# design 1

Design 1, metal layers overlaid:
(8 px per um) Only two layers are drawn.
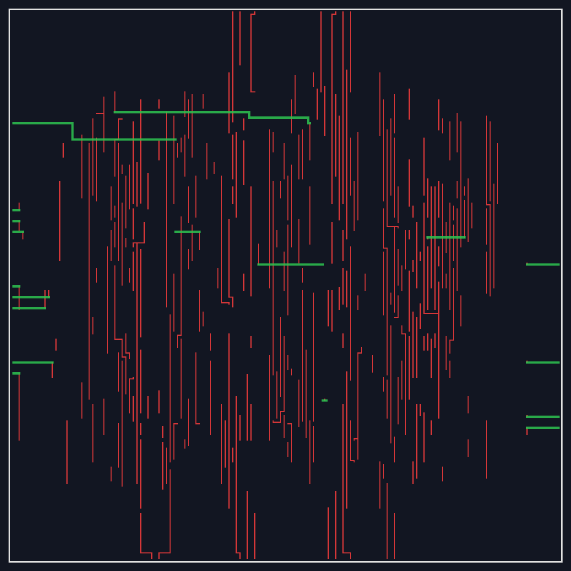

`src/rtl/micro_divider.sv`:
```
// Sequential restoring divider: one quotient bit per clock, start/busy/done handshake.
// A small IDLE/RUN/DONE controller sequences a shift/subtract datapath.
module micro_divider #(
  parameter int DW = 8,
  parameter int VW = 4
) (
  input  logic          sys_clk,
  input  logic          sys_rst,
  input  logic          start,
  input  logic [DW-1:0] dividend,
  input  logic [VW-1:0] divisor,
  output logic          busy,
  output logic          done,
  output logic [DW-1:0] quotient,
  output logic [VW-1:0] remainder,
  output logic          div0
);

  localparam int CW = (DW > 1) ? $clog2(DW) : 1;

  typedef enum logic [1:0] {IDLE, RUN, DONE} state_t;

  state_t        state_q, state_d;
  logic [DW-1:0] q_q, q_d;
  logic [VW-1:0] r_q, r_d;
  logic [VW-1:0] d_q, d_d;
  logic [CW-1:0] cnt_q, cnt_d;
  logic [DW-1:0] quo_q, quo_d;
  logic [VW-1:0] rem_q, rem_d;
  logic          div0_q, div0_d;

  logic [VW:0]   t;
  logic          t_ge;
  logic [VW-1:0] r_step;
  logic [DW-1:0] q_step;
  logic          last_step;

  // R < D after every step, so the stored partial remainder needs only VW bits;
  // the trial value and compare still carry the extra shifted-in bit.
  assign t         = {r_q, q_q[DW-1]};
  assign t_ge      = (t >= {1'b0, d_q});
  assign r_step    = t_ge ? VW'(t - {1'b0, d_q}) : t[VW-1:0];
  assign q_step    = {q_q[DW-2:0], t_ge};
  assign last_step = (cnt_q == CW'(DW - 1));

  // Controller
  always_comb begin
    state_d = state_q;
    case (state_q)
      IDLE:    if (start) state_d = (divisor == '0) ? DONE : RUN;
      RUN:     if (last_step) state_d = DONE;
      DONE:    state_d = IDLE;
      default: state_d = IDLE;
    endcase
  end

  // Datapath and result registers
  always_comb begin
    q_d    = q_q;
    r_d    = r_q;
    d_d    = d_q;
    cnt_d  = cnt_q;
    quo_d  = quo_q;
    rem_d  = rem_q;
    div0_d = div0_q;
    case (state_q)
      IDLE: begin
        if (start && divisor != '0) begin
          q_d   = dividend;
          d_d   = divisor;
          r_d   = '0;
          cnt_d = '0;
        end else if (start) begin
          quo_d  = '1;
          rem_d  = '0;
          div0_d = 1'b1;
        end
      end
      RUN: begin
        q_d   = q_step;
        r_d   = r_step;
        cnt_d = cnt_q + CW'(1);
        if (last_step) begin
          quo_d  = q_step;
          rem_d  = r_step;
          div0_d = 1'b0;
        end
      end
      default: ;
    endcase
  end

  always_ff @(posedge sys_clk or posedge sys_rst) begin
    if (sys_rst) begin
      state_q <= IDLE;
      q_q     <= '0;
      r_q     <= '0;
      d_q     <= '0;
      cnt_q   <= '0;
      quo_q   <= '0;
      rem_q   <= '0;
      div0_q  <= 1'b0;
    end else begin
      state_q <= state_d;
      q_q     <= q_d;
      r_q     <= r_d;
      d_q     <= d_d;
      cnt_q   <= cnt_d;
      quo_q   <= quo_d;
      rem_q   <= rem_d;
      div0_q  <= div0_d;
    end
  end

  assign busy      = (state_q == RUN);
  assign done      = (state_q == DONE);
  assign quotient  = quo_q;
  assign remainder = rem_q;
  assign div0      = div0_q;

endmodule

```
`config.mk`:
```
export PLATFORM = sky130hd
export DESIGN_NAME = micro_divider
export DESIGN_NICKNAME = d
export VERILOG_FILES = /design/src/rtl/micro_divider.sv
export SDC_FILE = /design/constraint.sdc
export NUM_CORES = 1
export LEC_CHECK = 0
export CORE_MARGIN = 4
export CORE_UTILIZATION = 45
export DETAILED_ROUTE_END_ITERATION = 6
export PLACE_DENSITY = 0.7
export SLEW_MARGIN = 20
export SYNTH_ARGS = -nofsm -noshare
export SYNTH_HDL_FRONTEND = slang
export SYNTH_SLANG_ARGS = --single-unit
export TNS_END_PERCENT = 5
```
`constraint.sdc`:
```
create_clock -name sys_clk -period 2.7 [get_ports sys_clk]
set_input_delay 0.27 -clock sys_clk [delete_from_list [all_inputs] [get_ports sys_clk]]
set_output_delay 0.27 -clock sys_clk [all_outputs]
set_load 0.01 [all_outputs]
```
# design 2

==> config.mk <==
export PLATFORM = sky130hd
export DESIGN_NAME = serial_add_ctrl_flat
export DESIGN_NICKNAME = d
export VERILOG_FILES = /design/src/rtl/serial_add_ctrl_if.sv /design/src/rtl/fa.sv /design/src/rtl/serial_add_ctrl.sv /design/src/flat_wrapper.sv
export SDC_FILE = /design/constraint.sdc
export NUM_CORES = 1
export LEC_CHECK = 0
export CAP_MARGIN = 30
export CORE_AREA = 2 2 59 66
export CTS_CLUSTER_SIZE = 28
export DETAILED_ROUTE_END_ITERATION = 6
export DIE_AREA = 0 0 61 68
export PLACE_DENSITY = 0.92
export SLEW_MARGIN = 10
export SYNTH_ARGS = -nofsm -noshare
export SYNTH_HDL_FRONTEND = slang
export SYNTH_HIERARCHICAL = 1
export SYNTH_SLANG_ARGS = --single-unit
==> constraint.sdc <==
create_clock -name clk_i -period 4.3 [get_ports clk_i]
set_input_delay 0.86 -clock clk_i [delete_from_list [all_inputs] [get_ports clk_i]]
set_output_delay 0.86 -clock clk_i [all_outputs]
set_load 0.01 [all_outputs]
==> src/rtl/serial_add_ctrl_if.sv <==
// Handshake and operand/result bundle for the bit-serial adder sequencer.
// The requester drives start/operands; the adder returns status and result.
interface serial_add_ctrl_if #(
   parameter int WIDTH = 8
);
   logic             start;
   logic [WIDTH-1:0] a;
   logic [WIDTH-1:0] b;
   logic             cin;
   logic             busy;
   logic             done;
   logic [WIDTH-1:0] sum;
   logic             cout;

   modport master (
      output start, a, b, cin,
      input  busy, done, sum, cout
   );

   modport slave (
      input  start, a, b, cin,
      output busy, done, sum, cout
   );
endinterface

==> src/rtl/fa.sv <==
// One-bit full adder shared by the serial adder datapath.
module fa (
   input  logic a_i,
   input  logic b_i,
   input  logic ci_i,
   output logic s_o,
   output logic co_o
);
   assign s_o  = a_i ^ b_i ^ ci_i;
   assign co_o = (a_i & b_i) | (a_i & ci_i) | (b_i & ci_i);
endmodule

==> src/rtl/serial_add_ctrl.sv <==
// Bit-serial adder sequencer: one full adder, one bit per clock, LSB first,
// with a start/busy/done handshake and a registered result.
module serial_add_ctrl #(
   parameter int WIDTH = 8
) (
   input  logic              clk_i,
   input  logic              rst_ni,
   serial_add_ctrl_if.slave  bus
);
   localparam int CW = $clog2(WIDTH);
   localparam logic [CW-1:0] LAST = CW'(WIDTH - 1);

   typedef enum logic [1:0] {
      IDLE = 2'd0,
      RUN  = 2'd1,
      DONE = 2'd2
   } state_e;

   state_e           state_q,  state_d;
   logic [WIDTH-1:0] a_sr_q,   a_sr_d;
   logic [WIDTH-1:0] b_sr_q,   b_sr_d;
   logic [WIDTH-1:0] sum_sr_q, sum_sr_d;
   logic [WIDTH-1:0] sum_q,    sum_d;
   logic             carry_q,  carry_d;
   logic             cout_q,   cout_d;
   logic [CW-1:0]    count_q,  count_d;
   logic             fa_s_s;
   logic             fa_c_s;

   fa u_fa (
      .a_i  (a_sr_q[0]),
      .b_i  (b_sr_q[0]),
      .ci_i (carry_q),
      .s_o  (fa_s_s),
      .co_o (fa_c_s)
   );

   // Next-state and datapath update; the result is published on the last RUN edge
   always_comb begin
      state_d  = state_q;
      a_sr_d   = a_sr_q;
      b_sr_d   = b_sr_q;
      sum_sr_d = sum_sr_q;
      sum_d    = sum_q;
      carry_d  = carry_q;
      cout_d   = cout_q;
      count_d  = count_q;
      case (state_q)
         IDLE: begin
            if (bus.start) begin
               a_sr_d   = bus.a;
               b_sr_d   = bus.b;
               carry_d  = bus.cin;
               sum_sr_d = {WIDTH{1'b0}};
               count_d  = {CW{1'b0}};
               state_d  = RUN;
            end else begin
               state_d  = IDLE;
            end
         end
         RUN: begin
            a_sr_d            = {1'b0, a_sr_q[WIDTH-1:1]};
            b_sr_d            = {1'b0, b_sr_q[WIDTH-1:1]};
            carry_d           = fa_c_s;
            sum_sr_d[count_q] = fa_s_s;
            // Explicit terminal compare keeps power-of-two widths off the natural wrap
            if (count_q == LAST) begin
               count_d = {CW{1'b0}};
               sum_d   = sum_sr_d;
               cout_d  = fa_c_s;
               state_d = DONE;
            end else begin
               count_d = count_q + CW'(1);
            end
         end
         DONE: begin
            state_d = IDLE;
         end
         default: begin
            state_d = IDLE;
         end
      endcase
   end

   // State and datapath registers with synchronous active-low reset
   always_ff @(posedge clk_i) begin
      if (!rst_ni) begin
         state_q  <= IDLE;
         a_sr_q   <= {WIDTH{1'b0}};
         b_sr_q   <= {WIDTH{1'b0}};
         sum_sr_q <= {WIDTH{1'b0}};
         sum_q    <= {WIDTH{1'b0}};
         carry_q  <= 1'b0;
         cout_q   <= 1'b0;
         count_q  <= {CW{1'b0}};
      end else begin
         state_q  <= state_d;
         a_sr_q   <= a_sr_d;
         b_sr_q   <= b_sr_d;
         sum_sr_q <= sum_sr_d;
         sum_q    <= sum_d;
         carry_q  <= carry_d;
         cout_q   <= cout_d;
         count_q  <= count_d;
      end
   end

   assign bus.busy = (state_q != IDLE);
   assign bus.done = (state_q == DONE);
   assign bus.sum  = sum_q;
   assign bus.cout = cout_q;
endmodule

==> src/flat_wrapper.sv <==
// flat-port wrapper written by rule: the top's interface ports become plain ports
module serial_add_ctrl_flat 
#(
   parameter int WIDTH = 8
)
  (clk_i, rst_ni, bus_start, bus_a, bus_b, bus_cin, bus_busy, bus_done, bus_sum, bus_cout);
  serial_add_ctrl_if #(.WIDTH(WIDTH)) bus_i ();
  input  logic clk_i;
  input  logic rst_ni;
  input wire logic [$bits(bus_i.start)-1:0] bus_start;
  input wire logic [$bits(bus_i.a)-1:0] bus_a;
  input wire logic [$bits(bus_i.b)-1:0] bus_b;
  input wire logic [$bits(bus_i.cin)-1:0] bus_cin;
  output wire logic [$bits(bus_i.busy)-1:0] bus_busy;
  output wire logic [$bits(bus_i.done)-1:0] bus_done;
  output wire logic [$bits(bus_i.sum)-1:0] bus_sum;
  output wire logic [$bits(bus_i.cout)-1:0] bus_cout;
  assign bus_i.start = bus_start;
  assign bus_i.a = bus_a;
  assign bus_i.b = bus_b;
  assign bus_i.cin = bus_cin;
  assign bus_busy = bus_i.busy;
  assign bus_done = bus_i.done;
  assign bus_sum = bus_i.sum;
  assign bus_cout = bus_i.cout;
  serial_add_ctrl #(.WIDTH(WIDTH)) u_core (.clk_i(clk_i), .rst_ni(rst_ni), .bus(bus_i));
endmodule
# design 3

==> src/rtl/ex_muldiv.sv <==
// ex_muldiv: iterative RV32M multiply/divide execute unit with start/done handshake and flush.
// Optional MULDIV_FAST_MUL_EN: multiplies use a single-cycle combinational multiplier.
module ex_muldiv #(
  parameter int XLEN = 32
) (
  input  logic            clk,
  input  logic            arst_n,
  input  logic            start_i,
  input  logic [2:0]      op_i,
  input  logic [XLEN-1:0] op1_i,
  input  logic [XLEN-1:0] op2_i,
  input  logic [4:0]      reg_w_addr_i,
  input  logic            flush_i,
  output logic            ready_o,
  output logic            stall_flag_o,
  output logic            result_valid_o,
  output logic [XLEN-1:0] result_o,
  output logic [4:0]      reg_w_addr_o,
  output logic            reg_w_ena_o
);
  localparam int CNT_W = $clog2(XLEN) + 1;

  localparam logic [2:0] OP_MUL    = 3'b000;
  localparam logic [2:0] OP_MULH   = 3'b001;
  localparam logic [2:0] OP_MULHSU = 3'b010;
  localparam logic [2:0] OP_DIV    = 3'b100;
  localparam logic [2:0] OP_REM    = 3'b110;

  typedef enum logic [1:0] {IDLE, CALC, DONE} state_t;
  state_t state, state_next;

  logic [CNT_W-1:0] cnt;
  logic [2:0]       op_q;
  logic [XLEN-1:0]  acc_hi, acc_lo, opb_q;
  logic             neg_res, neg_rem;

  logic             accept, is_div_in, op1_signed, op2_signed, s1, s2;
  logic [XLEN-1:0]  abs1, abs2;
  logic             div_zero, div_ovf, special, fast_mul;
  logic [XLEN-1:0]  special_result;

  logic [XLEN:0]     mul_sum;
  logic              div_ge;
  logic [XLEN-1:0]   div_shift;
  logic [XLEN-1:0]   step_hi, step_lo;
  logic [2*XLEN-1:0] prod_raw, prod_fix;
  logic [XLEN-1:0]   quot_fix, rem_fix, final_result;

  // Operand decode at the accept point: signedness, magnitudes and divide corner cases
  always_comb begin
    is_div_in  = op_i[2];
    op1_signed = (op_i == OP_MULH) || (op_i == OP_MULHSU) || (op_i == OP_DIV) || (op_i == OP_REM);
    op2_signed = (op_i == OP_MULH) || (op_i == OP_DIV) || (op_i == OP_REM);
    s1   = op1_signed & op1_i[XLEN-1];
    s2   = op2_signed & op2_i[XLEN-1];
    abs1 = s1 ? -op1_i : op1_i;
    abs2 = s2 ? -op2_i : op2_i;
    div_zero = is_div_in && (op2_i == '0);
    div_ovf  = is_div_in && !op_i[0] && (op1_i == {1'b1, {(XLEN-1){1'b0}}}) && (op2_i == '1);
    special  = div_zero || div_ovf;
    if (div_zero)
      special_result = op_i[1] ? op1_i : '1;
    else
      special_result = op_i[1] ? '0 : op1_i;
    accept = (state == IDLE) && start_i && !flush_i;
  end

`ifdef MULDIV_FAST_MUL_EN
  logic [2*XLEN-1:0] fast_a, fast_b, fast_prod;
  logic [XLEN-1:0]   fast_result;

  // Sign-extending to 2*XLEN makes a plain truncated multiply exact for every MUL* flavour
  always_comb begin
    fast_a      = {{XLEN{s1 & op1_i[XLEN-1]}}, op1_i};
    fast_b      = {{XLEN{s2 & op2_i[XLEN-1]}}, op2_i};
    fast_prod   = fast_a * fast_b;
    fast_result = (op_i == OP_MUL) ? fast_prod[XLEN-1:0] : fast_prod[2*XLEN-1:XLEN];
    fast_mul    = !op_i[2];
  end
`else
  assign fast_mul = 1'b0;
`endif

  // One shift-add or restoring-division step on the shared {acc_hi, acc_lo} pair
  always_comb begin
    mul_sum   = {1'b0, acc_hi} + (acc_lo[0] ? {1'b0, opb_q} : '0);
    div_ge    = {acc_hi, acc_lo[XLEN-1]} >= {1'b0, opb_q};
    div_shift = {acc_hi[XLEN-2:0], acc_lo[XLEN-1]};
    if (op_q[2]) begin
      step_hi = div_ge ? (div_shift - opb_q) : div_shift;
      step_lo = {acc_lo[XLEN-2:0], div_ge};
    end else begin
      step_hi = mul_sum[XLEN:1];
      step_lo = {mul_sum[0], acc_lo[XLEN-1:1]};
    end
    prod_raw = {step_hi, step_lo};
    prod_fix = neg_res ? -prod_raw : prod_raw;
    quot_fix = neg_res ? -step_lo : step_lo;
    rem_fix  = neg_rem ? -step_hi : step_hi;
    if (op_q[2])
      final_result = op_q[1] ? rem_fix : quot_fix;
    else
      final_result = (op_q == OP_MUL) ? prod_fix[XLEN-1:0] : prod_fix[2*XLEN-1:XLEN];
  end

  always_ff @(posedge clk) begin
    if (!arst_n) begin
      state        <= IDLE;
      cnt          <= '0;
      op_q         <= '0;
      acc_hi       <= '0;
      acc_lo       <= '0;
      opb_q        <= '0;
      neg_res      <= 1'b0;
      neg_rem      <= 1'b0;
      result_o     <= '0;
      reg_w_addr_o <= '0;
    end else begin
      state <= state_next;
      case (state)
        IDLE: if (accept) begin
          op_q         <= op_i;
          acc_hi       <= '0;
          acc_lo       <= abs1;
          opb_q        <= abs2;
          neg_res      <= s1 ^ s2;
          neg_rem      <= s1;
          cnt          <= CNT_W'(XLEN);
          reg_w_addr_o <= reg_w_addr_i;
          if (special) result_o <= special_result;
`ifdef MULDIV_FAST_MUL_EN
          else if (fast_mul) result_o <= fast_result;
`endif
        end
        CALC: if (!flush_i) begin
          acc_hi <= step_hi;
          acc_lo <= step_lo;
          cnt    <= cnt - 1'b1;
          if (cnt == CNT_W'(1)) result_o <= final_result;
        end
        default: ;
      endcase
    end
  end

  // Stall covers the accept cycle and CALC so the issuing stage holds its operands
  always_comb begin
    state_next     = state;
    ready_o        = 1'b0;
    stall_flag_o   = 1'b0;
    result_valid_o = 1'b0;
    reg_w_ena_o    = 1'b0;
    case (state)
      IDLE: begin
        ready_o = 1'b1;
        if (accept) begin
          stall_flag_o = 1'b1;
          state_next   = (special || fast_mul) ? DONE : CALC;
        end
      end
      CALC: begin
        stall_flag_o = 1'b1;
        if (flush_i)
          state_next = IDLE;
        else if (cnt == CNT_W'(1))
          state_next = DONE;
      end
      DONE: begin
        result_valid_o = !flush_i;
        reg_w_ena_o    = !flush_i;
        state_next     = IDLE;
      end
      default: state_next = IDLE;
    endcase
  end
endmodule
==> config.mk <==
export PLATFORM = sky130hd
export DESIGN_NAME = ex_muldiv
export DESIGN_NICKNAME = d
export VERILOG_FILES = /design/src/rtl/ex_muldiv.sv
export SDC_FILE = /design/constraint.sdc
export NUM_CORES = 1
export LEC_CHECK = 0
export ABC_AREA = 1
export CORE_ASPECT_RATIO = 0.5
export CORE_MARGIN = 3
export CORE_UTILIZATION = 40
export DETAILED_ROUTE_END_ITERATION = 6
export GPL_TIMING_DRIVEN = 0
export HOLD_SLACK_MARGIN = 0.15
export PLACE_DENSITY = 0.56
export SLEW_MARGIN = 5
export SYNTH_ARGS = -nofsm -noshare
export SYNTH_HDL_FRONTEND = slang
export SYNTH_SLANG_ARGS = --single-unit
==> constraint.sdc <==
create_clock -name clk -period 4.2 [get_ports clk]
set_input_delay 0.84 -clock clk [delete_from_list [all_inputs] [get_ports clk]]
set_output_delay 0.84 -clock clk [all_outputs]
set_load 0.01 [all_outputs]
Design 2, metal layers overlaid:
(8 px per um) Only two layers are drawn.
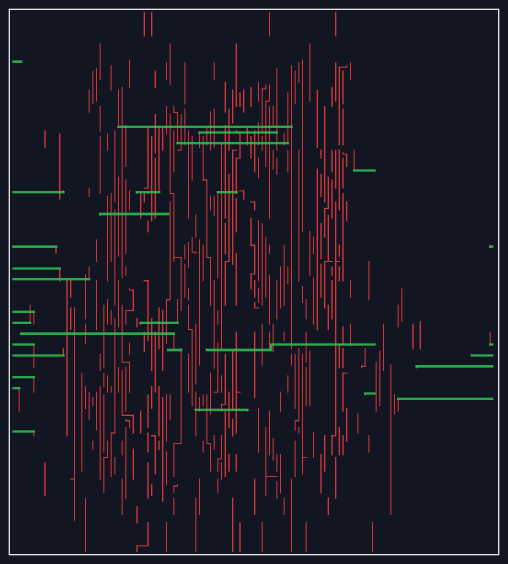
Red shows met2, wire length 1720 um. Green shows met3, wire length 187 um.

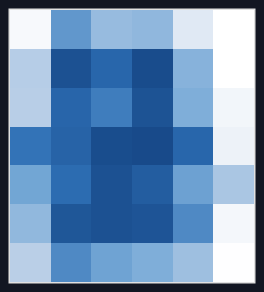
Design 2: local utilization
(4 px per um) 6 x 7 tiles, from white (low) to dark blue (high), 0 to 100% covered.
The fullest tile reaches 89%. 36% of the tiles are over 75% full. The densest ninth of the die: center. The emptiest ninth of the die: north-east. 7.1% of the tiles are nearly empty. The mean over all tiles is 53%.
Starting Density: 0.539
final core utilization: 0.633
Core ar.: 3540 sq um

==> job_summary.md, design 2 <==
## PnR job results

| Metric | Value |
|---|---|
| Synth cell types | `37` |
| Yosys warnings | `6` |
| Async set-reset flop share out of synthesis | `0` |
| Chip width | `61 um` |
| Detailed Routing Iterations Pass 1 | `4` |
| Finish-stage setup viols | `0` |
| IO Pins | `31` |
| Simple-Gate Fraction of Synth Area | `0.185` |
| Grt ovf | `0` |
| Fin crit share | `0.559` |
| Synth Instances | `214` |
| Fa+ha+maj area frac | `0.0236` |
| Count of tool warnings | `26` |
| Status | `complete, no violations` |
| Synth Flop Type | `dfxtp_1` |
| Largest net degree at the start of global routing | `31` |
| Slew margin rel. | `0.578` |
| Final Cell Area | `2240 sq um` |
| Ao+oa area frac | `0.236` |
| Total of max-cap violations | `0` |
| Vias | `1567` |
| Layout area overhead | `17.4%` |
| Layout cell share with drive strength beyond 1 | `0.0815` |
| Most Used Layer, Global Route | `met2` |
| Met1 GRT Util | `0.261` |
| Final std cells w/o fill | `283` |
| Slew Viols, Final | `0` |
| Top comb family, area | `AND-OR/OR-AND gates` |
| Switching portion of total power | `0.229` |
| Sum Neg Setup Slack | `0 ps` |
| Max incr delay on CP | `540 ps` |
| Peak Freq | `0.416 GHz` |
| CP Depth | `2` |
| DPL Wire Length | `2330 um` |
| Crit Path Class | `flip-flop to output port` |
| Syn Area/Cell | `8.92 sq um` |
| R2R Setup Slk | `2230 ps` |
| Pwr top | `registers` |
| Well Taps | `50` |
| Peak supply drop | `0.231 mV` |
| Clock buffer count | `6` |
| H-tree Lvls | `2` |
## design 2: state kept, by name, summed over array words and instances, names as in the netlist
name	count
u_core/bus.sum	8
u_core/b_sr_q	8
u_core/bus.cout	1
u_core/a_sr_q	8
u_core/sum_sr_q	8
u_core/count_q	3
u_core/carry_q	1
u_core/state_q	2
## design 2: synth_stat cells, drive strengths merged (5+ instances only)
library cell  number  area [sq um]
o21ai             23           119
dfxtp             39           781
a21oi             36           180
clkbuf             5          21.3
a31oi              8          50.1
mux2i              9          90.1
nand3              8          40.0
nand3b             6          45.0
nand2             26          97.6
nor2               6          22.5
buf               15           149
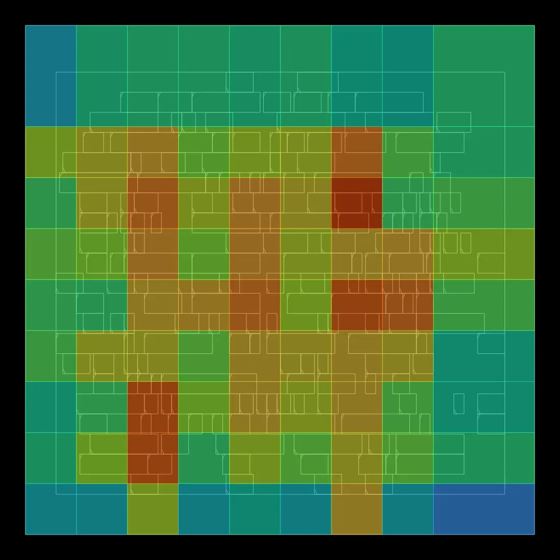
Design 1: congestion heat map
M3 GR Usage: 0.0535
Most Used Layer, Global Route: met2
DR WL/cell: 14.5 um
met2 Use GR: 0.305

About 'metal layers overlaid' of design 1:
Green shows met3, wire length 96.5 um. Red shows met2, wire length 1850 um.

==> job_summary.md, design 1 <==
## PnR job results

| Metric | Value |
|---|---|
| Status | `complete, no violations` |
| Worst hold path class | `input port to asynchronous set/reset pin` |
| DPL Wire Length | `2680 um` |
| Peak Freq | `0.510 GHz` |
| Clock transition at path regs | `60 ps` |
| Clock Tree Root | `clkbuf_8` |
| Synth Flop Type | `dfrtp_1` |
| Clock-cell share | `0.0366` |
| Peak supply drop | `0.556 mV` |
| Comb area | `699 sq um` |
| Post-Route WL | `3510 um` |
| All-Layer GR Usage | `0.177` |
| Finish-stage setup viols | `0` |
| Ys cells | `160` |
| Final non-clock buffer share | `0.157` |
| TritonCTS buffer count | `5` |
| Routed Antenna Nets | `0` |
| Comb pwr | `1.54 mW` |
| Grt ovf | `0` |
| Layout cell share with drive strength beyond 1 | `0.128` |
| Leading cell kind | `registers` |
| H-tree Lvls | `2` |
| Slew @ Worst Pin | `423 ps` |
| Starting Density | `0.481` |
| Chip width | `68.9 um` |
| Seq pwr share | `0.329` |
| Fin crit share | `0.726` |
| Placed Cells incl. Taps | `235` |
| Syn Area/Cell | `10.4 sq um` |
| CP Depth | `6` |
| Final core utilization | `0.601` |
| Leakage power | `0.929 nW` |
| Post-synth seq share | `0.510` |
| Clock power share | `0.122` |
-- design 1: metal layers --
metal	vias to the layer above	global-route usage	share of wire
met1	601	0.209	0.44
met2	20	0.305	0.53
met5	-	0	0
met3	4	0.0535	0.027
li1	610	-	-
met4	0	0.0584	0.0080
-- design 1: logic make-up after synthesis --
group                      after synthesis  share of synthesized area
buffers and inverters                   24                     0.0705
adders and majority gates                7                     0.0570
AOI/OAI and AO/OA                       44                      0.184
DFF                                     34                      0.510
and+or+nand+nor                         44                      0.129
xor gates and xnor gates                 1                    0.00525
muxes                                    6                     0.0443
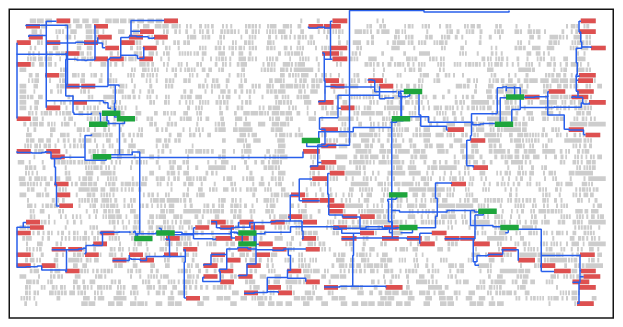
Design 3: clock distribution
(2 px per um)
Blue shows clock wires, length 2940 um. Green shows cells driving clock nets, count 17. Red shows flip-flops, count 146.
Position of the flops: widely spread.
Worst-Skew Late Latency: 480 ps
P_clk: 1.68 mW

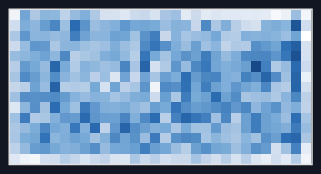
Design 3: local utilization
(1 px per um) 30 x 15 tiles, from white (low) to dark blue (high), 0 to 100% covered.
The mean over all tiles is 46%. The fullest tile reaches 90%. 4.7% of the tiles are over 75% full.

==> job_summary.md, design 3 <==
## PnR job results

| Metric | Value |
|---|---|
| Status | `complete, but fails checks` |
| Final worst setup slack | `28.9 ps` |
| Post-synth EDFFs | `0` |
| Post-DR vias/cell | `5.72` |
| Ao+oa area frac | `0.188` |
| Failing checks | `design-rule violations` |
| Clock transition at path regs | `80 ps` |
| Row count | `53` |
| Slew margin rel. | `0.192` |
| Drt drc | `2` |
| TritonCTS buffer count | `17` |
| Synth Instances | `3116` |
| Placed Cells incl. Taps | `3808` |
| Chip Height | `154 um` |
| Sum Neg Setup Slack | `0 ps` |
| Worst setup endpoint | `result_o[23]` |
| XOR Share, Synth | `0.0442` |
| Post-Syn Area | `17400 sq um` |
| Peak Freq | `0.240 GHz` |
| Core ar. | `42500 sq um` |
-- design 3: area by class of cell --
cell class	instances	area, sq um
Inverter	440	1660
Multi-Input combinational cell	2401	13500
Timing Repair Buffer	175	1640
Buffer	127	568
Fill cell	4590	20700
Sequential cell	146	3060
Tap cell	577	722
Clock inverter	15	188
Clock buffer	17	425
-- design 3: where the power goes --
group | internal (mW) | total, mW | switching (mW)
sequential | 1.66 | 1.90 | 0.243
combinational | 2.56 | 8.01 | 5.45
clock | 0.810 | 1.68 | 0.866
total | 5.03 | 11.6 | 6.55

# design 4

Design 4, congestion heat map:
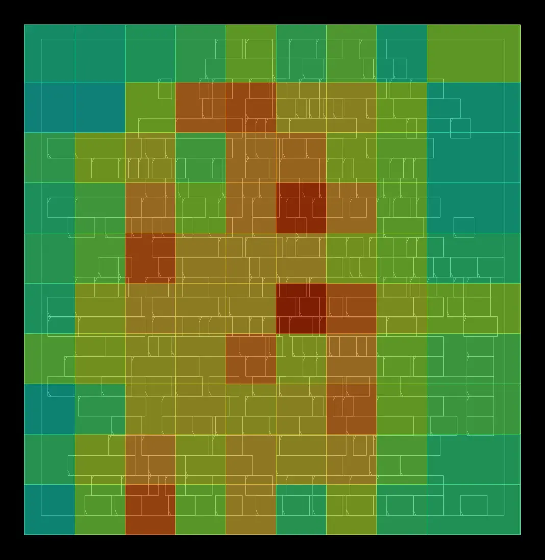

$ cat config.mk
export PLATFORM = sky130hd
export DESIGN_NAME = huff_dec_wr_ctrl_flat
export DESIGN_NICKNAME = d
export VERILOG_FILES = /design/src/rtl/huff_dec_wr_ctrl_if.sv /design/src/rtl/huff_dec_wr_ctrl.sv /design/src/flat_wrapper.sv
export SDC_FILE = /design/constraint.sdc
export NUM_CORES = 1
export LEC_CHECK = 0
export CAP_MARGIN = 20
export CORE_AREA = 2 2 66 68
export CTS_CLUSTER_SIZE = 24
export DETAILED_ROUTE_END_ITERATION = 12
export DIE_AREA = 0 0 68 70
export HOLD_SLACK_MARGIN = 0.1
export PLACE_DENSITY = 0.77
export REMOVE_ABC_BUFFERS = 1
export SLEW_MARGIN = 15
export SYNTH_ARGS = -nofsm -noshare
export SYNTH_HDL_FRONTEND = slang
export SYNTH_SLANG_ARGS = --single-unit
$ cat constraint.sdc
create_clock -name clk -period 2 [get_ports clk]
set_clock_uncertainty 0.05 [all_clocks]
set_input_delay 0.4 -clock clk [delete_from_list [all_inputs] [get_ports clk]]
set_output_delay 0.4 -clock clk [all_outputs]
set_load 0.02 [all_outputs]
$ cat src/rtl/huff_dec_wr_ctrl_if.sv
// Decoded-symbol stream between the Huffman decoder core and the output-buffer write controller.
interface huff_dec_wr_ctrl_if #(
    parameter int DATA_W = 8
);
    logic              sym_valid;
    logic [DATA_W-1:0] sym_data;
    logic              sym_ready;

    modport master (
        output sym_valid,
        output sym_data,
        input  sym_ready
    );

    modport slave (
        input  sym_valid,
        input  sym_data,
        output sym_ready
    );
endinterface

$ cat src/rtl/huff_dec_wr_ctrl.sv
// Output-buffer write controller: writes a block of decoded symbols to consecutive RAM
// addresses from 0, then pulses done in the same cycle as the final write.
module huff_dec_wr_ctrl #(
    parameter int ADDR_W = 8,
    parameter int DATA_W = 8
) (
    input  logic              clk,
    input  logic              rst,
    input  logic              start_i,
    input  logic [ADDR_W:0]   len_i,
    huff_dec_wr_ctrl_if.slave sym,
    output logic              mem_we_o,
    output logic [ADDR_W-1:0] mem_waddr_o,
    output logic [DATA_W-1:0] mem_wdata_o,
    output logic              busy_o,
    output logic              done_o,
    output logic [ADDR_W:0]   count_o
);

    typedef enum logic [1:0] {
        S_IDLE = 2'd0,
        S_RUN  = 2'd1,
        S_DONE = 2'd2
    } state_t;

    localparam logic [ADDR_W:0] ONE  = (ADDR_W+1)'(1);
    localparam logic [ADDR_W:0] FULL = (ADDR_W+1)'(1) << ADDR_W;

    state_t              state_q, state_d;
    logic [ADDR_W:0]     len_q, len_d;
    logic [ADDR_W:0]     count_q, count_d;
    logic                we_q, we_d;
    logic [ADDR_W-1:0]   waddr_q, waddr_d;
    logic [DATA_W-1:0]   wdata_q, wdata_d;
    logic                ready;
    logic                accept;

    // Lengths beyond the buffer depth are limited to a full buffer.
    function automatic logic [ADDR_W:0] clamp_len(input logic [ADDR_W:0] l);
        if (l > FULL) begin
            return FULL;
        end
        return l;
    endfunction

    // Ready depends only on state so the upstream valid never loops back into ready.
    assign ready  = (state_q == S_RUN);
    assign accept = sym.sym_valid && ready;

    always_comb begin
        state_d = state_q;
        len_d   = len_q;
        count_d = count_q;
        we_d    = 1'b0;
        waddr_d = waddr_q;
        wdata_d = wdata_q;

        unique case (state_q)
            S_IDLE: begin
                if (start_i) begin
                    len_d   = clamp_len(len_i);
                    count_d = '0;
                    state_d = (len_i == '0) ? S_DONE : S_RUN;
                end
            end
            S_RUN: begin
                if (accept) begin
                    we_d    = 1'b1;
                    waddr_d = count_q[ADDR_W-1:0];
                    wdata_d = sym.sym_data;
                    count_d = count_q + ONE;
                    if (count_q == (len_q - ONE)) begin
                        state_d = S_DONE;
                    end
                end
            end
            S_DONE: begin
                state_d = S_IDLE;
            end
            default: begin
                state_d = S_IDLE;
            end
        endcase
    end

    always_ff @(posedge clk or posedge rst) begin
        if (rst) begin
            state_q <= S_IDLE;
            len_q   <= '0;
            count_q <= '0;
            we_q    <= 1'b0;
            waddr_q <= '0;
            wdata_q <= '0;
        end else begin
            state_q <= state_d;
            len_q   <= len_d;
            count_q <= count_d;
            we_q    <= we_d;
            waddr_q <= waddr_d;
            wdata_q <= wdata_d;
        end
    end

    assign sym.sym_ready = ready;
    assign mem_we_o      = we_q;
    assign mem_waddr_o   = waddr_q;
    assign mem_wdata_o   = wdata_q;
    assign busy_o        = (state_q != S_IDLE);
    assign done_o        = (state_q == S_DONE);
    assign count_o       = count_q;

endmodule
$ cat src/flat_wrapper.sv
// flat-port wrapper written by rule: the top's interface ports become plain ports
module huff_dec_wr_ctrl_flat 
#(
    parameter int ADDR_W = 8,
    parameter int DATA_W = 8
)
  (clk, rst, start_i, len_i, mem_we_o, mem_waddr_o, mem_wdata_o, busy_o, done_o, count_o, sym_sym_valid, sym_sym_data, sym_sym_ready);
  huff_dec_wr_ctrl_if #(.DATA_W(DATA_W)) sym_i ();
  input  logic clk;
  input  logic rst;
  input  logic start_i;
  input  logic [ADDR_W:0] len_i;
  output logic mem_we_o;
  output logic [ADDR_W-1:0] mem_waddr_o;
  output logic [DATA_W-1:0] mem_wdata_o;
  output logic busy_o;
  output logic done_o;
  output logic [ADDR_W:0] count_o;
  input wire logic [$bits(sym_i.sym_valid)-1:0] sym_sym_valid;
  input wire logic [$bits(sym_i.sym_data)-1:0] sym_sym_data;
  output wire logic [$bits(sym_i.sym_ready)-1:0] sym_sym_ready;
  assign sym_i.sym_valid = sym_sym_valid;
  assign sym_i.sym_data = sym_sym_data;
  assign sym_sym_ready = sym_i.sym_ready;
  huff_dec_wr_ctrl #(.ADDR_W(ADDR_W), .DATA_W(DATA_W)) u_core (.clk(clk), .rst(rst), .start_i(start_i), .len_i(len_i), .sym(sym_i), .mem_we_o(mem_we_o), .mem_waddr_o(mem_waddr_o), .mem_wdata_o(mem_wdata_o), .busy_o(busy_o), .done_o(done_o), .count_o(count_o));
endmodule
# design 5

==> config.mk <==
export PLATFORM = sky130hd
export DESIGN_NAME = arb_field_serializer
export DESIGN_NICKNAME = d
export VERILOG_FILES = /design/src/rtl/can_frame_pkg.sv /design/src/rtl/can_bit_stuffer.sv /design/src/rtl/arb_field_serializer.sv
export SDC_FILE = /design/constraint.sdc
export NUM_CORES = 1
export LEC_CHECK = 0
export CORE_ASPECT_RATIO = 1.4
export CORE_MARGIN = 2
export CORE_UTILIZATION = 53
export DETAILED_ROUTE_END_ITERATION = 8
export GPL_TIMING_DRIVEN = 1
export PLACE_DENSITY = 0.8
export SKIP_CTS_REPAIR_TIMING = 1
export SYNTH_ARGS = -nofsm -noshare
export SYNTH_HDL_FRONTEND = slang
export SYNTH_HIERARCHICAL = 1
export SYNTH_SLANG_ARGS = --single-unit
==> constraint.sdc <==
create_clock -name SP -period 2.2 [get_ports SP]
set_input_delay 0.22 -clock SP [delete_from_list [all_inputs] [get_ports SP]]
set_output_delay 0.22 -clock SP [all_outputs]
set_load 0.03 [all_outputs]
==> src/rtl/can_frame_pkg.sv <==
// ============================================================================
// Module   : can_frame_pkg
// Brief    : Shared CAN frame constants, FSM state type and frame builder.
// Revision : 1.0 - initial release
// ============================================================================
`default_nettype none

package can_frame_pkg;

   localparam logic RECESSIVE     = 1'b1;
   localparam logic DOMINANT      = 1'b0;
   localparam logic SOF_BIT       = DOMINANT;
   localparam int   STUFF_LEN_DEF = 5;

   localparam int   STD_ARB_BITS  = 15;
   localparam int   EXT_ARB_BITS  = 35;
   localparam int   IDX_W         = 6;

   // Frame-bit indices bounding the arbitration window (SOF=0 is outside).
   localparam int   WIN_FIRST     = 1;
   localparam int   STD_WIN_LAST  = 13;
   localparam int   EXT_WIN_LAST  = 32;

   typedef enum logic [0:0] {
      IDLE = 1'b0,
      SEND = 1'b1
   } state_t;

   // Arbitration field left-aligned in EXT_ARB_BITS, MSB transmitted first.
   function automatic logic [EXT_ARB_BITS-1:0] build_frame(
      input logic [28:0] id,
      input logic        ide,
      input logic        rtr
   );
      if (ide)
         return {SOF_BIT, id[10:0], RECESSIVE, RECESSIVE, id[28:11],
                 rtr, DOMINANT, DOMINANT};
      else
         return {SOF_BIT, id[10:0], rtr, DOMINANT, DOMINANT,
                 {(EXT_ARB_BITS-STD_ARB_BITS){1'b0}}};
   endfunction

endpackage

`default_nettype wire

==> src/rtl/can_bit_stuffer.sv <==
// ============================================================================
// Module   : can_bit_stuffer
// Brief    : Run-length tracker for CAN bit stuffing (run counter, last bit).
// Revision : 1.0 - initial release
// ============================================================================
`default_nettype none

module can_bit_stuffer
   import can_frame_pkg::*;
#(
   parameter int STUFF_LEN = STUFF_LEN_DEF
) (
   input  logic       clk,
   input  logic       reset,
   input  logic       i_start,
   input  logic       i_push,
   input  logic       i_bit,
   output logic [2:0] o_run_len,
   output logic       o_last_bit,
   output logic       o_stuff_req
);

   localparam logic [2:0] c_STUFF_LEN = 3'(STUFF_LEN);

   logic [2:0] r_run;
   logic       r_last;

   // i_start opens a fresh run regardless of what the previous frame left.
   always_ff @(posedge clk or negedge reset) begin
      if (!reset) begin
         r_run  <= '0;
         r_last <= RECESSIVE;
      end else if (i_start) begin
         r_run  <= 3'd1;
         r_last <= i_bit;
      end else if (i_push) begin
         r_run  <= (i_bit == r_last) ? r_run + 3'd1 : 3'd1;
         r_last <= i_bit;
      end
   end

   assign o_run_len   = r_run;
   assign o_last_bit  = r_last;
   assign o_stuff_req = (r_run == c_STUFF_LEN);

endmodule

`default_nettype wire

==> src/rtl/arb_field_serializer.sv <==
// ============================================================================
// Module   : arb_field_serializer
// Brief    : Serialises SOF + CAN arbitration field with stuffing and monitoring.
// Revision : 1.0 - initial release
// ============================================================================
`default_nettype none

module arb_field_serializer
   import can_frame_pkg::*;
#(
   parameter int STUFF_LEN = STUFF_LEN_DEF
) (
   input  logic        SP,
   input  logic        reset,
   input  logic        start,
   input  logic [28:0] IDTFR,
   input  logic        IDE,
   input  logic        RTR,
   input  logic        rx_bit,
   output logic        tx_bit,
   output logic        busy,
   output logic        is_stuff,
   output logic        done,
   output logic        arb_lost,
   output logic        bit_err,
   output logic [2:0]  run_len_out,
   output logic        last_bit_out
);

   localparam int c_MSB = EXT_ARB_BITS - 1;

   state_t                  r_state, w_state;
   logic [EXT_ARB_BITS-1:0] r_shift, w_shift, w_frame;
   logic [IDX_W-1:0]        r_idx, w_idx, w_win_last, w_frame_last;
   logic                    r_ext, w_ext;
   logic                    r_tx, w_tx;
   logic                    r_busy, w_busy;
   logic                    r_is_stuff, w_is_stuff;
   logic                    r_done, w_done;
   logic                    r_arb, w_arb;
   logic                    r_berr, w_berr;
   logic                    w_stf_start, w_stf_push, w_stf_bit;
   logic                    w_stuff_req, w_last_bit;
   logic [2:0]              w_run_len;
   logic                    w_in_win, w_lost, w_err;

   can_bit_stuffer #(.STUFF_LEN(STUFF_LEN)) u_stuffer (
      .clk         (SP),
      .reset       (reset),
      .i_start     (w_stf_start),
      .i_push      (w_stf_push),
      .i_bit       (w_stf_bit),
      .o_run_len   (w_run_len),
      .o_last_bit  (w_last_bit),
      .o_stuff_req (w_stuff_req)
   );

   assign w_frame      = build_frame(IDTFR, IDE, RTR);
   assign w_win_last   = r_ext ? IDX_W'(EXT_WIN_LAST)     : IDX_W'(STD_WIN_LAST);
   assign w_frame_last = r_ext ? IDX_W'(EXT_ARB_BITS - 1) : IDX_W'(STD_ARB_BITS - 1);

   // r_tx/r_idx/r_is_stuff describe the bit that just ended at this edge.
   assign w_in_win = !r_is_stuff && (r_idx >= IDX_W'(WIN_FIRST)) && (r_idx <= w_win_last);
   assign w_lost   = (r_tx == RECESSIVE) && (rx_bit == DOMINANT) && w_in_win;
   assign w_err    = (r_tx != rx_bit) && !w_lost;

   always_ff @(posedge SP or negedge reset) begin
      if (!reset) begin
         r_state    <= IDLE;
         r_shift    <= '0;
         r_idx      <= '0;
         r_ext      <= 1'b0;
         r_tx       <= RECESSIVE;
         r_busy     <= 1'b0;
         r_is_stuff <= 1'b0;
         r_done     <= 1'b0;
         r_arb      <= 1'b0;
         r_berr     <= 1'b0;
      end else begin
         r_state    <= w_state;
         r_shift    <= w_shift;
         r_idx      <= w_idx;
         r_ext      <= w_ext;
         r_tx       <= w_tx;
         r_busy     <= w_busy;
         r_is_stuff <= w_is_stuff;
         r_done     <= w_done;
         r_arb      <= w_arb;
         r_berr     <= w_berr;
      end
   end

   always_comb begin
      w_state     = r_state;
      w_shift     = r_shift;
      w_idx       = r_idx;
      w_ext       = r_ext;
      w_tx        = r_tx;
      w_busy      = r_busy;
      w_is_stuff  = r_is_stuff;
      w_done      = 1'b0;
      w_arb       = 1'b0;
      w_berr      = 1'b0;
      w_stf_start = 1'b0;
      w_stf_push  = 1'b0;
      w_stf_bit   = DOMINANT;
      case (r_state)
         IDLE: begin
            if (start) begin
               w_state     = SEND;
               w_shift     = w_frame << 1;
               w_idx       = '0;
               w_ext       = IDE;
               w_tx        = w_frame[c_MSB];
               w_busy      = 1'b1;
               w_is_stuff  = 1'b0;
               w_stf_start = 1'b1;
               w_stf_bit   = w_frame[c_MSB];
            end
         end
         SEND: begin
            if (w_lost || w_err) begin
               w_state    = IDLE;
               w_tx       = RECESSIVE;
               w_busy     = 1'b0;
               w_is_stuff = 1'b0;
               w_arb      = w_lost;
               w_berr     = w_err;
            end else if (!r_is_stuff && (r_idx == w_frame_last)) begin
               // No trailing stuff here: the next stage sees run_len_out and stuffs.
               w_state    = IDLE;
               w_tx       = RECESSIVE;
               w_busy     = 1'b0;
               w_is_stuff = 1'b0;
               w_done     = 1'b1;
            end else if (w_stuff_req) begin
               w_tx       = ~w_last_bit;
               w_is_stuff = 1'b1;
               w_stf_push = 1'b1;
               w_stf_bit  = ~w_last_bit;
            end else begin
               w_tx       = r_shift[c_MSB];
               w_shift    = r_shift << 1;
               w_idx      = r_idx + IDX_W'(1);
               w_is_stuff = 1'b0;
               w_stf_push = 1'b1;
               w_stf_bit  = r_shift[c_MSB];
            end
         end
         default: w_state = IDLE;
      endcase
   end

   assign tx_bit       = r_tx;
   assign busy         = r_busy;
   assign is_stuff     = r_is_stuff;
   assign done         = r_done;
   assign arb_lost     = r_arb;
   assign bit_err      = r_berr;
   assign run_len_out  = w_run_len;
   assign last_bit_out = w_last_bit;

endmodule

`default_nettype wire

# design 6

<file path="src/rtl/mips_mem_pkg.sv">
// Shared types and constants for the single-port memory arbiter.
//   word_t          : 32-bit data/address word
//   arb_state_e     : arbiter FSM states
//   DEFAULT_TIMEOUT : default abort limit in BUSY cycles without mem_ack
//   word_align()    : clears the byte-offset bits of an address
package mips_mem_pkg;

   typedef logic [31:0] word_t;

   localparam int unsigned DEFAULT_TIMEOUT = 15;

   typedef enum logic [1:0] {
      IDLE,
      BUSY_IF,
      BUSY_DM,
      RESP
   } arb_state_e;

   function automatic word_t word_align(input word_t addr);
      return addr & ~word_t'(3);
   endfunction

endpackage

</file>
<file path="src/rtl/arb_timeout_counter.sv">
// Watchdog counter for an outstanding memory grant.
//   clock  : rising-edge clock
//   reset  : synchronous active-high reset, clears the count
//   clear  : synchronous clear (wins over enable)
//   enable : count one more cycle without a memory acknowledge
//   last   : current count is LIMIT-1, so an enabled cycle now reaches LIMIT
module arb_timeout_counter #(
   parameter int unsigned LIMIT = 15
) (
   input  logic clock,
   input  logic reset,
   input  logic clear,
   input  logic enable,
   output logic last
);

   logic [7:0] count_q;

   always_ff @(posedge clock) begin
      if (reset || clear) begin
         count_q <= 8'd0;
      end else if (enable) begin
         count_q <= count_q + 8'd1;
      end
   end

   // Flag the final permitted cycle so the abort lands exactly when the count hits LIMIT.
   assign last = (count_q == 8'(LIMIT - 1));

endmodule

</file>
<file path="src/rtl/mem_port_arbiter.sv">
// Arbitrates a single-port memory between instruction fetch (IF) and data
// memory (DM) requesters of a pipelined core. DM has fixed priority.
//   clock, Reset                   : clock and synchronous active-high reset
//   if_req/if_addr                 : fetch request (level, held until if_done)
//   if_rdata/if_done/if_stall      : fetch data, completion pulse, stall
//   dm_req/dm_we/dm_addr/dm_wdata  : data request (level, held until dm_done)
//   dm_rdata/dm_done/dm_stall      : load data, completion pulse, stall
//   mem_req/mem_we/mem_addr/mem_wdata : registered memory request
//   mem_rdata/mem_ack              : memory response, ack is a one-cycle pulse
//   timeout_err                    : sticky, set when a grant is aborted
module mem_port_arbiter
   import mips_mem_pkg::*;
#(
   parameter int unsigned TIMEOUT = DEFAULT_TIMEOUT
) (
   input  logic  clock,
   input  logic  Reset,

   input  logic  if_req,
   input  word_t if_addr,
   output word_t if_rdata,
   output logic  if_done,
   output logic  if_stall,

   input  logic  dm_req,
   input  logic  dm_we,
   input  word_t dm_addr,
   input  word_t dm_wdata,
   output word_t dm_rdata,
   output logic  dm_done,
   output logic  dm_stall,

   output logic  mem_req,
   output logic  mem_we,
   output word_t mem_addr,
   output word_t mem_wdata,
   input  word_t mem_rdata,
   input  logic  mem_ack,

   output logic  timeout_err
);

   arb_state_e state_q, state_d;
   logic       grant_dm_q, grant_dm_d;
   logic       mem_we_q, mem_we_d;
   word_t      mem_addr_q, mem_addr_d;
   word_t      mem_wdata_q, mem_wdata_d;
   word_t      if_rdata_q, if_rdata_d;
   word_t      dm_rdata_q, dm_rdata_d;
   logic       timeout_err_q, timeout_err_d;

   logic       busy;
   logic       cnt_clear;
   logic       cnt_enable;
   logic       cnt_last;

   assign busy = (state_q == BUSY_IF) || (state_q == BUSY_DM);

   // Outside BUSY the counter is held at zero, so every grant starts from a clean count.
   assign cnt_clear  = !busy;
   assign cnt_enable = busy && !mem_ack;

   arb_timeout_counter #(
      .LIMIT(TIMEOUT)
   ) u_timeout_counter (
      .clock  (clock),
      .reset  (Reset),
      .clear  (cnt_clear),
      .enable (cnt_enable),
      .last   (cnt_last)
   );

   always_comb begin
      state_d       = state_q;
      grant_dm_d    = grant_dm_q;
      mem_we_d      = mem_we_q;
      mem_addr_d    = mem_addr_q;
      mem_wdata_d   = mem_wdata_q;
      if_rdata_d    = if_rdata_q;
      dm_rdata_d    = dm_rdata_q;
      timeout_err_d = timeout_err_q;

      unique case (state_q)
         IDLE: begin
            // Data access belongs to the older instruction, so it wins a tie.
            if (dm_req) begin
               state_d     = BUSY_DM;
               grant_dm_d  = 1'b1;
               mem_we_d    = dm_we;
               mem_addr_d  = word_align(dm_addr);
               mem_wdata_d = dm_wdata;
            end else if (if_req) begin
               state_d     = BUSY_IF;
               grant_dm_d  = 1'b0;
               mem_we_d    = 1'b0;
               mem_addr_d  = word_align(if_addr);
               mem_wdata_d = '0;
            end
         end

         BUSY_IF, BUSY_DM: begin
            // An ack in the final permitted cycle still completes normally.
            if (mem_ack) begin
               state_d = RESP;
               if (state_q == BUSY_DM) begin
                  dm_rdata_d = mem_rdata;
               end else begin
                  if_rdata_d = mem_rdata;
               end
            end else if (cnt_last) begin
               // Abort with zero data so the stalled pipeline still sees a done pulse.
               state_d       = RESP;
               timeout_err_d = 1'b1;
               if (state_q == BUSY_DM) begin
                  dm_rdata_d = '0;
               end else begin
                  if_rdata_d = '0;
               end
            end
         end

         RESP: begin
            // Requests are re-sampled only in IDLE, never in the done cycle.
            state_d = IDLE;
         end

         default: begin
            state_d = IDLE;
         end
      endcase
   end

   always_ff @(posedge clock) begin
      if (Reset) begin
         state_q       <= IDLE;
         grant_dm_q    <= 1'b0;
         mem_we_q      <= 1'b0;
         mem_addr_q    <= '0;
         mem_wdata_q   <= '0;
         if_rdata_q    <= '0;
         dm_rdata_q    <= '0;
         timeout_err_q <= 1'b0;
      end else begin
         state_q       <= state_d;
         grant_dm_q    <= grant_dm_d;
         mem_we_q      <= mem_we_d;
         mem_addr_q    <= mem_addr_d;
         mem_wdata_q   <= mem_wdata_d;
         if_rdata_q    <= if_rdata_d;
         dm_rdata_q    <= dm_rdata_d;
         timeout_err_q <= timeout_err_d;
      end
   end

   assign mem_req     = busy;
   assign mem_we      = mem_we_q;
   assign mem_addr    = mem_addr_q;
   assign mem_wdata   = mem_wdata_q;

   assign if_done     = (state_q == RESP) && !grant_dm_q;
   assign dm_done     = (state_q == RESP) && grant_dm_q;
   assign if_rdata    = if_rdata_q;
   assign dm_rdata    = dm_rdata_q;

   assign if_stall    = if_req && !if_done;
   assign dm_stall    = dm_req && !dm_done;

   assign timeout_err = timeout_err_q;

endmodule

</file>
<file path="config.mk">
export PLATFORM = sky130hd
export DESIGN_NAME = mem_port_arbiter
export DESIGN_NICKNAME = d
export VERILOG_FILES = /design/src/rtl/mips_mem_pkg.sv /design/src/rtl/arb_timeout_counter.sv /design/src/rtl/mem_port_arbiter.sv
export SDC_FILE = /design/constraint.sdc
export NUM_CORES = 1
export LEC_CHECK = 0
export CAP_MARGIN = 20
export CORE_MARGIN = 5
export CORE_UTILIZATION = 35
export DETAILED_ROUTE_END_ITERATION = 6
export PLACE_DENSITY_LB_ADDON = 0.15
export SYNTH_ARGS = -nofsm -noshare
export SYNTH_HDL_FRONTEND = slang
export SYNTH_HIERARCHICAL = 1
export SYNTH_SLANG_ARGS = --single-unit
</file>
<file path="constraint.sdc">
create_clock -name clock -period 2.27 [get_ports clock]
set_input_delay 0.454 -clock clock [delete_from_list [all_inputs] [get_ports clock]]
set_output_delay 0.454 -clock clock [all_outputs]
set_load 0.005 [all_outputs]
</file>
Design 6, congestion heat map:
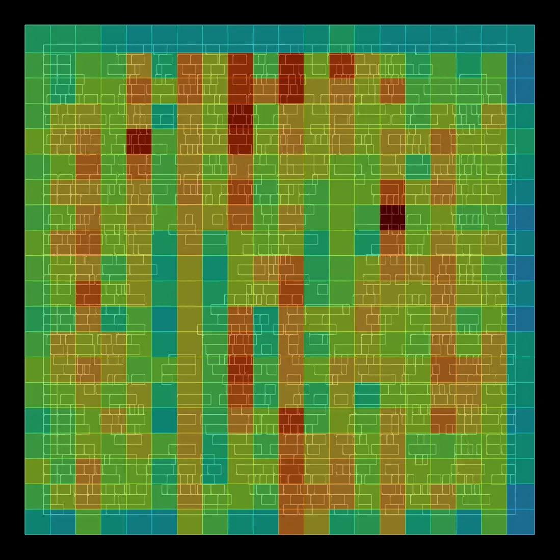
met2 Use GR: 0.303
M3 GR Usage: 0.0769
met1 GRT Util: 0.214
Most Used Layer, Global Route: met2
All-Layer GR Usage: 0.183

==> job_summary.md, design 6 <==
## PnR job results

| Metric | Value |
|---|---|
| Cell type with the largest total area | `dfxtp_1` |
| R2R Setup Slk | `280 ps` |
| Worst R2R End | `dm_rdata[24]` |
| Hold Crit Start | `mem_wdata[16]` |
| Top comb family, area | `simple AND/OR/NAND/NOR gates` |
| Initial antenna violation count | `1` |
| Post-CTS Resized | `2` |
| TritonCTS buffer count | `17` |
| Peak supply drop | `0.600 mV` |
| Most common logic cells in the final layout | `clkdlybuf4s50_1 (258), dfxtp_1 (139), a21oi_1 (102)` |
| Worst hold path cell count | `2` |
| CP Max Fanout | `9` |
| Largest net degree at the start of global routing | `65` |
| Vias | `5671` |
| Most common logic cell in the routed design | `clkdlybuf4s50_1` |
| Status | `complete, no violations` |
| Area share, top type | `0.481` |
| CTS tree | `done` |
| Post-Route WL | `18400 um` |
| Ys cells | `654` |
| # Post-CTS Setup Buffers | `0` |
| Final Hold Vio Count | `0` |
| Top post-synthesis cells by count | `dfxtp_1 (139), a21oi_1 (102), nand2_1 (71)` |
| Slew @ Worst Pin | `649 ps` |
| Total of max-cap violations | `0` |
| Final core utilization | `0.561` |
## design 6: stage by stage
| stage | instances | instance area, sq um |
|---|---|---|
| floorplan | 655 | 5790 |
| global placement | 1090 | 8490 |
| detailed placement | 1091 | 8520 |
| CTS | 1123 | 9190 |
| global route | 1123 | 9200 |
| finish | 1123 | 9200 |
## design 6: layout make-up
type | instances | area [sq um] | area share
clock buffer | 23 | 508 | 0.0552
clock inverter | 9 | 156 | 0.0170
inverter | 4 | 15.0 | 0.00163
multi-input combinational | 444 | 2630 | 0.286
sequential | 139 | 2780 | 0.303
tap | 220 | 275 | 0.0299
timing repair buffer | 284 | 2840 | 0.308
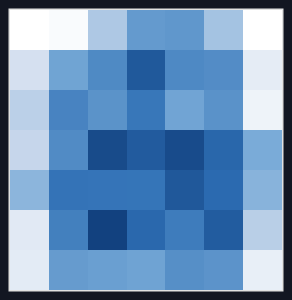
Design 4: local utilization
(4 px per um) 7 x 7 tiles, from white (low) to dark blue (high), 0 to 100% covered.
The fullest tile reaches 93%. The mean over all tiles is 53%. 20% of the tiles are over 75% full. 4.1% of the tiles are nearly empty.

Notes on 'congestion heat map' of design 4 above:
met2 Use GR: 0.310
M3 GR Usage: 0.0483
final core utilization: 0.619

==> job_summary.md, design 4 <==
## PnR job results

| Metric | Value |
|---|---|
| Status | `complete, no violations` |
| Placed cell areas | `2470 sq um` |
| All-Layer GR Usage | `0.198` |
| Ys flops | `37` |
| Drt drc | `0` |
| Main area contributors | `dfrtp_1 (50%), mux2_2 (9.7%), xnor2_1 (4.7%), nand2_1 (4.7%), nand3b_1 (3.2%)` |
| Flop area | `926 sq um` |
| Final Cell Area | `2560 sq um` |
| Top post-synthesis cells by count | `dfrtp_1 (37), nand2_1 (23), mux2_2 (16)` |
| Flop Count | `37` |
| Pre-CTS setup slack | `42.3 ps` |
| Syn Area/Cell | `10.6 sq um` |
| Slew @ Worst Pin | `484 ps` |
| Max layer used | `met4` |
| Initial antenna violation count | `0` |
| Cell type with the largest total area | `dfrtp_1` |
| Final Critical Period | `1940 ps` |
| Ys cells | `174` |
| Clock Tree Root | `clkbuf_8` |
| CTS Hold Bufs | `0` |
| Slew Viols, Final | `0` |
| Area share, top type | `0.500` |
| M1 WL | `1880 um` |
design 4: kinds of logic (layout without fill, tap and decap cells):
kind of cell	count (synthesis)	after routing	share of synthesized area
compound gates	18	18	0.0682
xor+xnor	16	16	0.0756
fa+ha+maj	2	2	0.0135
buf+inv	11	75	0.0250
flops	37	37	0.500
mux	18	18	0.108
simple gates	72	72	0.210
design 4: report_power, final:
group	internal, mW	total, mW	switching [mW]	leakage, nW
clock network	0.245	0.518	0.273	0.0374
registers	1.02	1.28	0.255	0.462
logic	0.949	1.92	0.970	0.644
total	2.22	3.71	1.50	1.14
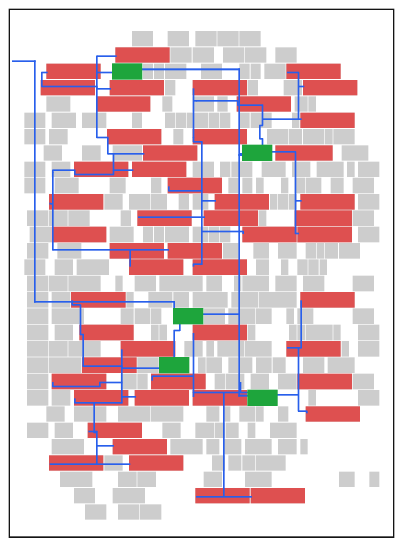
Design 5: clock distribution
(6 px per um)
Blue shows clock wires, length 566 um. Green shows cells driving clock nets, count 5. Red shows flip-flops, count 50.
Position of the flops: widely spread.

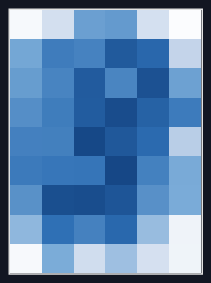
Design 5: local utilization
(3 px per um) 6 x 9 tiles, from white (low) to dark blue (high), 0 to 100% covered.
The fullest tile reaches 91%. The emptiest ninth of the die: south-east. The mean over all tiles is 58%. The densest ninth of the die: center. 28% of the tiles are over 75% full.

==> job_summary.md, design 5 <==
## PnR job results

| Metric | Value |
|---|---|
| Vias in the first global route | `1831` |
| Syn nets | `278` |
| Global-route wire length before repair | `8600 um` |
| Cell family with most CP delay | `flip-flops` |
| Final Hold Vio Count | `4` |
| Chip Height | `87.7 um` |
| Met1 GRT Util | `0.245` |
| WP buf/inv | `2` |
| Worst hold margin | `-1.03 ps` |
| R2R Setup Slk | `110 ps` |
| Inverters | `14` |
| Post-Route WL | `4950 um` |
| Number of non-clock buffers | `57` |
| Largest net degree at the start of global routing | `51` |
| CTS Buffer Depth | `2` |
| Peak supply drop | `0.625 mV` |
| Well Taps | `64` |
| Final Critical Period | `2090 ps` |
| Slew margin rel. | `0.589` |
| Synth cell types | `44` |
| Status | `complete, but fails checks` |
| Comb pwr | `2.21 mW` |
| Core ar. | `4840 sq um` |
| Met2 Use GR | `0.330` |
| Grt ovf | `0` |
| CP startpoint | `r_ext` |
| Failing checks | `negative hold slack` |
| Leakage power | `1.58 nW` |
| DR WL/cell | `14.3 um` |
| All-Layer GR Usage | `0.196` |
| Max layer used | `met4` |
| Critical Path Source Type | `flip-flop` |
| Final worst setup slack | `111 ps` |
| Most common logic cells in the final layout | `dfrtp_1 (48), clkdlybuf4s50_1 (43), a22o_1 (18)` |
| Pwr top | `combinational cells` |
| Psw | `1.65 mW` |
| Post-synth EDFFs | `0` |
| Starting Density | `0.548` |
| Pwr Total | `4.35 mW` |
| Worst hold path class | `input port to asynchronous set/reset pin` |
| IO Pins | `45` |
==> design 5: through the flow <==
stage | util | area, sq um | cells | hold WS [ps]
finish | 0.682 | 3300 | 346 | -1.03
global route | 0.682 | 3300 | 346 | 60.6
CTS | 0.679 | 3290 | 345 | 21.4
detailed placement | 0.659 | 3190 | 337 | 363
global placement | 0.659 | 3190 | 337 | 360
floorplan | - | 2660 | 231 | -75.6

==> notes/layouts.md <==
Pictures saved along the way, in no particular order.

Power grid.
shot_01.png
(3 px per um) Pins as bars on the die edge.
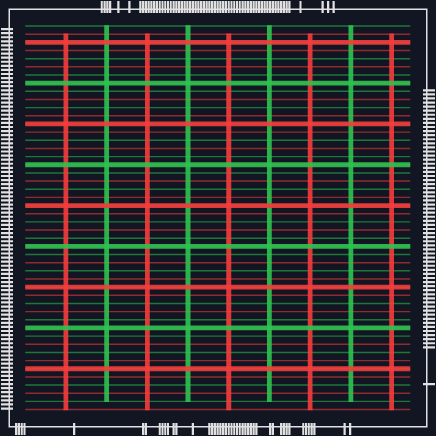
shot_02.png
(6 px per um) Pins as bars on the die edge.
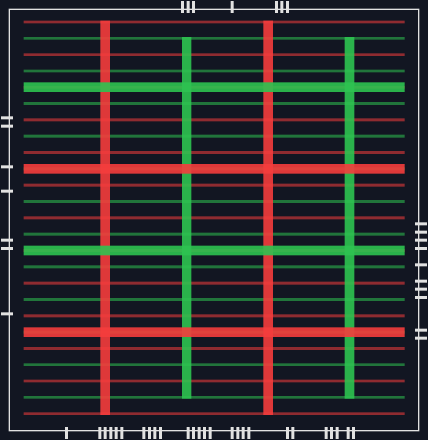
shot_03.png
(6 px per um) Pins as bars on the die edge.
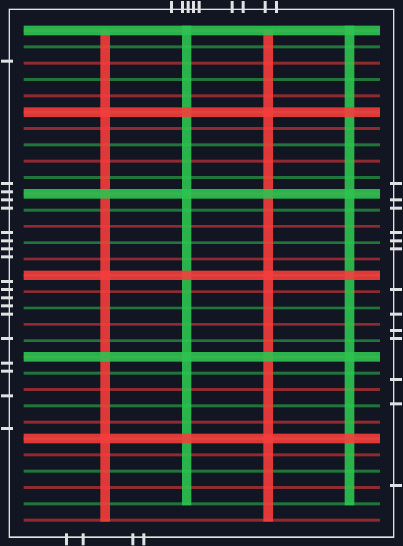
shot_02.png: design 4
shot_03.png: design 5
shot_01.png: design 6

Key to shot_01.png:
Green shows VDD. Red shows VSS.
The core has 47 rows. 9 straps on met4. 48 met1 rails follow the rows. 269 signal pins sit on the boundary. 9 straps on met5.


# design 7

Design 7, clock distribution:
(2 px per um)
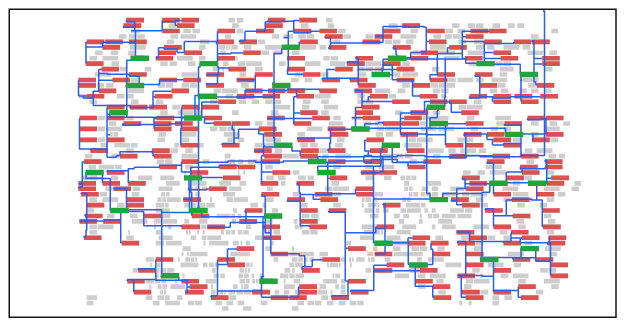

[src/rtl/uart_fifo.sv]
// Byte buffering between the peripheral register file and the uart core:
// a TX FIFO drained through strobe/busy and an RX FIFO filled through ready/clear.

module uart_fifo_buf #(
    parameter int unsigned DEPTH_LOG2 = 4
) (
    input  logic                  raw_clk,
    input  logic                  reset,
    input  logic                  push,
    input  logic [7:0]            push_data,
    input  logic                  pop,
    output logic [7:0]            head,
    output logic [DEPTH_LOG2:0]   count,
    output logic                  full,
    output logic                  empty,
    output logic                  push_ok_c
);
    localparam int unsigned DEPTH = 1 << DEPTH_LOG2;
    localparam int unsigned CW    = DEPTH_LOG2 + 1;
    localparam int unsigned PW    = DEPTH_LOG2;

    logic [7:0]    mem [DEPTH];
    logic [PW-1:0] wr_ptr;
    logic [PW-1:0] rd_ptr;
    logic          pop_ok;
    logic [CW-1:0] count_n;

    // A pop on a full FIFO frees the slot the same-cycle push lands in.
    assign pop_ok    = pop && !empty;
    assign push_ok_c = push && (!full || pop_ok);
    assign count_n   = count + CW'(push_ok_c) - CW'(pop_ok);
    assign head      = mem[rd_ptr];

    always_ff @(posedge raw_clk or negedge reset) begin
        if (!reset) begin
            wr_ptr <= '0;
            rd_ptr <= '0;
            count  <= '0;
            full   <= 1'b0;
            empty  <= 1'b1;
            for (int i = 0; i < int'(DEPTH); i++) mem[i] <= '0;
        end else begin
            if (push_ok_c) begin
                mem[wr_ptr] <= push_data;
                wr_ptr      <= wr_ptr + PW'(1);
            end
            if (pop_ok) rd_ptr <= rd_ptr + PW'(1);
            count <= count_n;
            full  <= (count_n == CW'(DEPTH));
            empty <= (count_n == '0);
        end
    end
endmodule

module uart_fifo #(
    parameter int unsigned DEPTH_LOG2 = 4
) (
    input  logic                  raw_clk,
    input  logic                  reset,
    input  logic                  tx_write,
    input  logic [7:0]            tx_write_data,
    input  logic                  rx_read,
    output logic [7:0]            rx_read_data,
    output logic                  tx_full,
    output logic                  tx_empty,
    output logic [DEPTH_LOG2:0]   tx_count,
    output logic                  rx_empty,
    output logic                  rx_full,
    output logic [DEPTH_LOG2:0]   rx_count,
    output logic                  tx_drop,
    output logic                  rx_overflow,
    input  logic                  flag_clear,
    output logic [7:0]            uart_tx_data,
    output logic                  uart_tx_strobe,
    input  logic                  uart_tx_busy,
    input  logic [7:0]            uart_rx_data,
    input  logic                  uart_rx_ready,
    output logic                  uart_rx_ready_clear
);
    localparam logic [1:0] TX_IDLE   = 2'd0;
    localparam logic [1:0] TX_STROBE = 2'd1;
    localparam logic [1:0] TX_WAIT   = 2'd2;
    localparam logic       RX_IDLE   = 1'b0;
    localparam logic       RX_ACK    = 1'b1;

    logic [1:0] tx_state, tx_state_n;
    logic       tx_strobe_n;
    logic [7:0] tx_data_n;
    logic [7:0] tx_head;
    logic       tx_pop_c;
    logic       tx_push_ok_c;
    logic       rx_state, rx_state_n;
    logic       rx_clear_n;
    logic       rx_push_c;
    logic       rx_push_ok_c;

    uart_fifo_buf #(.DEPTH_LOG2(DEPTH_LOG2)) u_tx_buf (
        .raw_clk   (raw_clk),
        .reset     (reset),
        .push      (tx_write),
        .push_data (tx_write_data),
        .pop       (tx_pop_c),
        .head      (tx_head),
        .count     (tx_count),
        .full      (tx_full),
        .empty     (tx_empty),
        .push_ok_c (tx_push_ok_c)
    );

    uart_fifo_buf #(.DEPTH_LOG2(DEPTH_LOG2)) u_rx_buf (
        .raw_clk   (raw_clk),
        .reset     (reset),
        .push      (rx_push_c),
        .push_data (uart_rx_data),
        .pop       (rx_read),
        .head      (rx_read_data),
        .count     (rx_count),
        .full      (rx_full),
        .empty     (rx_empty),
        .push_ok_c (rx_push_ok_c)
    );

    // TX drain: present head, hold until uart reports busy, then pop.
    always_comb begin
        tx_state_n  = tx_state;
        tx_strobe_n = uart_tx_strobe;
        tx_data_n   = uart_tx_data;
        tx_pop_c    = 1'b0;
        case (tx_state)
            TX_IDLE: begin
                if (!tx_empty && !uart_tx_busy) begin
                    tx_data_n   = tx_head;
                    tx_strobe_n = 1'b1;
                    tx_state_n  = TX_STROBE;
                end
            end
            TX_STROBE: begin
                if (uart_tx_busy) begin
                    tx_strobe_n = 1'b0;
                    tx_pop_c    = 1'b1;
                    tx_state_n  = TX_WAIT;
                end
            end
            TX_WAIT: begin
                if (!uart_tx_busy) tx_state_n = TX_IDLE;
            end
            default: begin
                tx_strobe_n = 1'b0;
                tx_state_n  = TX_IDLE;
            end
        endcase
    end

    // RX fill: one push per ready assertion, single-cycle clear pulse.
    always_comb begin
        rx_state_n = rx_state;
        rx_clear_n = 1'b0;
        rx_push_c  = 1'b0;
        case (rx_state)
            RX_IDLE: begin
                if (uart_rx_ready) begin
                    rx_push_c  = 1'b1;
                    rx_clear_n = 1'b1;
                    rx_state_n = RX_ACK;
                end
            end
            RX_ACK: begin
                if (!uart_rx_ready) rx_state_n = RX_IDLE;
            end
            default: rx_state_n = RX_IDLE;
        endcase
    end

    always_ff @(posedge raw_clk or negedge reset) begin
        if (!reset) begin
            tx_state            <= TX_IDLE;
            uart_tx_strobe      <= 1'b0;
            uart_tx_data        <= '0;
            rx_state            <= RX_IDLE;
            uart_rx_ready_clear <= 1'b0;
        end else begin
            tx_state            <= tx_state_n;
            uart_tx_strobe      <= tx_strobe_n;
            uart_tx_data        <= tx_data_n;
            rx_state            <= rx_state_n;
            uart_rx_ready_clear <= rx_clear_n;
        end
    end

    // Sticky error flags; a clear wins over a same-cycle set.
    always_ff @(posedge raw_clk or negedge reset) begin
        if (!reset) begin
            tx_drop     <= 1'b0;
            rx_overflow <= 1'b0;
        end else if (flag_clear) begin
            tx_drop     <= 1'b0;
            rx_overflow <= 1'b0;
        end else begin
            if (tx_write && !tx_push_ok_c)  tx_drop     <= 1'b1;
            if (rx_push_c && !rx_push_ok_c) rx_overflow <= 1'b1;
        end
    end
endmodule

[config.mk]
export PLATFORM = sky130hd
export DESIGN_NAME = uart_fifo
export DESIGN_NICKNAME = d
export VERILOG_FILES = /design/src/rtl/uart_fifo.sv
export SDC_FILE = /design/constraint.sdc
export NUM_CORES = 1
export LEC_CHECK = 0
export CAP_MARGIN = 20
export CELL_PAD_IN_SITES_DETAIL_PLACEMENT = 0
export CELL_PAD_IN_SITES_GLOBAL_PLACEMENT = 1
export CORE_ASPECT_RATIO = 0.5
export CORE_MARGIN = 2
export CORE_UTILIZATION = 31
export DETAILED_ROUTE_END_ITERATION = 10
export PLACE_DENSITY = 0.54
export SYNTH_ARGS = -nofsm -noshare
export SYNTH_HDL_FRONTEND = slang
export SYNTH_SLANG_ARGS = --single-unit
[constraint.sdc]
create_clock -name raw_clk -period 2.5 [get_ports raw_clk]
set_input_delay 0.5 -clock raw_clk [delete_from_list [all_inputs] [get_ports raw_clk]]
set_output_delay 0.5 -clock raw_clk [all_outputs]
set_load 0.02 [all_outputs]
# design 8

===== src/rtl/action_dispatch.sv =====
// Holds classifier actions in a small FWFT queue and issues each one to the
// register file's action-write port only on cycles where its normal write port is idle.
module action_dispatch #(
  parameter int NUM_ACTIONS  = 8,
  parameter int THREAD_BITS  = 2,
  parameter int DEPTH_BITS   = 2,
  parameter int STARVE_LIMIT = 16
) (
  input  logic                   clk,
  input  logic                   reset,
  input  logic                   act_valid_in,
  input  logic [NUM_ACTIONS-1:0] act_data_in,
  input  logic [THREAD_BITS-1:0] act_thread_in,
  output logic                   act_ready_out,
  input  logic                   wb_wena_in,
  output logic [NUM_ACTIONS-1:0] action_data_out,
  output logic                   action_wen_out,
  output logic [THREAD_BITS-1:0] action_thread_id_out,
  output logic [DEPTH_BITS:0]    count_out,
  output logic                   err_thread_out,
  output logic                   starve_out
);

  localparam int            DEPTH    = 1 << DEPTH_BITS;
  localparam logic [DEPTH_BITS:0] FULL_CNT = {1'b1, {DEPTH_BITS{1'b0}}};
  localparam logic [7:0]    STARVE_LIM8 = STARVE_LIMIT[7:0];

  logic [NUM_ACTIONS-1:0] data_mem [DEPTH];
  logic [THREAD_BITS-1:0] thr_mem  [DEPTH];
  logic [DEPTH_BITS-1:0]  wr_ptr, rd_ptr;
  logic [DEPTH_BITS:0]    count;
  logic [7:0]             starve_cnt, starve_nxt;
  logic                   full, empty, accept, thread_ok, push, pop, blocked;

  assign full      = (count == FULL_CNT);
  assign empty     = (count == '0);
  assign thread_ok = ((act_thread_in >> 1) == '0);
  assign accept    = act_valid_in && !full;
  assign push      = accept && thread_ok;
  assign pop       = !empty && !wb_wena_in;
  assign blocked   = !empty && wb_wena_in;

  assign act_ready_out        = !full;
  assign action_wen_out       = pop;
  assign action_data_out      = empty ? '0 : data_mem[rd_ptr];
  assign action_thread_id_out = empty ? '0 : thr_mem[rd_ptr];
  assign count_out            = count;

  // Storage is not reset: an empty queue masks the head to zero.
  always_ff @(posedge clk) begin
    if (push) begin
      data_mem[wr_ptr] <= act_data_in;
      thr_mem[wr_ptr]  <= act_thread_in;
    end
  end

  always_ff @(posedge clk or posedge reset) begin
    if (reset) begin
      wr_ptr <= '0;
      rd_ptr <= '0;
      count  <= '0;
    end else begin
      if (push) wr_ptr <= wr_ptr + 1'b1;
      if (pop)  rd_ptr <= rd_ptr + 1'b1;
      case ({push, pop})
        2'b10:   count <= count + 1'b1;
        2'b01:   count <= count - 1'b1;
        default: count <= count;
      endcase
    end
  end

  // Bad thread IDs still complete the handshake so the classifier never stalls on them.
  always_ff @(posedge clk or posedge reset) begin
    if (reset)                    err_thread_out <= 1'b0;
    else if (accept && !thread_ok) err_thread_out <= 1'b1;
  end

  always_comb begin
    starve_nxt = '0;
    if (blocked) starve_nxt = (starve_cnt == 8'hFF) ? starve_cnt : starve_cnt + 8'd1;
  end

  always_ff @(posedge clk or posedge reset) begin
    if (reset) begin
      starve_cnt <= '0;
      starve_out <= 1'b0;
    end else begin
      starve_cnt <= starve_nxt;
      starve_out <= (starve_nxt >= STARVE_LIM8);
    end
  end

endmodule


===== config.mk =====
export PLATFORM = sky130hd
export DESIGN_NAME = action_dispatch
export DESIGN_NICKNAME = d
export VERILOG_FILES = /design/src/rtl/action_dispatch.sv
export SDC_FILE = /design/constraint.sdc
export NUM_CORES = 1
export LEC_CHECK = 0
export ABC_AREA = 1
export CAP_MARGIN = 10
export CORE_AREA = 2 2 96 98
export DETAILED_ROUTE_END_ITERATION = 16
export DIE_AREA = 0 0 98 100
export PLACE_DENSITY_LB_ADDON = 0.1
export RECOVER_POWER = 50
export SLEW_MARGIN = 20
export SYNTH_ARGS = -nofsm -noshare
export SYNTH_HDL_FRONTEND = slang
export SYNTH_SLANG_ARGS = --single-unit
export TNS_END_PERCENT = 5

===== constraint.sdc =====
create_clock -name clk -period 3.1 [get_ports clk]
set_input_delay 0.93 -clock clk [delete_from_list [all_inputs] [get_ports clk]]
set_output_delay 0.93 -clock clk [all_outputs]
set_load 0.1 [all_outputs]

# design 9

File: config.mk
export PLATFORM = sky130hd
export DESIGN_NAME = regfile_wr_arbiter
export DESIGN_NICKNAME = d
export VERILOG_FILES = /design/src/rtl/regfile_pkg.sv /design/src/rtl/regfile_wr_arbiter_rr_pick8.sv /design/src/rtl/regfile_wr_arbiter.sv
export SDC_FILE = /design/constraint.sdc
export NUM_CORES = 1
export LEC_CHECK = 0
export CAP_MARGIN = 20
export CORE_AREA = 10 10 244 246
export CTS_CLUSTER_DIAMETER = 150
export CTS_CLUSTER_SIZE = 14
export DETAILED_ROUTE_END_ITERATION = 12
export DIE_AREA = 0 0 254 256
export PLACE_DENSITY_LB_ADDON = 0.05
export SLEW_MARGIN = 5
export SYNTH_ARGS = -nofsm -noshare
export SYNTH_HDL_FRONTEND = slang
export SYNTH_SLANG_ARGS = --single-unit
export TNS_END_PERCENT = 1
File: constraint.sdc
create_clock -name clk -period 10.38 [get_ports clk]
set_input_delay 1.557 -clock clk [delete_from_list [all_inputs] [get_ports clk]]
set_output_delay 1.557 -clock clk [all_outputs]
set_load 0.1 [all_outputs]
File: src/rtl/regfile_pkg.sv
// Shared register-file write-port types and defaults for the writeback arbiters
// and the register file itself.
package regfile_pkg;

  localparam int unsigned NUM_REQ    = 8;
  localparam int unsigned SEL_W      = 3;
  localparam int unsigned DEF_ADDR_W = 5;
  localparam int unsigned DEF_DATA_W = 64;

  typedef logic [SEL_W-1:0] sel_t;

  typedef enum logic {
    ARB_IDLE,
    ARB_LOCKED
  } arb_state_e;

  function automatic logic [NUM_REQ-1:0] onehot8(input sel_t idx);
    return NUM_REQ'(1) << idx;
  endfunction

endpackage

File: src/rtl/regfile_wr_arbiter_rr_pick8.sv
// Rotate-priority encoder: first set bit of req searching ptr, ptr+1, ... modulo 8.
module rr_pick8
  import regfile_pkg::*;
(
  input  logic [NUM_REQ-1:0] req,
  input  sel_t               ptr,
  output logic               any,
  output sel_t               idx
);

  sel_t cand;

  always_comb begin
    any  = 1'b0;
    idx  = '0;
    cand = '0;
    for (int unsigned k = 0; k < NUM_REQ; k++) begin
      cand = ptr + SEL_W'(k);
      if (!any && req[cand]) begin
        any = 1'b1;
        idx = cand;
      end
    end
  end

endmodule

File: src/rtl/regfile_wr_arbiter.sv
// Round-robin arbiter for the register file's single write port, with optional
// per-owner burst lock; drives the 3-to-8 write-enable decoder plus addr/data.
module regfile_wr_arbiter
  import regfile_pkg::*;
#(
  parameter int unsigned ADDR_W    = DEF_ADDR_W,
  parameter int unsigned DATA_W    = DEF_DATA_W,
  parameter int unsigned MAX_BURST = 4
) (
  input  logic                        clk,
  input  logic                        reset_n,
  input  logic [NUM_REQ-1:0]          req,
  input  logic [NUM_REQ-1:0]          req_lock,
  input  logic [NUM_REQ*ADDR_W-1:0]   req_addr,
  input  logic [NUM_REQ*DATA_W-1:0]   req_data,
  output logic [NUM_REQ-1:0]          ready,
  output logic [SEL_W-1:0]            wr_sel,
  output logic                        wr_en,
  output logic [ADDR_W-1:0]           wr_addr,
  output logic [DATA_W-1:0]           wr_data,
  output logic                        owner_valid
);

  localparam int unsigned CNT_W = 4;

  arb_state_e        state_q, state_d;
  sel_t              owner_q, owner_d;
  sel_t              ptr_q, ptr_d;
  logic [CNT_W-1:0]  cnt_q, cnt_d;
  logic              wr_en_q, wr_en_d;
  sel_t              wr_sel_q, wr_sel_d;
  logic [ADDR_W-1:0] wr_addr_q, wr_addr_d;
  logic [DATA_W-1:0] wr_data_q, wr_data_d;
  logic              owner_valid_q, owner_valid_d;

  logic pick_any;
  sel_t pick_idx;
  logic accept;
  sel_t win;

  rr_pick8 u_pick (
    .req (req),
    .ptr (ptr_q),
    .any (pick_any),
    .idx (pick_idx)
  );

  always_comb begin
    state_d       = state_q;
    owner_d       = owner_q;
    ptr_d         = ptr_q;
    cnt_d         = cnt_q;
    wr_sel_d      = wr_sel_q;
    wr_addr_d     = wr_addr_q;
    wr_data_d     = wr_data_q;
    owner_valid_d = owner_valid_q;
    accept        = 1'b0;
    win           = pick_idx;

    // While locked only the owner may be served; the rotating search is bypassed.
    if (state_q == ARB_IDLE) begin
      accept = pick_any;
      win    = pick_idx;
    end else begin
      accept = req[owner_q];
      win    = owner_q;
    end

    ready   = accept ? onehot8(win) : '0;
    wr_en_d = accept;

    if (accept) begin
      wr_sel_d  = win;
      wr_addr_d = req_addr[int'(win)*ADDR_W +: ADDR_W];
      wr_data_d = req_data[int'(win)*DATA_W +: DATA_W];
    end

    case (state_q)
      ARB_IDLE: begin
        if (accept) begin
          if (req_lock[win] && (MAX_BURST > 1)) begin
            state_d       = ARB_LOCKED;
            owner_d       = win;
            cnt_d         = CNT_W'(1);
            owner_valid_d = 1'b1;
          end else begin
            ptr_d = win + SEL_W'(1);
          end
        end
      end
      ARB_LOCKED: begin
        // A missing owner request or the burst limit both release the lock.
        if (accept && req_lock[owner_q] && ((int'(cnt_q) + 1) < int'(MAX_BURST))) begin
          cnt_d = cnt_q + CNT_W'(1);
        end else begin
          state_d       = ARB_IDLE;
          ptr_d         = owner_q + SEL_W'(1);
          cnt_d         = '0;
          owner_valid_d = 1'b0;
        end
      end
      default: begin
        state_d       = ARB_IDLE;
        cnt_d         = '0;
        owner_valid_d = 1'b0;
      end
    endcase
  end

  always_ff @(posedge clk or negedge reset_n) begin
    if (!reset_n) begin
      state_q       <= ARB_IDLE;
      owner_q       <= '0;
      ptr_q         <= '0;
      cnt_q         <= '0;
      wr_en_q       <= 1'b0;
      wr_sel_q      <= '0;
      wr_addr_q     <= '0;
      wr_data_q     <= '0;
      owner_valid_q <= 1'b0;
    end else begin
      state_q       <= state_d;
      owner_q       <= owner_d;
      ptr_q         <= ptr_d;
      cnt_q         <= cnt_d;
      wr_en_q       <= wr_en_d;
      wr_sel_q      <= wr_sel_d;
      wr_addr_q     <= wr_addr_d;
      wr_data_q     <= wr_data_d;
      owner_valid_q <= owner_valid_d;
    end
  end

  assign wr_en       = wr_en_q;
  assign wr_sel      = wr_sel_q;
  assign wr_addr     = wr_addr_q;
  assign wr_data     = wr_data_q;
  assign owner_valid = owner_valid_q;

endmodule

# design 10

===== config.mk =====
export PLATFORM = sky130hd
export DESIGN_NAME = rf_write_arbiter
export DESIGN_NICKNAME = d
export VERILOG_FILES = /design/src/rtl/rf_pkg.sv /design/src/rtl/rr_arb2.sv /design/src/rtl/rf_write_arbiter.sv
export SDC_FILE = /design/constraint.sdc
export NUM_CORES = 1
export LEC_CHECK = 0
export CORE_MARGIN = 2
export CORE_UTILIZATION = 42
export DETAILED_ROUTE_END_ITERATION = 16
export PLACE_DENSITY_LB_ADDON = 0.05
export SYNTH_ARGS = -nofsm -noshare
export SYNTH_HDL_FRONTEND = slang
export SYNTH_SLANG_ARGS = --single-unit

===== constraint.sdc =====
create_clock -name clock -period 4.95 [get_ports clock]
set_input_delay 0.99 -clock clock [delete_from_list [all_inputs] [get_ports clock]]
set_output_delay 0.99 -clock clock [all_outputs]
set_load 0.02 [all_outputs]

===== src/rtl/rf_pkg.sv =====
// Shared widths and requester identifiers for the register-file write arbiter.
package rf_pkg;

    localparam int RF_DATA_W = 32;
    localparam int RF_ADDR_W = 5;
    localparam int RF_CNT_W  = 8;

    localparam int REQ_ALU  = 0;
    localparam int REQ_LOAD = 1;

    typedef enum logic {
        GRANT_ALU  = 1'b0,
        GRANT_LOAD = 1'b1
    } grant_e;

endpackage


===== src/rtl/rr_arb2.sv =====
// Two-requester round-robin decision; purely combinational.
module rr_arb2
    import rf_pkg::*;
(
    input  logic   valid0,
    input  logic   valid1,
    input  logic   hold,
    input  grant_e last_grant,
    output logic   grant0,
    output logic   grant1
);

    logic both;

    always_comb begin
        both   = valid0 && valid1;
        grant0 = 1'b0;
        grant1 = 1'b0;
        if (!hold) begin
            if (both) begin
                // On contention the requester that did not win last time goes.
                grant0 = (last_grant == GRANT_LOAD);
                grant1 = (last_grant == GRANT_ALU);
            end else begin
                grant0 = valid0;
                grant1 = valid1;
            end
        end
    end

endmodule


===== src/rtl/rf_write_arbiter.sv =====
// Arbitrates ALU and load writebacks onto the single register-file write port.
module rf_write_arbiter
    import rf_pkg::*;
#(
    parameter int DATA_W = RF_DATA_W,
    parameter int ADDR_W = RF_ADDR_W,
    parameter int CNT_W  = RF_CNT_W
) (
    input  logic              clock,
    input  logic              reset_n,
    input  logic              hold,
    input  logic              req0_valid,
    input  logic [ADDR_W-1:0] req0_addr,
    input  logic [DATA_W-1:0] req0_data,
    output logic              req0_ready,
    input  logic              req1_valid,
    input  logic [ADDR_W-1:0] req1_addr,
    input  logic [DATA_W-1:0] req1_data,
    output logic              req1_ready,
    output logic              RegWrite,
    output logic [ADDR_W-1:0] WriteReg,
    output logic [DATA_W-1:0] WriteData,
    output logic [CNT_W-1:0]  grant_cnt0,
    output logic [CNT_W-1:0]  grant_cnt1
);

    logic              grant0, grant1;
    grant_e            last_grant_q, last_grant_d;
    logic              regwrite_q, regwrite_d;
    logic [ADDR_W-1:0] write_reg_q, write_reg_d;
    logic [DATA_W-1:0] write_data_q, write_data_d;
    logic [CNT_W-1:0]  cnt0_q, cnt0_d;
    logic [CNT_W-1:0]  cnt1_q, cnt1_d;

    // Folding reset into hold keeps both readies low while reset is asserted.
    rr_arb2 u_arb (
        .valid0     (req0_valid),
        .valid1     (req1_valid),
        .hold       (hold || !reset_n),
        .last_grant (last_grant_q),
        .grant0     (grant0),
        .grant1     (grant1)
    );

    assign req0_ready = grant0;
    assign req1_ready = grant1;

    always_comb begin
        last_grant_d = last_grant_q;
        regwrite_d   = 1'b0;
        write_reg_d  = write_reg_q;
        write_data_d = write_data_q;
        cnt0_d       = cnt0_q;
        cnt1_d       = cnt1_q;
        if (grant0) begin
            last_grant_d = GRANT_ALU;
            regwrite_d   = 1'b1;
            write_reg_d  = req0_addr;
            write_data_d = req0_data;
            if (cnt0_q != '1) cnt0_d = cnt0_q + CNT_W'(1);
        end else if (grant1) begin
            last_grant_d = GRANT_LOAD;
            regwrite_d   = 1'b1;
            write_reg_d  = req1_addr;
            write_data_d = req1_data;
            if (cnt1_q != '1) cnt1_d = cnt1_q + CNT_W'(1);
        end
    end

    always_ff @(posedge clock or negedge reset_n) begin
        if (!reset_n) begin
            last_grant_q <= GRANT_LOAD;
            regwrite_q   <= 1'b0;
            write_reg_q  <= '0;
            write_data_q <= '0;
            cnt0_q       <= '0;
            cnt1_q       <= '0;
        end else begin
            last_grant_q <= last_grant_d;
            regwrite_q   <= regwrite_d;
            write_reg_q  <= write_reg_d;
            write_data_q <= write_data_d;
            cnt0_q       <= cnt0_d;
            cnt1_q       <= cnt1_d;
        end
    end

    assign RegWrite   = regwrite_q;
    assign WriteReg   = write_reg_q;
    assign WriteData  = write_data_q;
    assign grant_cnt0 = cnt0_q;
    assign grant_cnt1 = cnt1_q;

endmodule


Design 7, power grid:
(2 px per um) Pins as bars on the die edge.
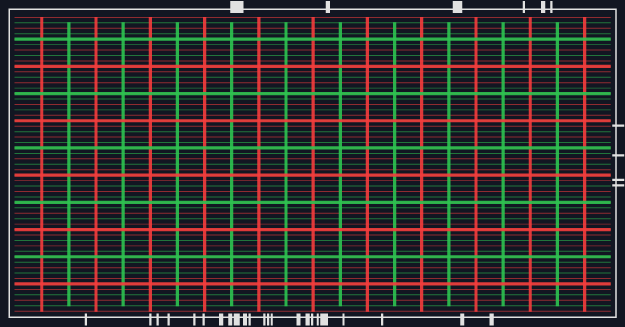
Red shows VSS. Green shows VDD.
21 straps on met4. 57 signal pins sit on the boundary. 55 met1 rails follow the rows. The core has 54 rows. 10 straps on met5.
Core ar.: 43800 sq um
Chip Height: 153 um

## Picture notes: 'clock distribution' of design 7
Blue shows clock wires, length 4270 um. Green shows cells driving clock nets, count 34. Red shows flip-flops, count 301.
Position of the flops: widely spread.
final setup skew: 13.3 ps
Worst-Skew Late Latency: 520 ps

==> job_summary.md, design 7 <==
## PnR job results

| Metric | Value |
|---|---|
| Async set-reset flop share out of synthesis | `1.00` |
| Vias in the first global route | `8680` |
| Metal3 WL | `1020 um` |
| Max incr delay on CP | `510 ps` |
| Finish-stage setup viols | `8` |
| Most common logic cells in the final layout | `dfrtp_1 (297), mux2_2 (258), mux4_2 (70)` |
| CP startpoint | `u_rx_buf.rd_ptr[0]` |
| Hold path endpoint | `tx_state[1]` |
| Vias | `7827` |
| Global-route wire length before repair | `51600 um` |
| Final Cell Area | `17100 sq um` |
| Most Used Layer, Global Route | `met2` |
| Seq area share | `0.441` |
| Final worst setup slack | `-449 ps` |
| Syn nets | `935` |
| Worst hold margin | `450 ps` |
| M1 WL | `15100 um` |
| Metal2 WL | `15800 um` |
| Total of max-cap violations | `0` |
| Yosys warnings | `0` |
| Synth Instances | `890` |
| Clock-cell share | `0.0647` |
| CP Max Fanout | `5` |
| Most common logic cell in the routed design | `dfrtp_1` |
| Failing checks | `negative setup slack` |
| Status | `complete, but fails checks` |
| Row count | `54` |
| Simple-Gate Fraction of Synth Area | `0.0423` |
| WP data arrival | `2450 ps` |
| Slew Viols, Final | `0` |
| Flop Count | `301` |
design 7: timing repair:
| item | in CTS | in global routing |
|---|---|---|
| pin swaps | 0 | 6 |
| gates resized | 40 | 22 |
| setup endpoints to repair | 9 | 12 |
| setup buffers | 5 | 2 |
| hold buffers | 1 | 0 |
| endpoints found under the hold margin | 33 | 0 |
| gates cloned | 2 | 1 |
design 7: worst max-delay path: cells and delay by family (launching register included):
| kind | cells | cell delay [ps] |
|---|---|---|
| buf+inv | 3 | 430 |
| flops | 1 | 490 |
| mux | 2 | 1010 |
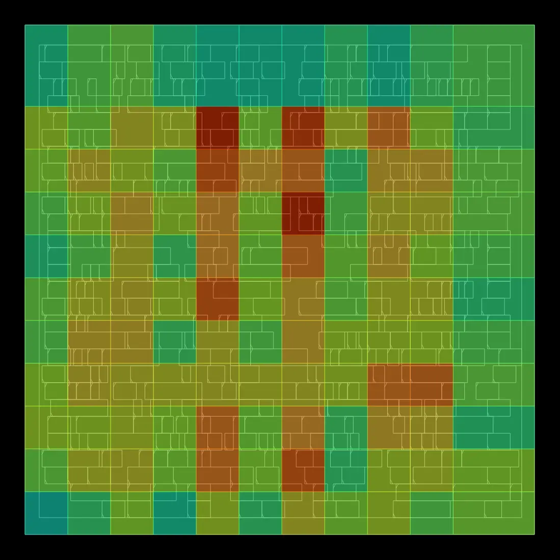
Design 10: congestion heat map
final core utilization: 0.680
met2 Use GR: 0.349
Most Used Layer, Global Route: met2
M3 GR Usage: 0.0674
All-Layer GR Usage: 0.205

==> job_summary.md, design 10 <==
## PnR job results

| Metric | Value |
|---|---|
| Worst hold path cell count | `2` |
| Final setup skew | `9.35 ps` |
| Worst setup endpoint | `req1_ready` |
| R2R Setup Slk | `3050 ps` |
| Comb gates | `204` |
| Die area | `6740 sq um` |
| Detailed Routing Iterations Pass 1 | `4` |
| Hold Crit Start | `last_grant_q` |
| Final Cell Area | `4020 sq um` |
| CP Max Fanout | `8` |
| CTS Buffer Depth | `2` |
| Number of port buffers | `134` |
| Grt ovf | `0` |
| Pre-CTS setup slack | `1450 ps` |
| Routed Antenna Nets | `0` |
| Post-Route WL | `6970 um` |
| Status | `complete, no violations` |
| WP data arrival | `2490 ps` |
| H-tree Lvls | `2` |
| Clock buffer count | `8` |
| Worst-Skew Late Latency | `300 ps` |
| Slew margin rel. | `0.390` |
| Leading cell kind | `registers` |
| Vias in the first global route | `2272` |
| Worst hold margin | `483 ps` |
| Cell type with the largest total area | `dfrtp_1` |
| Ao+oa area frac | `0.103` |
| Most common logic cell in the routed design | `clkdlybuf4s50_1` |
| Fin crit share | `0.704` |
| Final-layout fill cell count | `517` |
==> design 10: critical path, cell delays in order <==
cell	delay (ps)
clkdlybuf4s50_1	440
nor2b_4	160
nand3_2	190
inv_2	100
clkdlybuf4s50_1	610
==> design 10: per-layer routing <==
metal	track usage	vias up	wire length, um
li1	-	1198	-
met1	0.250	1116	2840
met2	0.349	108	3360
met3	0.0674	8	679
met4	0.0567	0	92
met5	0	-	0
==> design 10: state kept, by name, indices dropped and copies added (netlist names) <==
register / cells
grant_cnt1: 8
grant_cnt0: 8
last_grant_q: 1
RegWrite: 1
WriteData: 32
WriteReg: 5
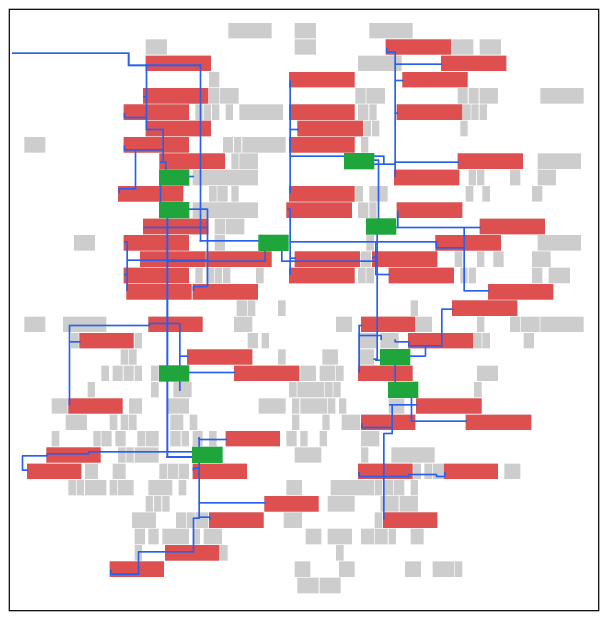
Design 8: clock distribution
(6 px per um)
Blue shows clock wires, length 731 um. Green shows cells driving clock nets, count 9. Red shows flip-flops, count 57.
There are 10 routed clock nets.

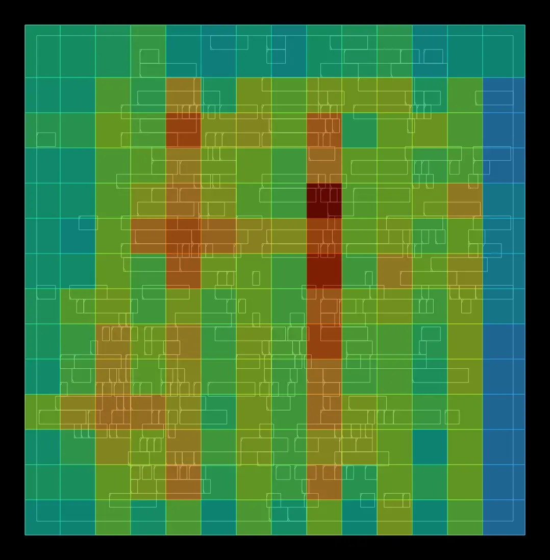
Design 8: congestion heat map
met2 Use GR: 0.208
final core utilization: 0.375
met1 GRT Util: 0.139
Most Used Layer, Global Route: met2
M3 GR Usage: 0.0279

==> job_summary.md, design 8 <==
## PnR job results

| Metric | Value |
|---|---|
| Status | `complete, no violations` |
| Worst-Skew Late Latency | `330 ps` |
| CTS tree | `done` |
| Main area contributors | `edfxtp_1 (47%), dfrtp_1 (17%), nor2_1 (7.2%), o21ai_1 (4.7%), ha_1 (3.0%)` |
| Critical Path Source Type | `input port` |
| Max layer used | `met4` |
| Required @ worst endpoint | `2170 ps` |
| Seq area share | `0.487` |
| Most common logic cells in the final layout | `nor2_1 (49), edfxtp_1 (40), o21ai_1 (22)` |
| Async set-reset flop share out of synthesis | `0.298` |
| DR WL/cell | `13.2 um` |
| Sum Neg Setup Slack | `0 ps` |
| Most common logic cell in the routed design | `nor2_1` |
| Routed Antenna Nets | `0` |
| Crit Path Class | `input port to output port` |
| Starting Density | `0.286` |
| Final non-clock buffer share | `0.133` |
| Critical R2R Launch | `count_out[0]` |
| Placed Cells incl. Taps | `374` |
| CTS Hold Bufs | `0` |
| Syn nets | `254` |
| Comb area | `812 sq um` |
| Number of port buffers | `30` |
| Post-synth EDFFs | `40` |
| Layout area overhead | `31.3%` |
| Total of max-cap violations | `0` |
| Yosys stat area | `2540 sq um` |
==> design 8: sequential cells by signal (all words and copies together) (netlist names) <==
register and count:
data_mem 32, starve_cnt 8, thr_mem 8, count_out 3, rd_ptr 2, wr_ptr 2
err_thread_out 1, starve_out 1
==> design 8: cells by family (layout without fill, tap and decap cells) <==
group / Yosys count / count (layout) / share of synthesized area
AND-OR/OR-AND: 41 / 41 / 0.0827
buffers and inverters: 33 / 79 / 0.0527
adder cells (fa/ha/maj): 7 / 7 / 0.0374
AND/OR/NAND/NOR: 89 / 89 / 0.167
XOR/XNOR: 6 / 6 / 0.0207
flip-flops: 57 / 57 / 0.640
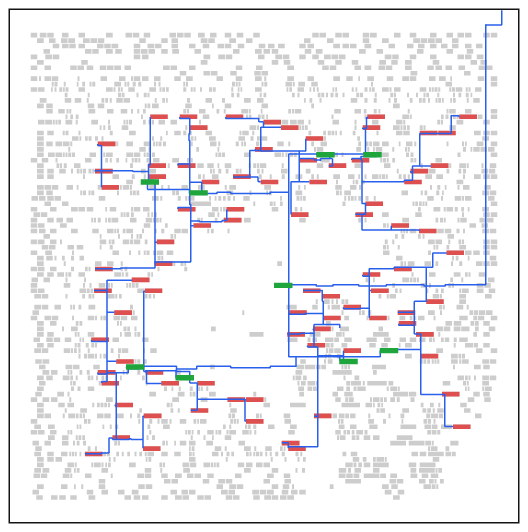
Design 9: clock distribution
(2 px per um)
Red shows flip-flops, count 85. Green shows cells driving clock nets, count 9. Blue shows clock wires, length 2060 um.
There are 10 routed clock nets.
Worst-Skew Late Latency: 370 ps

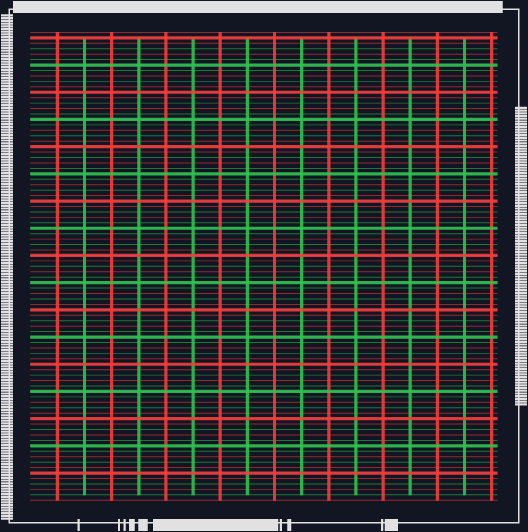
Design 9: power grid
(2 px per um) Pins as bars on the die edge.
Green shows VDD. Red shows VSS.
17 straps on met4. 652 signal pins sit on the boundary. 17 straps on met5. The core has 86 rows. 87 met1 rails follow the rows.

==> job_summary.md, design 9 <==
## PnR job results

| Metric | Value |
|---|---|
| Post-DR vias/cell | `4.52` |
| Status | `complete, no violations` |
| Ao+oa area frac | `0.132` |
| Flop Count | `85` |
| Global placement routability congestion | `0.807` |
| Synth Flop Type | `dfrtp_1` |
| Final Critical Period | `7960 ps` |
| CTS Sinks | `85` |
| Area share, top type | `0.224` |
| Critical path cell sequence | `inv_1 > ha_1 > mux4_2 > mux2i_1 > o211ai_1 > a311o_1 > a22oi_2 > nor2_4 > inv_4 > ha_1 > and3_1 > clkdlybuf4s50_1` |
| Max layer used | `met5` |
| Clock Tree Root | `clkbuf_16` |
| Hold path endpoint | `wr_data[20]` |
| M1 WL | `26100 um` |
| Final-layout fill cell count | `6035` |
| Initial antenna violation count | `13` |
| Ys flops | `85` |
| Fin crit share | `0.767` |
| Yosys stat area | `9480 sq um` |
| Top comb family, area | `simple AND/OR/NAND/NOR gates` |
| All-Layer GR Usage | `0.201` |
| Final std cells w/o fill | `2657` |
| Chip Height | `256 um` |
| Largest register FFs | `64` |
| M3 GR Usage | `0.0679` |
| Met2 Use GR | `0.378` |
| Detailed Routing Iterations Pass 1 | `5` |
| Largest net degree at the start of global routing | `160` |
| Post-synth EDFFs | `0` |
| Post-Syn Area | `9480 sq um` |
| CP endpoint kind | `output port` |
| Number of non-clock buffers | `663` |
| Layout cell share with drive strength beyond 1 | `0.0369` |
| Worst hold path class | `flip-flop to flip-flop` |
## design 9: Yosys cell counts, types with 5 or more instances
library cell / instances
mux2i_1: 163
buf_2: 51
o21ai_0: 146
a21oi_1: 13
mux2_2: 7
inv_1: 12
nand3_1: 214
and3_1: 6
nor2_1: 286
nor2b_1: 5
and2_1: 10
mux4_2: 11
dfrtp_1: 85
ha_1: 8
clkbuf_1: 45
nand2_1: 228
buf_4: 13

# design 11

Design 11, power grid:
(6 px per um) Pins as bars on the die edge.
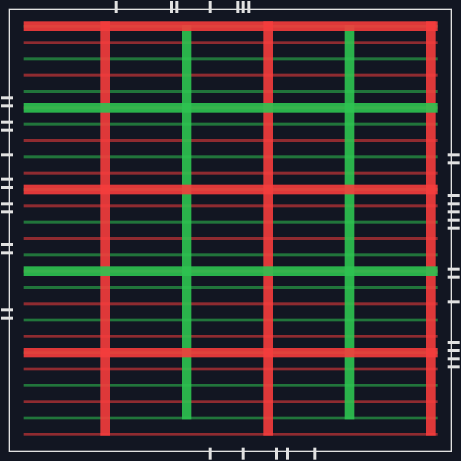

`config.mk`:
```
export PLATFORM = sky130hd
export DESIGN_NAME = oled_pixel_serializer
export DESIGN_NICKNAME = d
export VERILOG_FILES = /design/src/rtl/oled_pixel_serializer_pkg.sv /design/src/rtl/spi_bit_shifter.sv /design/src/rtl/oled_pixel_serializer.sv
export SDC_FILE = /design/constraint.sdc
export NUM_CORES = 1
export LEC_CHECK = 0
export CAP_MARGIN = 20
export CORE_MARGIN = 2
export CORE_UTILIZATION = 45
export CTS_CLUSTER_SIZE = 28
export DETAILED_ROUTE_END_ITERATION = 16
export PLACE_DENSITY = 0.8
export SYNTH_ARGS = -nofsm -noshare
export SYNTH_HDL_FRONTEND = slang
export SYNTH_SLANG_ARGS = --single-unit
```
`constraint.sdc`:
```
create_clock -name clock -period 2.7 [get_ports clock]
set_clock_uncertainty 0.05 [all_clocks]
set_input_delay 0.81 -clock clock [delete_from_list [all_inputs] [get_ports clock]]
set_output_delay 0.81 -clock clock [all_outputs]
set_load 0.05 [all_outputs]
```
`src/rtl/oled_pixel_serializer_pkg.sv`:
```
// oled_pixel_serializer_pkg
// Shared definitions for the OLED pixel serializer and the colour stages
// that feed it: the serializer FSM state encoding, default panel geometry,
// pixel word width and RGB565 colour constants.
package oled_pixel_serializer_pkg;

    typedef enum logic [1:0] {
        ST_IDLE    = 2'd0,
        ST_FETCH   = 2'd1,
        ST_SHIFT   = 2'd2,
        ST_ADVANCE = 2'd3
    } state_t;

    localparam int DEF_WIDTH  = 96;
    localparam int DEF_HEIGHT = 64;
    localparam int PIXEL_BITS = 16;

    // RGB565: [15:11] red, [10:5] green, [4:0] blue
    localparam logic [PIXEL_BITS-1:0] RGB565_BLACK   = 16'h0000;
    localparam logic [PIXEL_BITS-1:0] RGB565_RED     = 16'hF800;
    localparam logic [PIXEL_BITS-1:0] RGB565_GREEN   = 16'h07E0;
    localparam logic [PIXEL_BITS-1:0] RGB565_BLUE    = 16'h001F;
    localparam logic [PIXEL_BITS-1:0] RGB565_WHITE   = 16'hFFFF;
    localparam logic [PIXEL_BITS-1:0] RGB565_YELLOW  = 16'hFFE0;
    localparam logic [PIXEL_BITS-1:0] RGB565_CYAN    = 16'h07FF;
    localparam logic [PIXEL_BITS-1:0] RGB565_MAGENTA = 16'hF81F;

endpackage

```
`src/rtl/spi_bit_shifter.sv`:
```
// spi_bit_shifter
// Serialises one PIXEL_BITS word MSB first in SPI mode 0 (sclk idles low,
// data changes on the falling edge, sampled by the panel on the rising edge).
// Each sclk half-period lasts CLK_DIV clock cycles, so a word takes
// 2*PIXEL_BITS*CLK_DIV cycles from load to done.
//
// Ports
//   clock   in   system clock
//   resetn  in   asynchronous active-low reset
//   load    in   one-cycle strobe: capture data and start shifting
//   data    in   word to send
//   sclk    out  serial clock
//   sdin    out  serial data (MSB of the shift register)
//   active  out  high while a word is being shifted
//   done    out  combinational pulse on the cycle whose edge ends the last
//                sclk falling edge; active drops on that same edge
module spi_bit_shifter
    import oled_pixel_serializer_pkg::*;
#(
    parameter int CLK_DIV = 4
) (
    input  logic                  clock,
    input  logic                  resetn,
    input  logic                  load,
    input  logic [PIXEL_BITS-1:0] data,
    output logic                  sclk,
    output logic                  sdin,
    output logic                  active,
    output logic                  done
);

    localparam int DIV_W = (CLK_DIV > 1) ? $clog2(CLK_DIV) : 1;
    localparam logic [DIV_W-1:0] DIV_LAST = DIV_W'(CLK_DIV - 1);
    localparam logic [4:0]       BIT_LAST = 5'(PIXEL_BITS - 1);

    logic [PIXEL_BITS-1:0] shreg;
    logic [DIV_W-1:0]      div_cnt;
    logic [4:0]            bit_cnt;
    logic                  sclk_q;
    logic                  active_q;
    logic                  half_end;

    assign half_end = active_q && (div_cnt == DIV_LAST);
    // Falling edge of the last bit: sclk is high and its half-period ends now.
    assign done     = half_end && sclk_q && (bit_cnt == BIT_LAST);

    assign sclk   = sclk_q;
    assign sdin   = shreg[PIXEL_BITS-1];
    assign active = active_q;

    always_ff @(posedge clock or negedge resetn) begin
        if (!resetn) begin
            shreg    <= RGB565_BLACK;
            div_cnt  <= '0;
            bit_cnt  <= '0;
            sclk_q   <= 1'b0;
            active_q <= 1'b0;
        end else if (load) begin
            // First bit is on sdin immediately, well before the first rise.
            shreg    <= data;
            div_cnt  <= '0;
            bit_cnt  <= '0;
            sclk_q   <= 1'b0;
            active_q <= 1'b1;
        end else if (active_q) begin
            if (half_end) begin
                div_cnt <= '0;
                if (sclk_q) begin
                    // Falling edge: advance to the next bit while sclk goes low.
                    sclk_q <= 1'b0;
                    if (bit_cnt == BIT_LAST) begin
                        active_q <= 1'b0;
                        bit_cnt  <= '0;
                        shreg    <= RGB565_BLACK;
                    end else begin
                        bit_cnt <= bit_cnt + 1'b1;
                        shreg   <= {shreg[PIXEL_BITS-2:0], 1'b0};
                    end
                end else begin
                    sclk_q <= 1'b1;
                end
            end else begin
                div_cnt <= div_cnt + 1'b1;
            end
        end
    end

endmodule

```
`src/rtl/oled_pixel_serializer.sv`:
```
// oled_pixel_serializer
// Walks the panel raster (x fastest, then y), asks an external colour stage
// for each pixel through x/y, captures the RGB565 answer after
// COLOR_LATENCY+1 cycles and sends it over SPI with cs_n framing each pixel.
// Frames repeat back to back while enable is high; a frame that has started
// always runs to completion.
//
// Valid/ready contract with the colour stage: there is no handshake.
// x/y are registered and change only on entry to FETCH; pixel_data must be
// valid COLOR_LATENCY+1 cycles later and is sampled on that single edge only.
//
// Ports
//   clock        in   system clock
//   resetn       in   asynchronous active-low reset
//   enable       in   start / continue frame streaming
//   x, y         out  coordinates of the pixel being fetched
//   pixel_data   in   RGB565 colour for x/y
//   sclk, sdin   out  SPI clock and data
//   cs_n         out  active-low chip select, low only while shifting
//   frame_begin  out  one-cycle pulse as the fetch of pixel (0,0) starts
//   busy         out  high whenever the FSM is not in IDLE
//   fsm_state    out  current FSM state, for observation
module oled_pixel_serializer
    import oled_pixel_serializer_pkg::*;
#(
    parameter int CLK_DIV       = 4,
    parameter int COLOR_LATENCY = 1,
    parameter int WIDTH         = DEF_WIDTH,
    parameter int HEIGHT        = DEF_HEIGHT
) (
    input  logic                  clock,
    input  logic                  resetn,
    input  logic                  enable,
    output logic [6:0]            x,
    output logic [5:0]            y,
    input  logic [PIXEL_BITS-1:0] pixel_data,
    output logic                  sclk,
    output logic                  sdin,
    output logic                  cs_n,
    output logic                  frame_begin,
    output logic                  busy,
    output state_t                fsm_state
);

    localparam int LAT_W = $clog2(COLOR_LATENCY + 2);
    localparam logic [LAT_W-1:0] LAT_LAST = LAT_W'(COLOR_LATENCY);
    localparam logic [6:0]       X_LAST   = 7'(WIDTH - 1);
    localparam logic [5:0]       Y_LAST   = 6'(HEIGHT - 1);

    state_t           state_q, state_d;
    logic [6:0]       x_q, x_d;
    logic [5:0]       y_q, y_d;
    logic             fb_q, fb_d;
    logic [LAT_W-1:0] wait_q, wait_d;
    logic             load;
    logic             shift_active;
    logic             shift_done;

    always_ff @(posedge clock or negedge resetn) begin
        if (!resetn) begin
            state_q <= ST_IDLE;
            x_q     <= '0;
            y_q     <= '0;
            fb_q    <= 1'b0;
            wait_q  <= '0;
        end else begin
            state_q <= state_d;
            x_q     <= x_d;
            y_q     <= y_d;
            fb_q    <= fb_d;
            wait_q  <= wait_d;
        end
    end

    always_comb begin
        state_d = state_q;
        x_d     = x_q;
        y_d     = y_q;
        fb_d    = 1'b0;
        wait_d  = wait_q;
        load    = 1'b0;
        case (state_q)
            ST_IDLE: begin
                if (enable) begin
                    x_d     = '0;
                    y_d     = '0;
                    fb_d    = 1'b1;
                    wait_d  = '0;
                    state_d = ST_FETCH;
                end
            end
            ST_FETCH: begin
                // wait_q counts cycles since x/y changed; the colour stage
                // answer is valid on the edge where it reaches COLOR_LATENCY.
                if (wait_q == LAT_LAST) begin
                    load    = 1'b1;
                    wait_d  = '0;
                    state_d = ST_SHIFT;
                end else begin
                    wait_d = wait_q + 1'b1;
                end
            end
            ST_SHIFT: begin
                if (shift_done) begin
                    state_d = ST_ADVANCE;
                end
            end
            ST_ADVANCE: begin
                wait_d  = '0;
                state_d = ST_FETCH;
                if (x_q < X_LAST) begin
                    x_d = x_q + 1'b1;
                end else if (y_q < Y_LAST) begin
                    x_d = '0;
                    y_d = y_q + 1'b1;
                end else begin
                    // End of frame: restart seamlessly or park at (0,0).
                    x_d = '0;
                    y_d = '0;
                    if (enable) begin
                        fb_d = 1'b1;
                    end else begin
                        state_d = ST_IDLE;
                    end
                end
            end
            default: begin
                state_d = ST_IDLE;
            end
        endcase
    end

    spi_bit_shifter #(
        .CLK_DIV (CLK_DIV)
    ) u_shifter (
        .clock  (clock),
        .resetn (resetn),
        .load   (load),
        .data   (pixel_data),
        .sclk   (sclk),
        .sdin   (sdin),
        .active (shift_active),
        .done   (shift_done)
    );

    // The shifter is active exactly while the FSM is in SHIFT, and its
    // active flag is a flop, so cs_n is glitch-free and resets at once.
    assign cs_n        = ~shift_active;
    assign x           = x_q;
    assign y           = y_q;
    assign frame_begin = fb_q;
    assign busy        = (state_q != ST_IDLE);
    assign fsm_state   = state_q;

endmodule

```
# design 12

===== src/rtl/alu_if.sv =====
// Operand/result bundle between the ALU-control side of the datapath and the ALU.
// master drives operands and op; slave (the ALU) returns the registered result and zero flag.
interface alu_if #(
    parameter int WIDTH = 32
);
    logic [WIDTH-1:0] A;
    logic [WIDTH-1:0] B;
    logic [3:0]       op;
    logic [WIDTH-1:0] resultado;
    logic             zero_flag;

    modport master (
        output A, B, op,
        input  resultado, zero_flag
    );

    modport slave (
        input  A, B, op,
        output resultado, zero_flag
    );
endinterface


===== src/rtl/alu.sv =====
// Registered 32-bit MIPS ALU (AND/OR/ADD/SUB/SLT/NOR, optional DIV), one-cycle latency.
// Define ALU_DIV_EN to build the signed divider for op 1010; otherwise 1010 yields 0.
module alu #(
    parameter int WIDTH = 32
) (
    input logic  clk,
    input logic  rst_n,
    alu_if.slave bus
);

    localparam logic [3:0] OP_AND = 4'b0000;
    localparam logic [3:0] OP_OR  = 4'b0001;
    localparam logic [3:0] OP_ADD = 4'b0010;
    localparam logic [3:0] OP_SUB = 4'b0110;
    localparam logic [3:0] OP_SLT = 4'b0111;
    localparam logic [3:0] OP_NOR = 4'b1100;
    localparam logic [3:0] OP_DIV = 4'b1010;

    logic [WIDTH-1:0] result_next;
    logic             slt_bit;

    assign slt_bit = ($signed(bus.A) < $signed(bus.B));

`ifdef ALU_DIV_EN
    localparam logic [WIDTH-1:0] INT_MIN = {1'b1, {(WIDTH-1){1'b0}}};

    logic [WIDTH-1:0] div_result;

    // Divide-by-zero and INT_MIN / -1 are pinned explicitly rather than left to the operator.
    always_comb begin
        if (bus.B == '0) begin
            div_result = '1;
        end else if (bus.A == INT_MIN && bus.B == '1) begin
            div_result = INT_MIN;
        end else begin
            div_result = $signed(bus.A) / $signed(bus.B);
        end
    end
`endif

    always_comb begin
        // NOTE: default assignment first so every path drives result_next and no latch is inferred.
        result_next = '0;
        case (bus.op)
            OP_AND:  result_next = bus.A & bus.B;
            OP_OR:   result_next = bus.A | bus.B;
            OP_ADD:  result_next = bus.A + bus.B;
            OP_SUB:  result_next = bus.A - bus.B;
            OP_SLT:  result_next = {{(WIDTH-1){1'b0}}, slt_bit};
            OP_NOR:  result_next = ~(bus.A | bus.B);
`ifdef ALU_DIV_EN
            OP_DIV:  result_next = div_result;
`endif
            default: result_next = '0;
        endcase
    end

    // Flag comes from the same value being registered, so both outputs move together.
    always_ff @(posedge clk) begin
        // NOTE: non-blocking assignments so every register samples pre-edge values.
        if (!rst_n) begin
            bus.resultado <= '0;
            bus.zero_flag <= 1'b1;
        end else begin
            bus.resultado <= result_next;
            bus.zero_flag <= (result_next == '0);
        end
    end

endmodule


===== src/flat_wrapper.sv =====
// flat-port wrapper written by rule: the top's interface ports become plain ports
module alu_flat 
#(
    parameter int WIDTH = 32
)
  (clk, rst_n, bus_A, bus_B, bus_op, bus_resultado, bus_zero_flag);
  alu_if #(.WIDTH(WIDTH)) bus_i ();
  input logic clk;
  input logic rst_n;
  input wire logic [$bits(bus_i.A)-1:0] bus_A;
  input wire logic [$bits(bus_i.B)-1:0] bus_B;
  input wire logic [$bits(bus_i.op)-1:0] bus_op;
  output wire logic [$bits(bus_i.resultado)-1:0] bus_resultado;
  output wire logic [$bits(bus_i.zero_flag)-1:0] bus_zero_flag;
  assign bus_i.A = bus_A;
  assign bus_i.B = bus_B;
  assign bus_i.op = bus_op;
  assign bus_resultado = bus_i.resultado;
  assign bus_zero_flag = bus_i.zero_flag;
  alu #(.WIDTH(WIDTH)) u_core (.clk(clk), .rst_n(rst_n), .bus(bus_i));
endmodule

===== config.mk =====
export PLATFORM = sky130hd
export DESIGN_NAME = alu_flat
export DESIGN_NICKNAME = d
export VERILOG_FILES = /design/src/rtl/alu_if.sv /design/src/rtl/alu.sv /design/src/flat_wrapper.sv
export SDC_FILE = /design/constraint.sdc
export NUM_CORES = 1
export LEC_CHECK = 0
export CORE_AREA = 4 4 114 116
export DETAILED_ROUTE_END_ITERATION = 16
export DIE_AREA = 0 0 118 120
export PLACE_DENSITY = 0.82
export SYNTH_ARGS = -nofsm -noshare
export SYNTH_HDL_FRONTEND = slang
export SYNTH_SLANG_ARGS = --single-unit

===== constraint.sdc =====
create_clock -name clk -period 5.3 [get_ports clk]
set_input_delay 1.06 -clock clk [delete_from_list [all_inputs] [get_ports clk]]
set_output_delay 1.06 -clock clk [all_outputs]
set_load 0.1 [all_outputs]

Design 12, power grid:
(4 px per um) Pins as bars on the die edge.
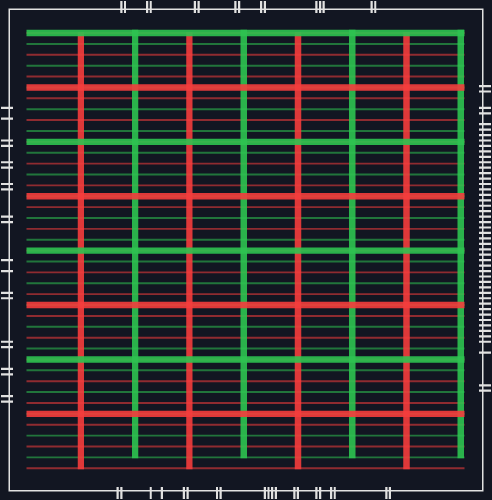
Red shows VSS. Green shows VDD.
41 met1 rails follow the rows. The core has 40 rows. 8 straps on met4.
Chip Height: 120 um
peak supply drop: 0.131 mV
chip width: 118 um
Core ar.: 11900 sq um

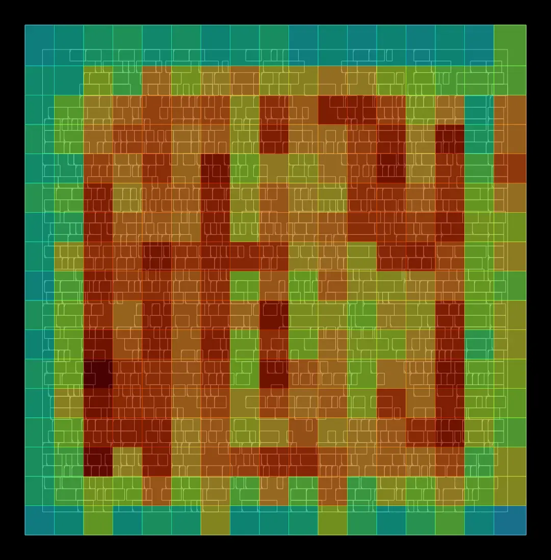
Design 12: congestion heat map
Most Used Layer, Global Route: met2
All-Layer GR Usage: 0.324
met1 GRT Util: 0.442
DR WL/cell: 20.4 um

==> job_summary.md, design 12 <==
## PnR job results

| Metric | Value |
|---|---|
| Iteration-0 DRC Markers | `885` |
| Crit-path most repeated cell | `buf_4` |
| Clock buffer count | `6` |
| Final std cells w/o fill | `1182` |
| WP buf/inv | `4` |
| Post-Route WL | `24100 um` |
| Yosys top cell by instances | `ha_1` |
| Status | `complete, no violations` |
| CTS tree | `done` |
| CP startpoint | `bus_A[6]` |
| Detailed Routing Iterations Pass 1 | `6` |
| Largest net degree at the start of global routing | `25` |
| Combinational Power Share | `0.598` |
| H-tree Lvls | `2` |
| XOR Share, Synth | `0.00787` |
| Area share, top type | `0.195` |
| Syn Area/Cell | `7.05 sq um` |
| Finish-stage setup viols | `0` |
| Die area | `14200 sq um` |
| Global placement routability congestion | `1.03` |
| Most flops, register | `u_core.bus.resultado` |
| Comb gates | `754` |
| Top post-synthesis cells by count | `ha_1 (104), inv_1 (96), a21oi_1 (90)` |
| CP Depth | `16` |
| Comb area | `5390 sq um` |
| Count of tool warnings | `98` |
| # diodes | `0` |
| Slew @ Worst Pin | `1030 ps` |
| Synth Flop Type | `dfxtp_1` |
| P_seq | `0.276 mW` |
| Starting Density | `0.560` |
| RSZ-0062 raised after global routing | `no` |
| Clock Tree Root | `clkbuf_16` |
| Largest register FFs | `32` |
| Simple-Gate Fraction of Synth Area | `0.222` |
| Synth cell types | `80` |
| Leakage power | `3.55 nW` |
==> design 12: metal layers <==
metal / vias up / track usage
met4: 0 / 0.103
met5: - / 0
li1: 3661 / -
met3: 90 / 0.0763
met2: 562 / 0.504
met1: 3592 / 0.442
==> design 12: per-stage QoR <==
stage	utilization	worst slack, ps	cell area (sq um)	hold slack, ps
after floorplan	-	1290	6670	1180
after global placement	0.665	365	7920	1850
after detailed placement	0.665	315	7920	1870
after CTS	0.680	583	8100	1590
after global routing	0.680	309	8100	1660
final	0.680	476	8100	1600
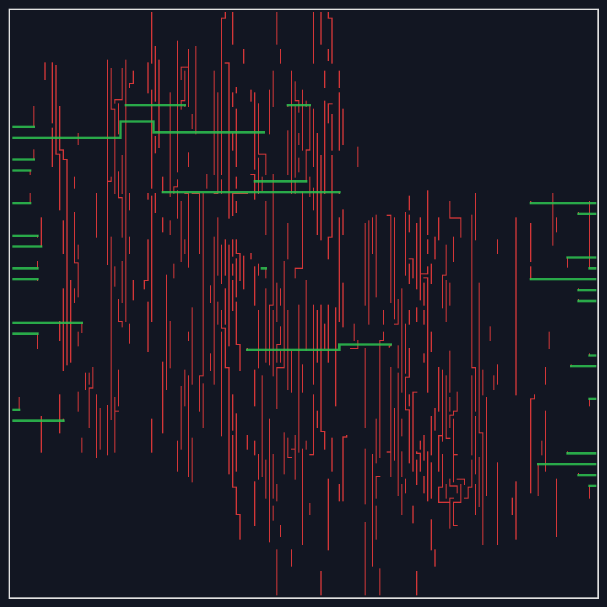
Design 11: metal layers overlaid
(8 px per um) Only two layers are drawn.
Red shows met2, wire length 2110 um. Green shows met3, wire length 176 um.
vias: 1766
Post-Route WL: 4240 um
All-Layer GR Usage: 0.169
DR WL/cell: 13.3 um

About 'power grid' of design 11:
Red shows VSS. Green shows VDD.
The core has 25 rows. 39 signal pins sit on the boundary. 5 straps on met5.
Core ar.: 4690 sq um
peak supply drop: 0.305 mV
Chip Height: 73.4 um
chip width: 73.4 um

==> job_summary.md, design 11 <==
## PnR job results

| Metric | Value |
|---|---|
| Number of port buffers | `38` |
| Ao+oa area frac | `0.151` |
| Simple-Gate Fraction of Synth Area | `0.207` |
| Slew margin rel. | `0.362` |
| Async set-reset flop share out of synthesis | `1.00` |
| Comb/total area | `0.372` |
| Layout area overhead | `25.1%` |
| Worst hold path class | `input port to asynchronous set/reset pin` |
| Detailed Routing Iterations Pass 1 | `4` |
| Comb area | `1010 sq um` |
| Starting Density | `0.462` |
| Clock buffer count | `6` |
| Finish-stage setup viols | `0` |
| Status | `complete, no violations` |
| Well Taps | `54` |
| Critical Path Source Type | `flip-flop` |
design 11: layer usage:
metal / GRT usage / vias up
li1: - / 884
met1: 0.214 / 840
met2: 0.295 / 40
met3: 0.0412 / 2
met4: 0.0364 / 0
met5: 0 / -
design 11: critical path, delay by kind of cell, from the launching register on:
kind | cells | cell delay [ps]
buffers and inverters | 2 | 930
flip-flops | 1 | 450
design 11: flip-flops by register name, indices dropped and copies added, names as in the netlist:
name,count
y,6
u_shifter.shreg,16
u_shifter.sclk,1
frame_begin,1
fsm_state,2
u_shifter.bit_cnt,5
u_shifter.div_cnt,2
x,7
wait_q,2
u_shifter.active,1


==> layout pictures side by side <==
Signal wires on met4.
picture 1
(1.5 px per um)
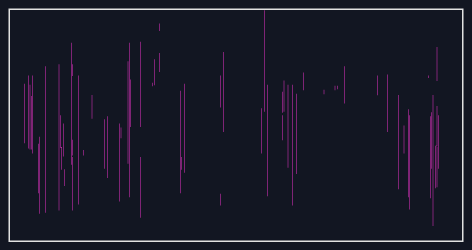
picture 2
(1.5 px per um)
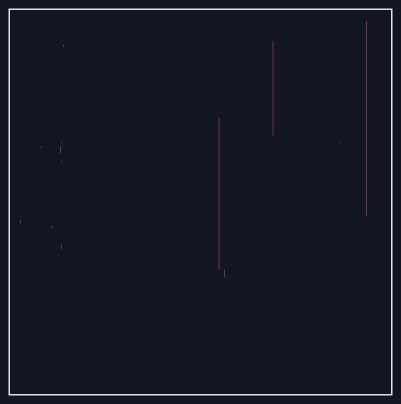
picture 3
(1.5 px per um)
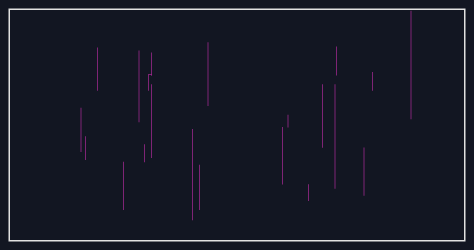
picture 4
(3 px per um)
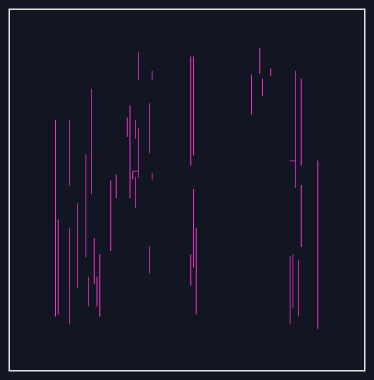
picture 5
(3 px per um)
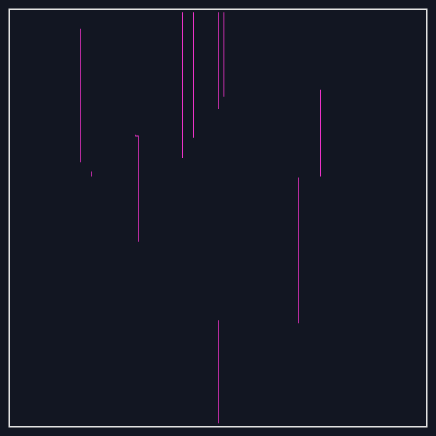
Design 7 is picture 3.
Design 3 is picture 1.
Design 9 is picture 2.
Design 6 is picture 5.
Design 12 is picture 4.

Key to picture 1:
The layer carries 2510 um of wire. The layer holds 2.9% of the routed length. The wires run mostly vertical. The longest straight run is 103 um. 55 nets have wire on it.


==> gallery <==
Clock distribution.
image #1
(4 px per um)
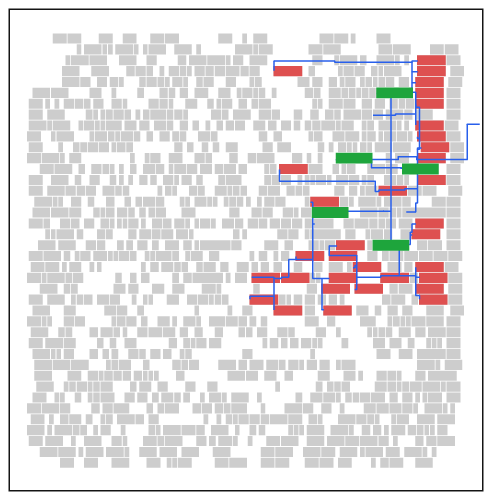
image #2
(8 px per um)
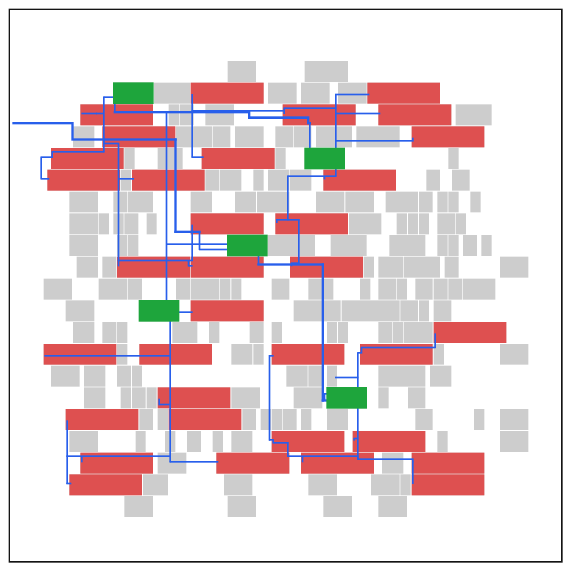
image #3
(8 px per um)
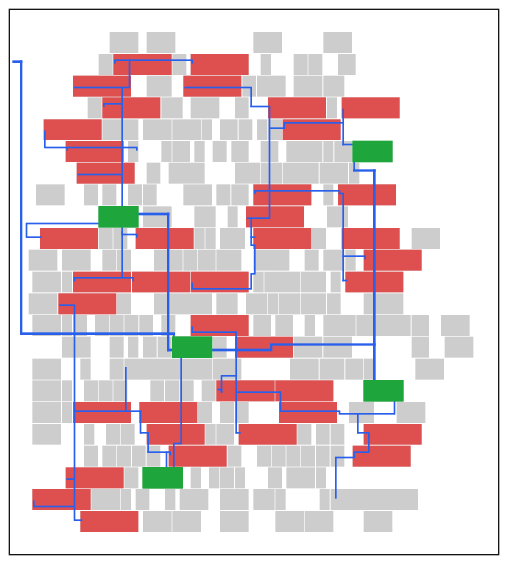
image #4
(4 px per um)
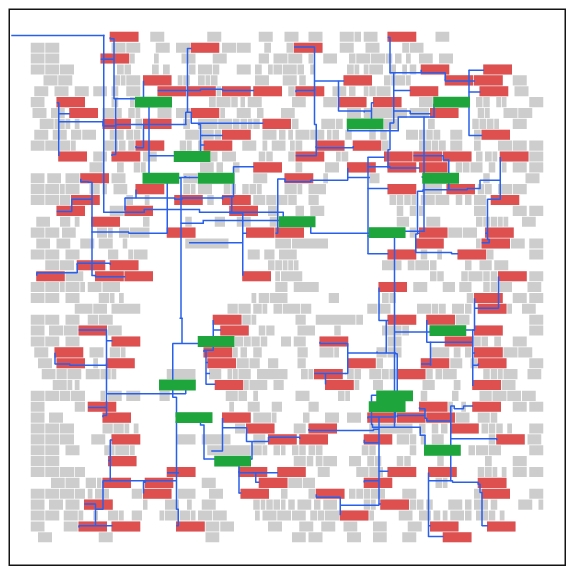
image #5
(6 px per um)
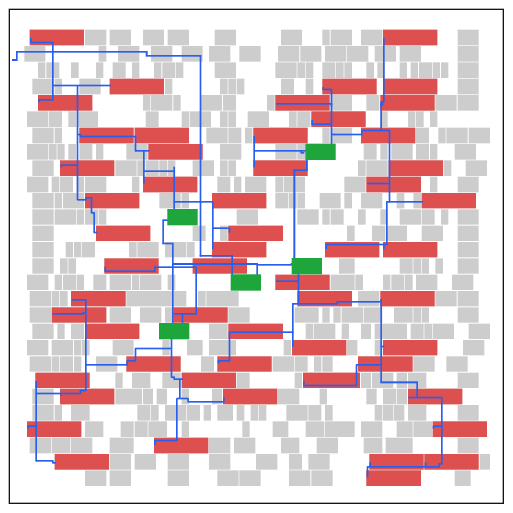
image #6
(8 px per um)
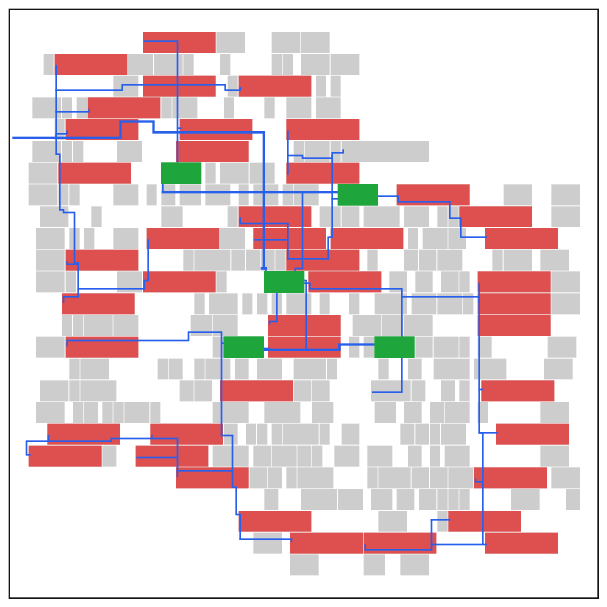
- largest die: image #4
- most sequential cells: image #4
| picture | from |
|---|---|
| image #5 | design 10 |
| image #6 | design 11 |
| image #4 | design 6 |
| image #2 | design 1 |
| image #3 | design 2 |
| image #1 | design 12 |

Power figures rest on the tool's default switching activity, not on a simulated workload.
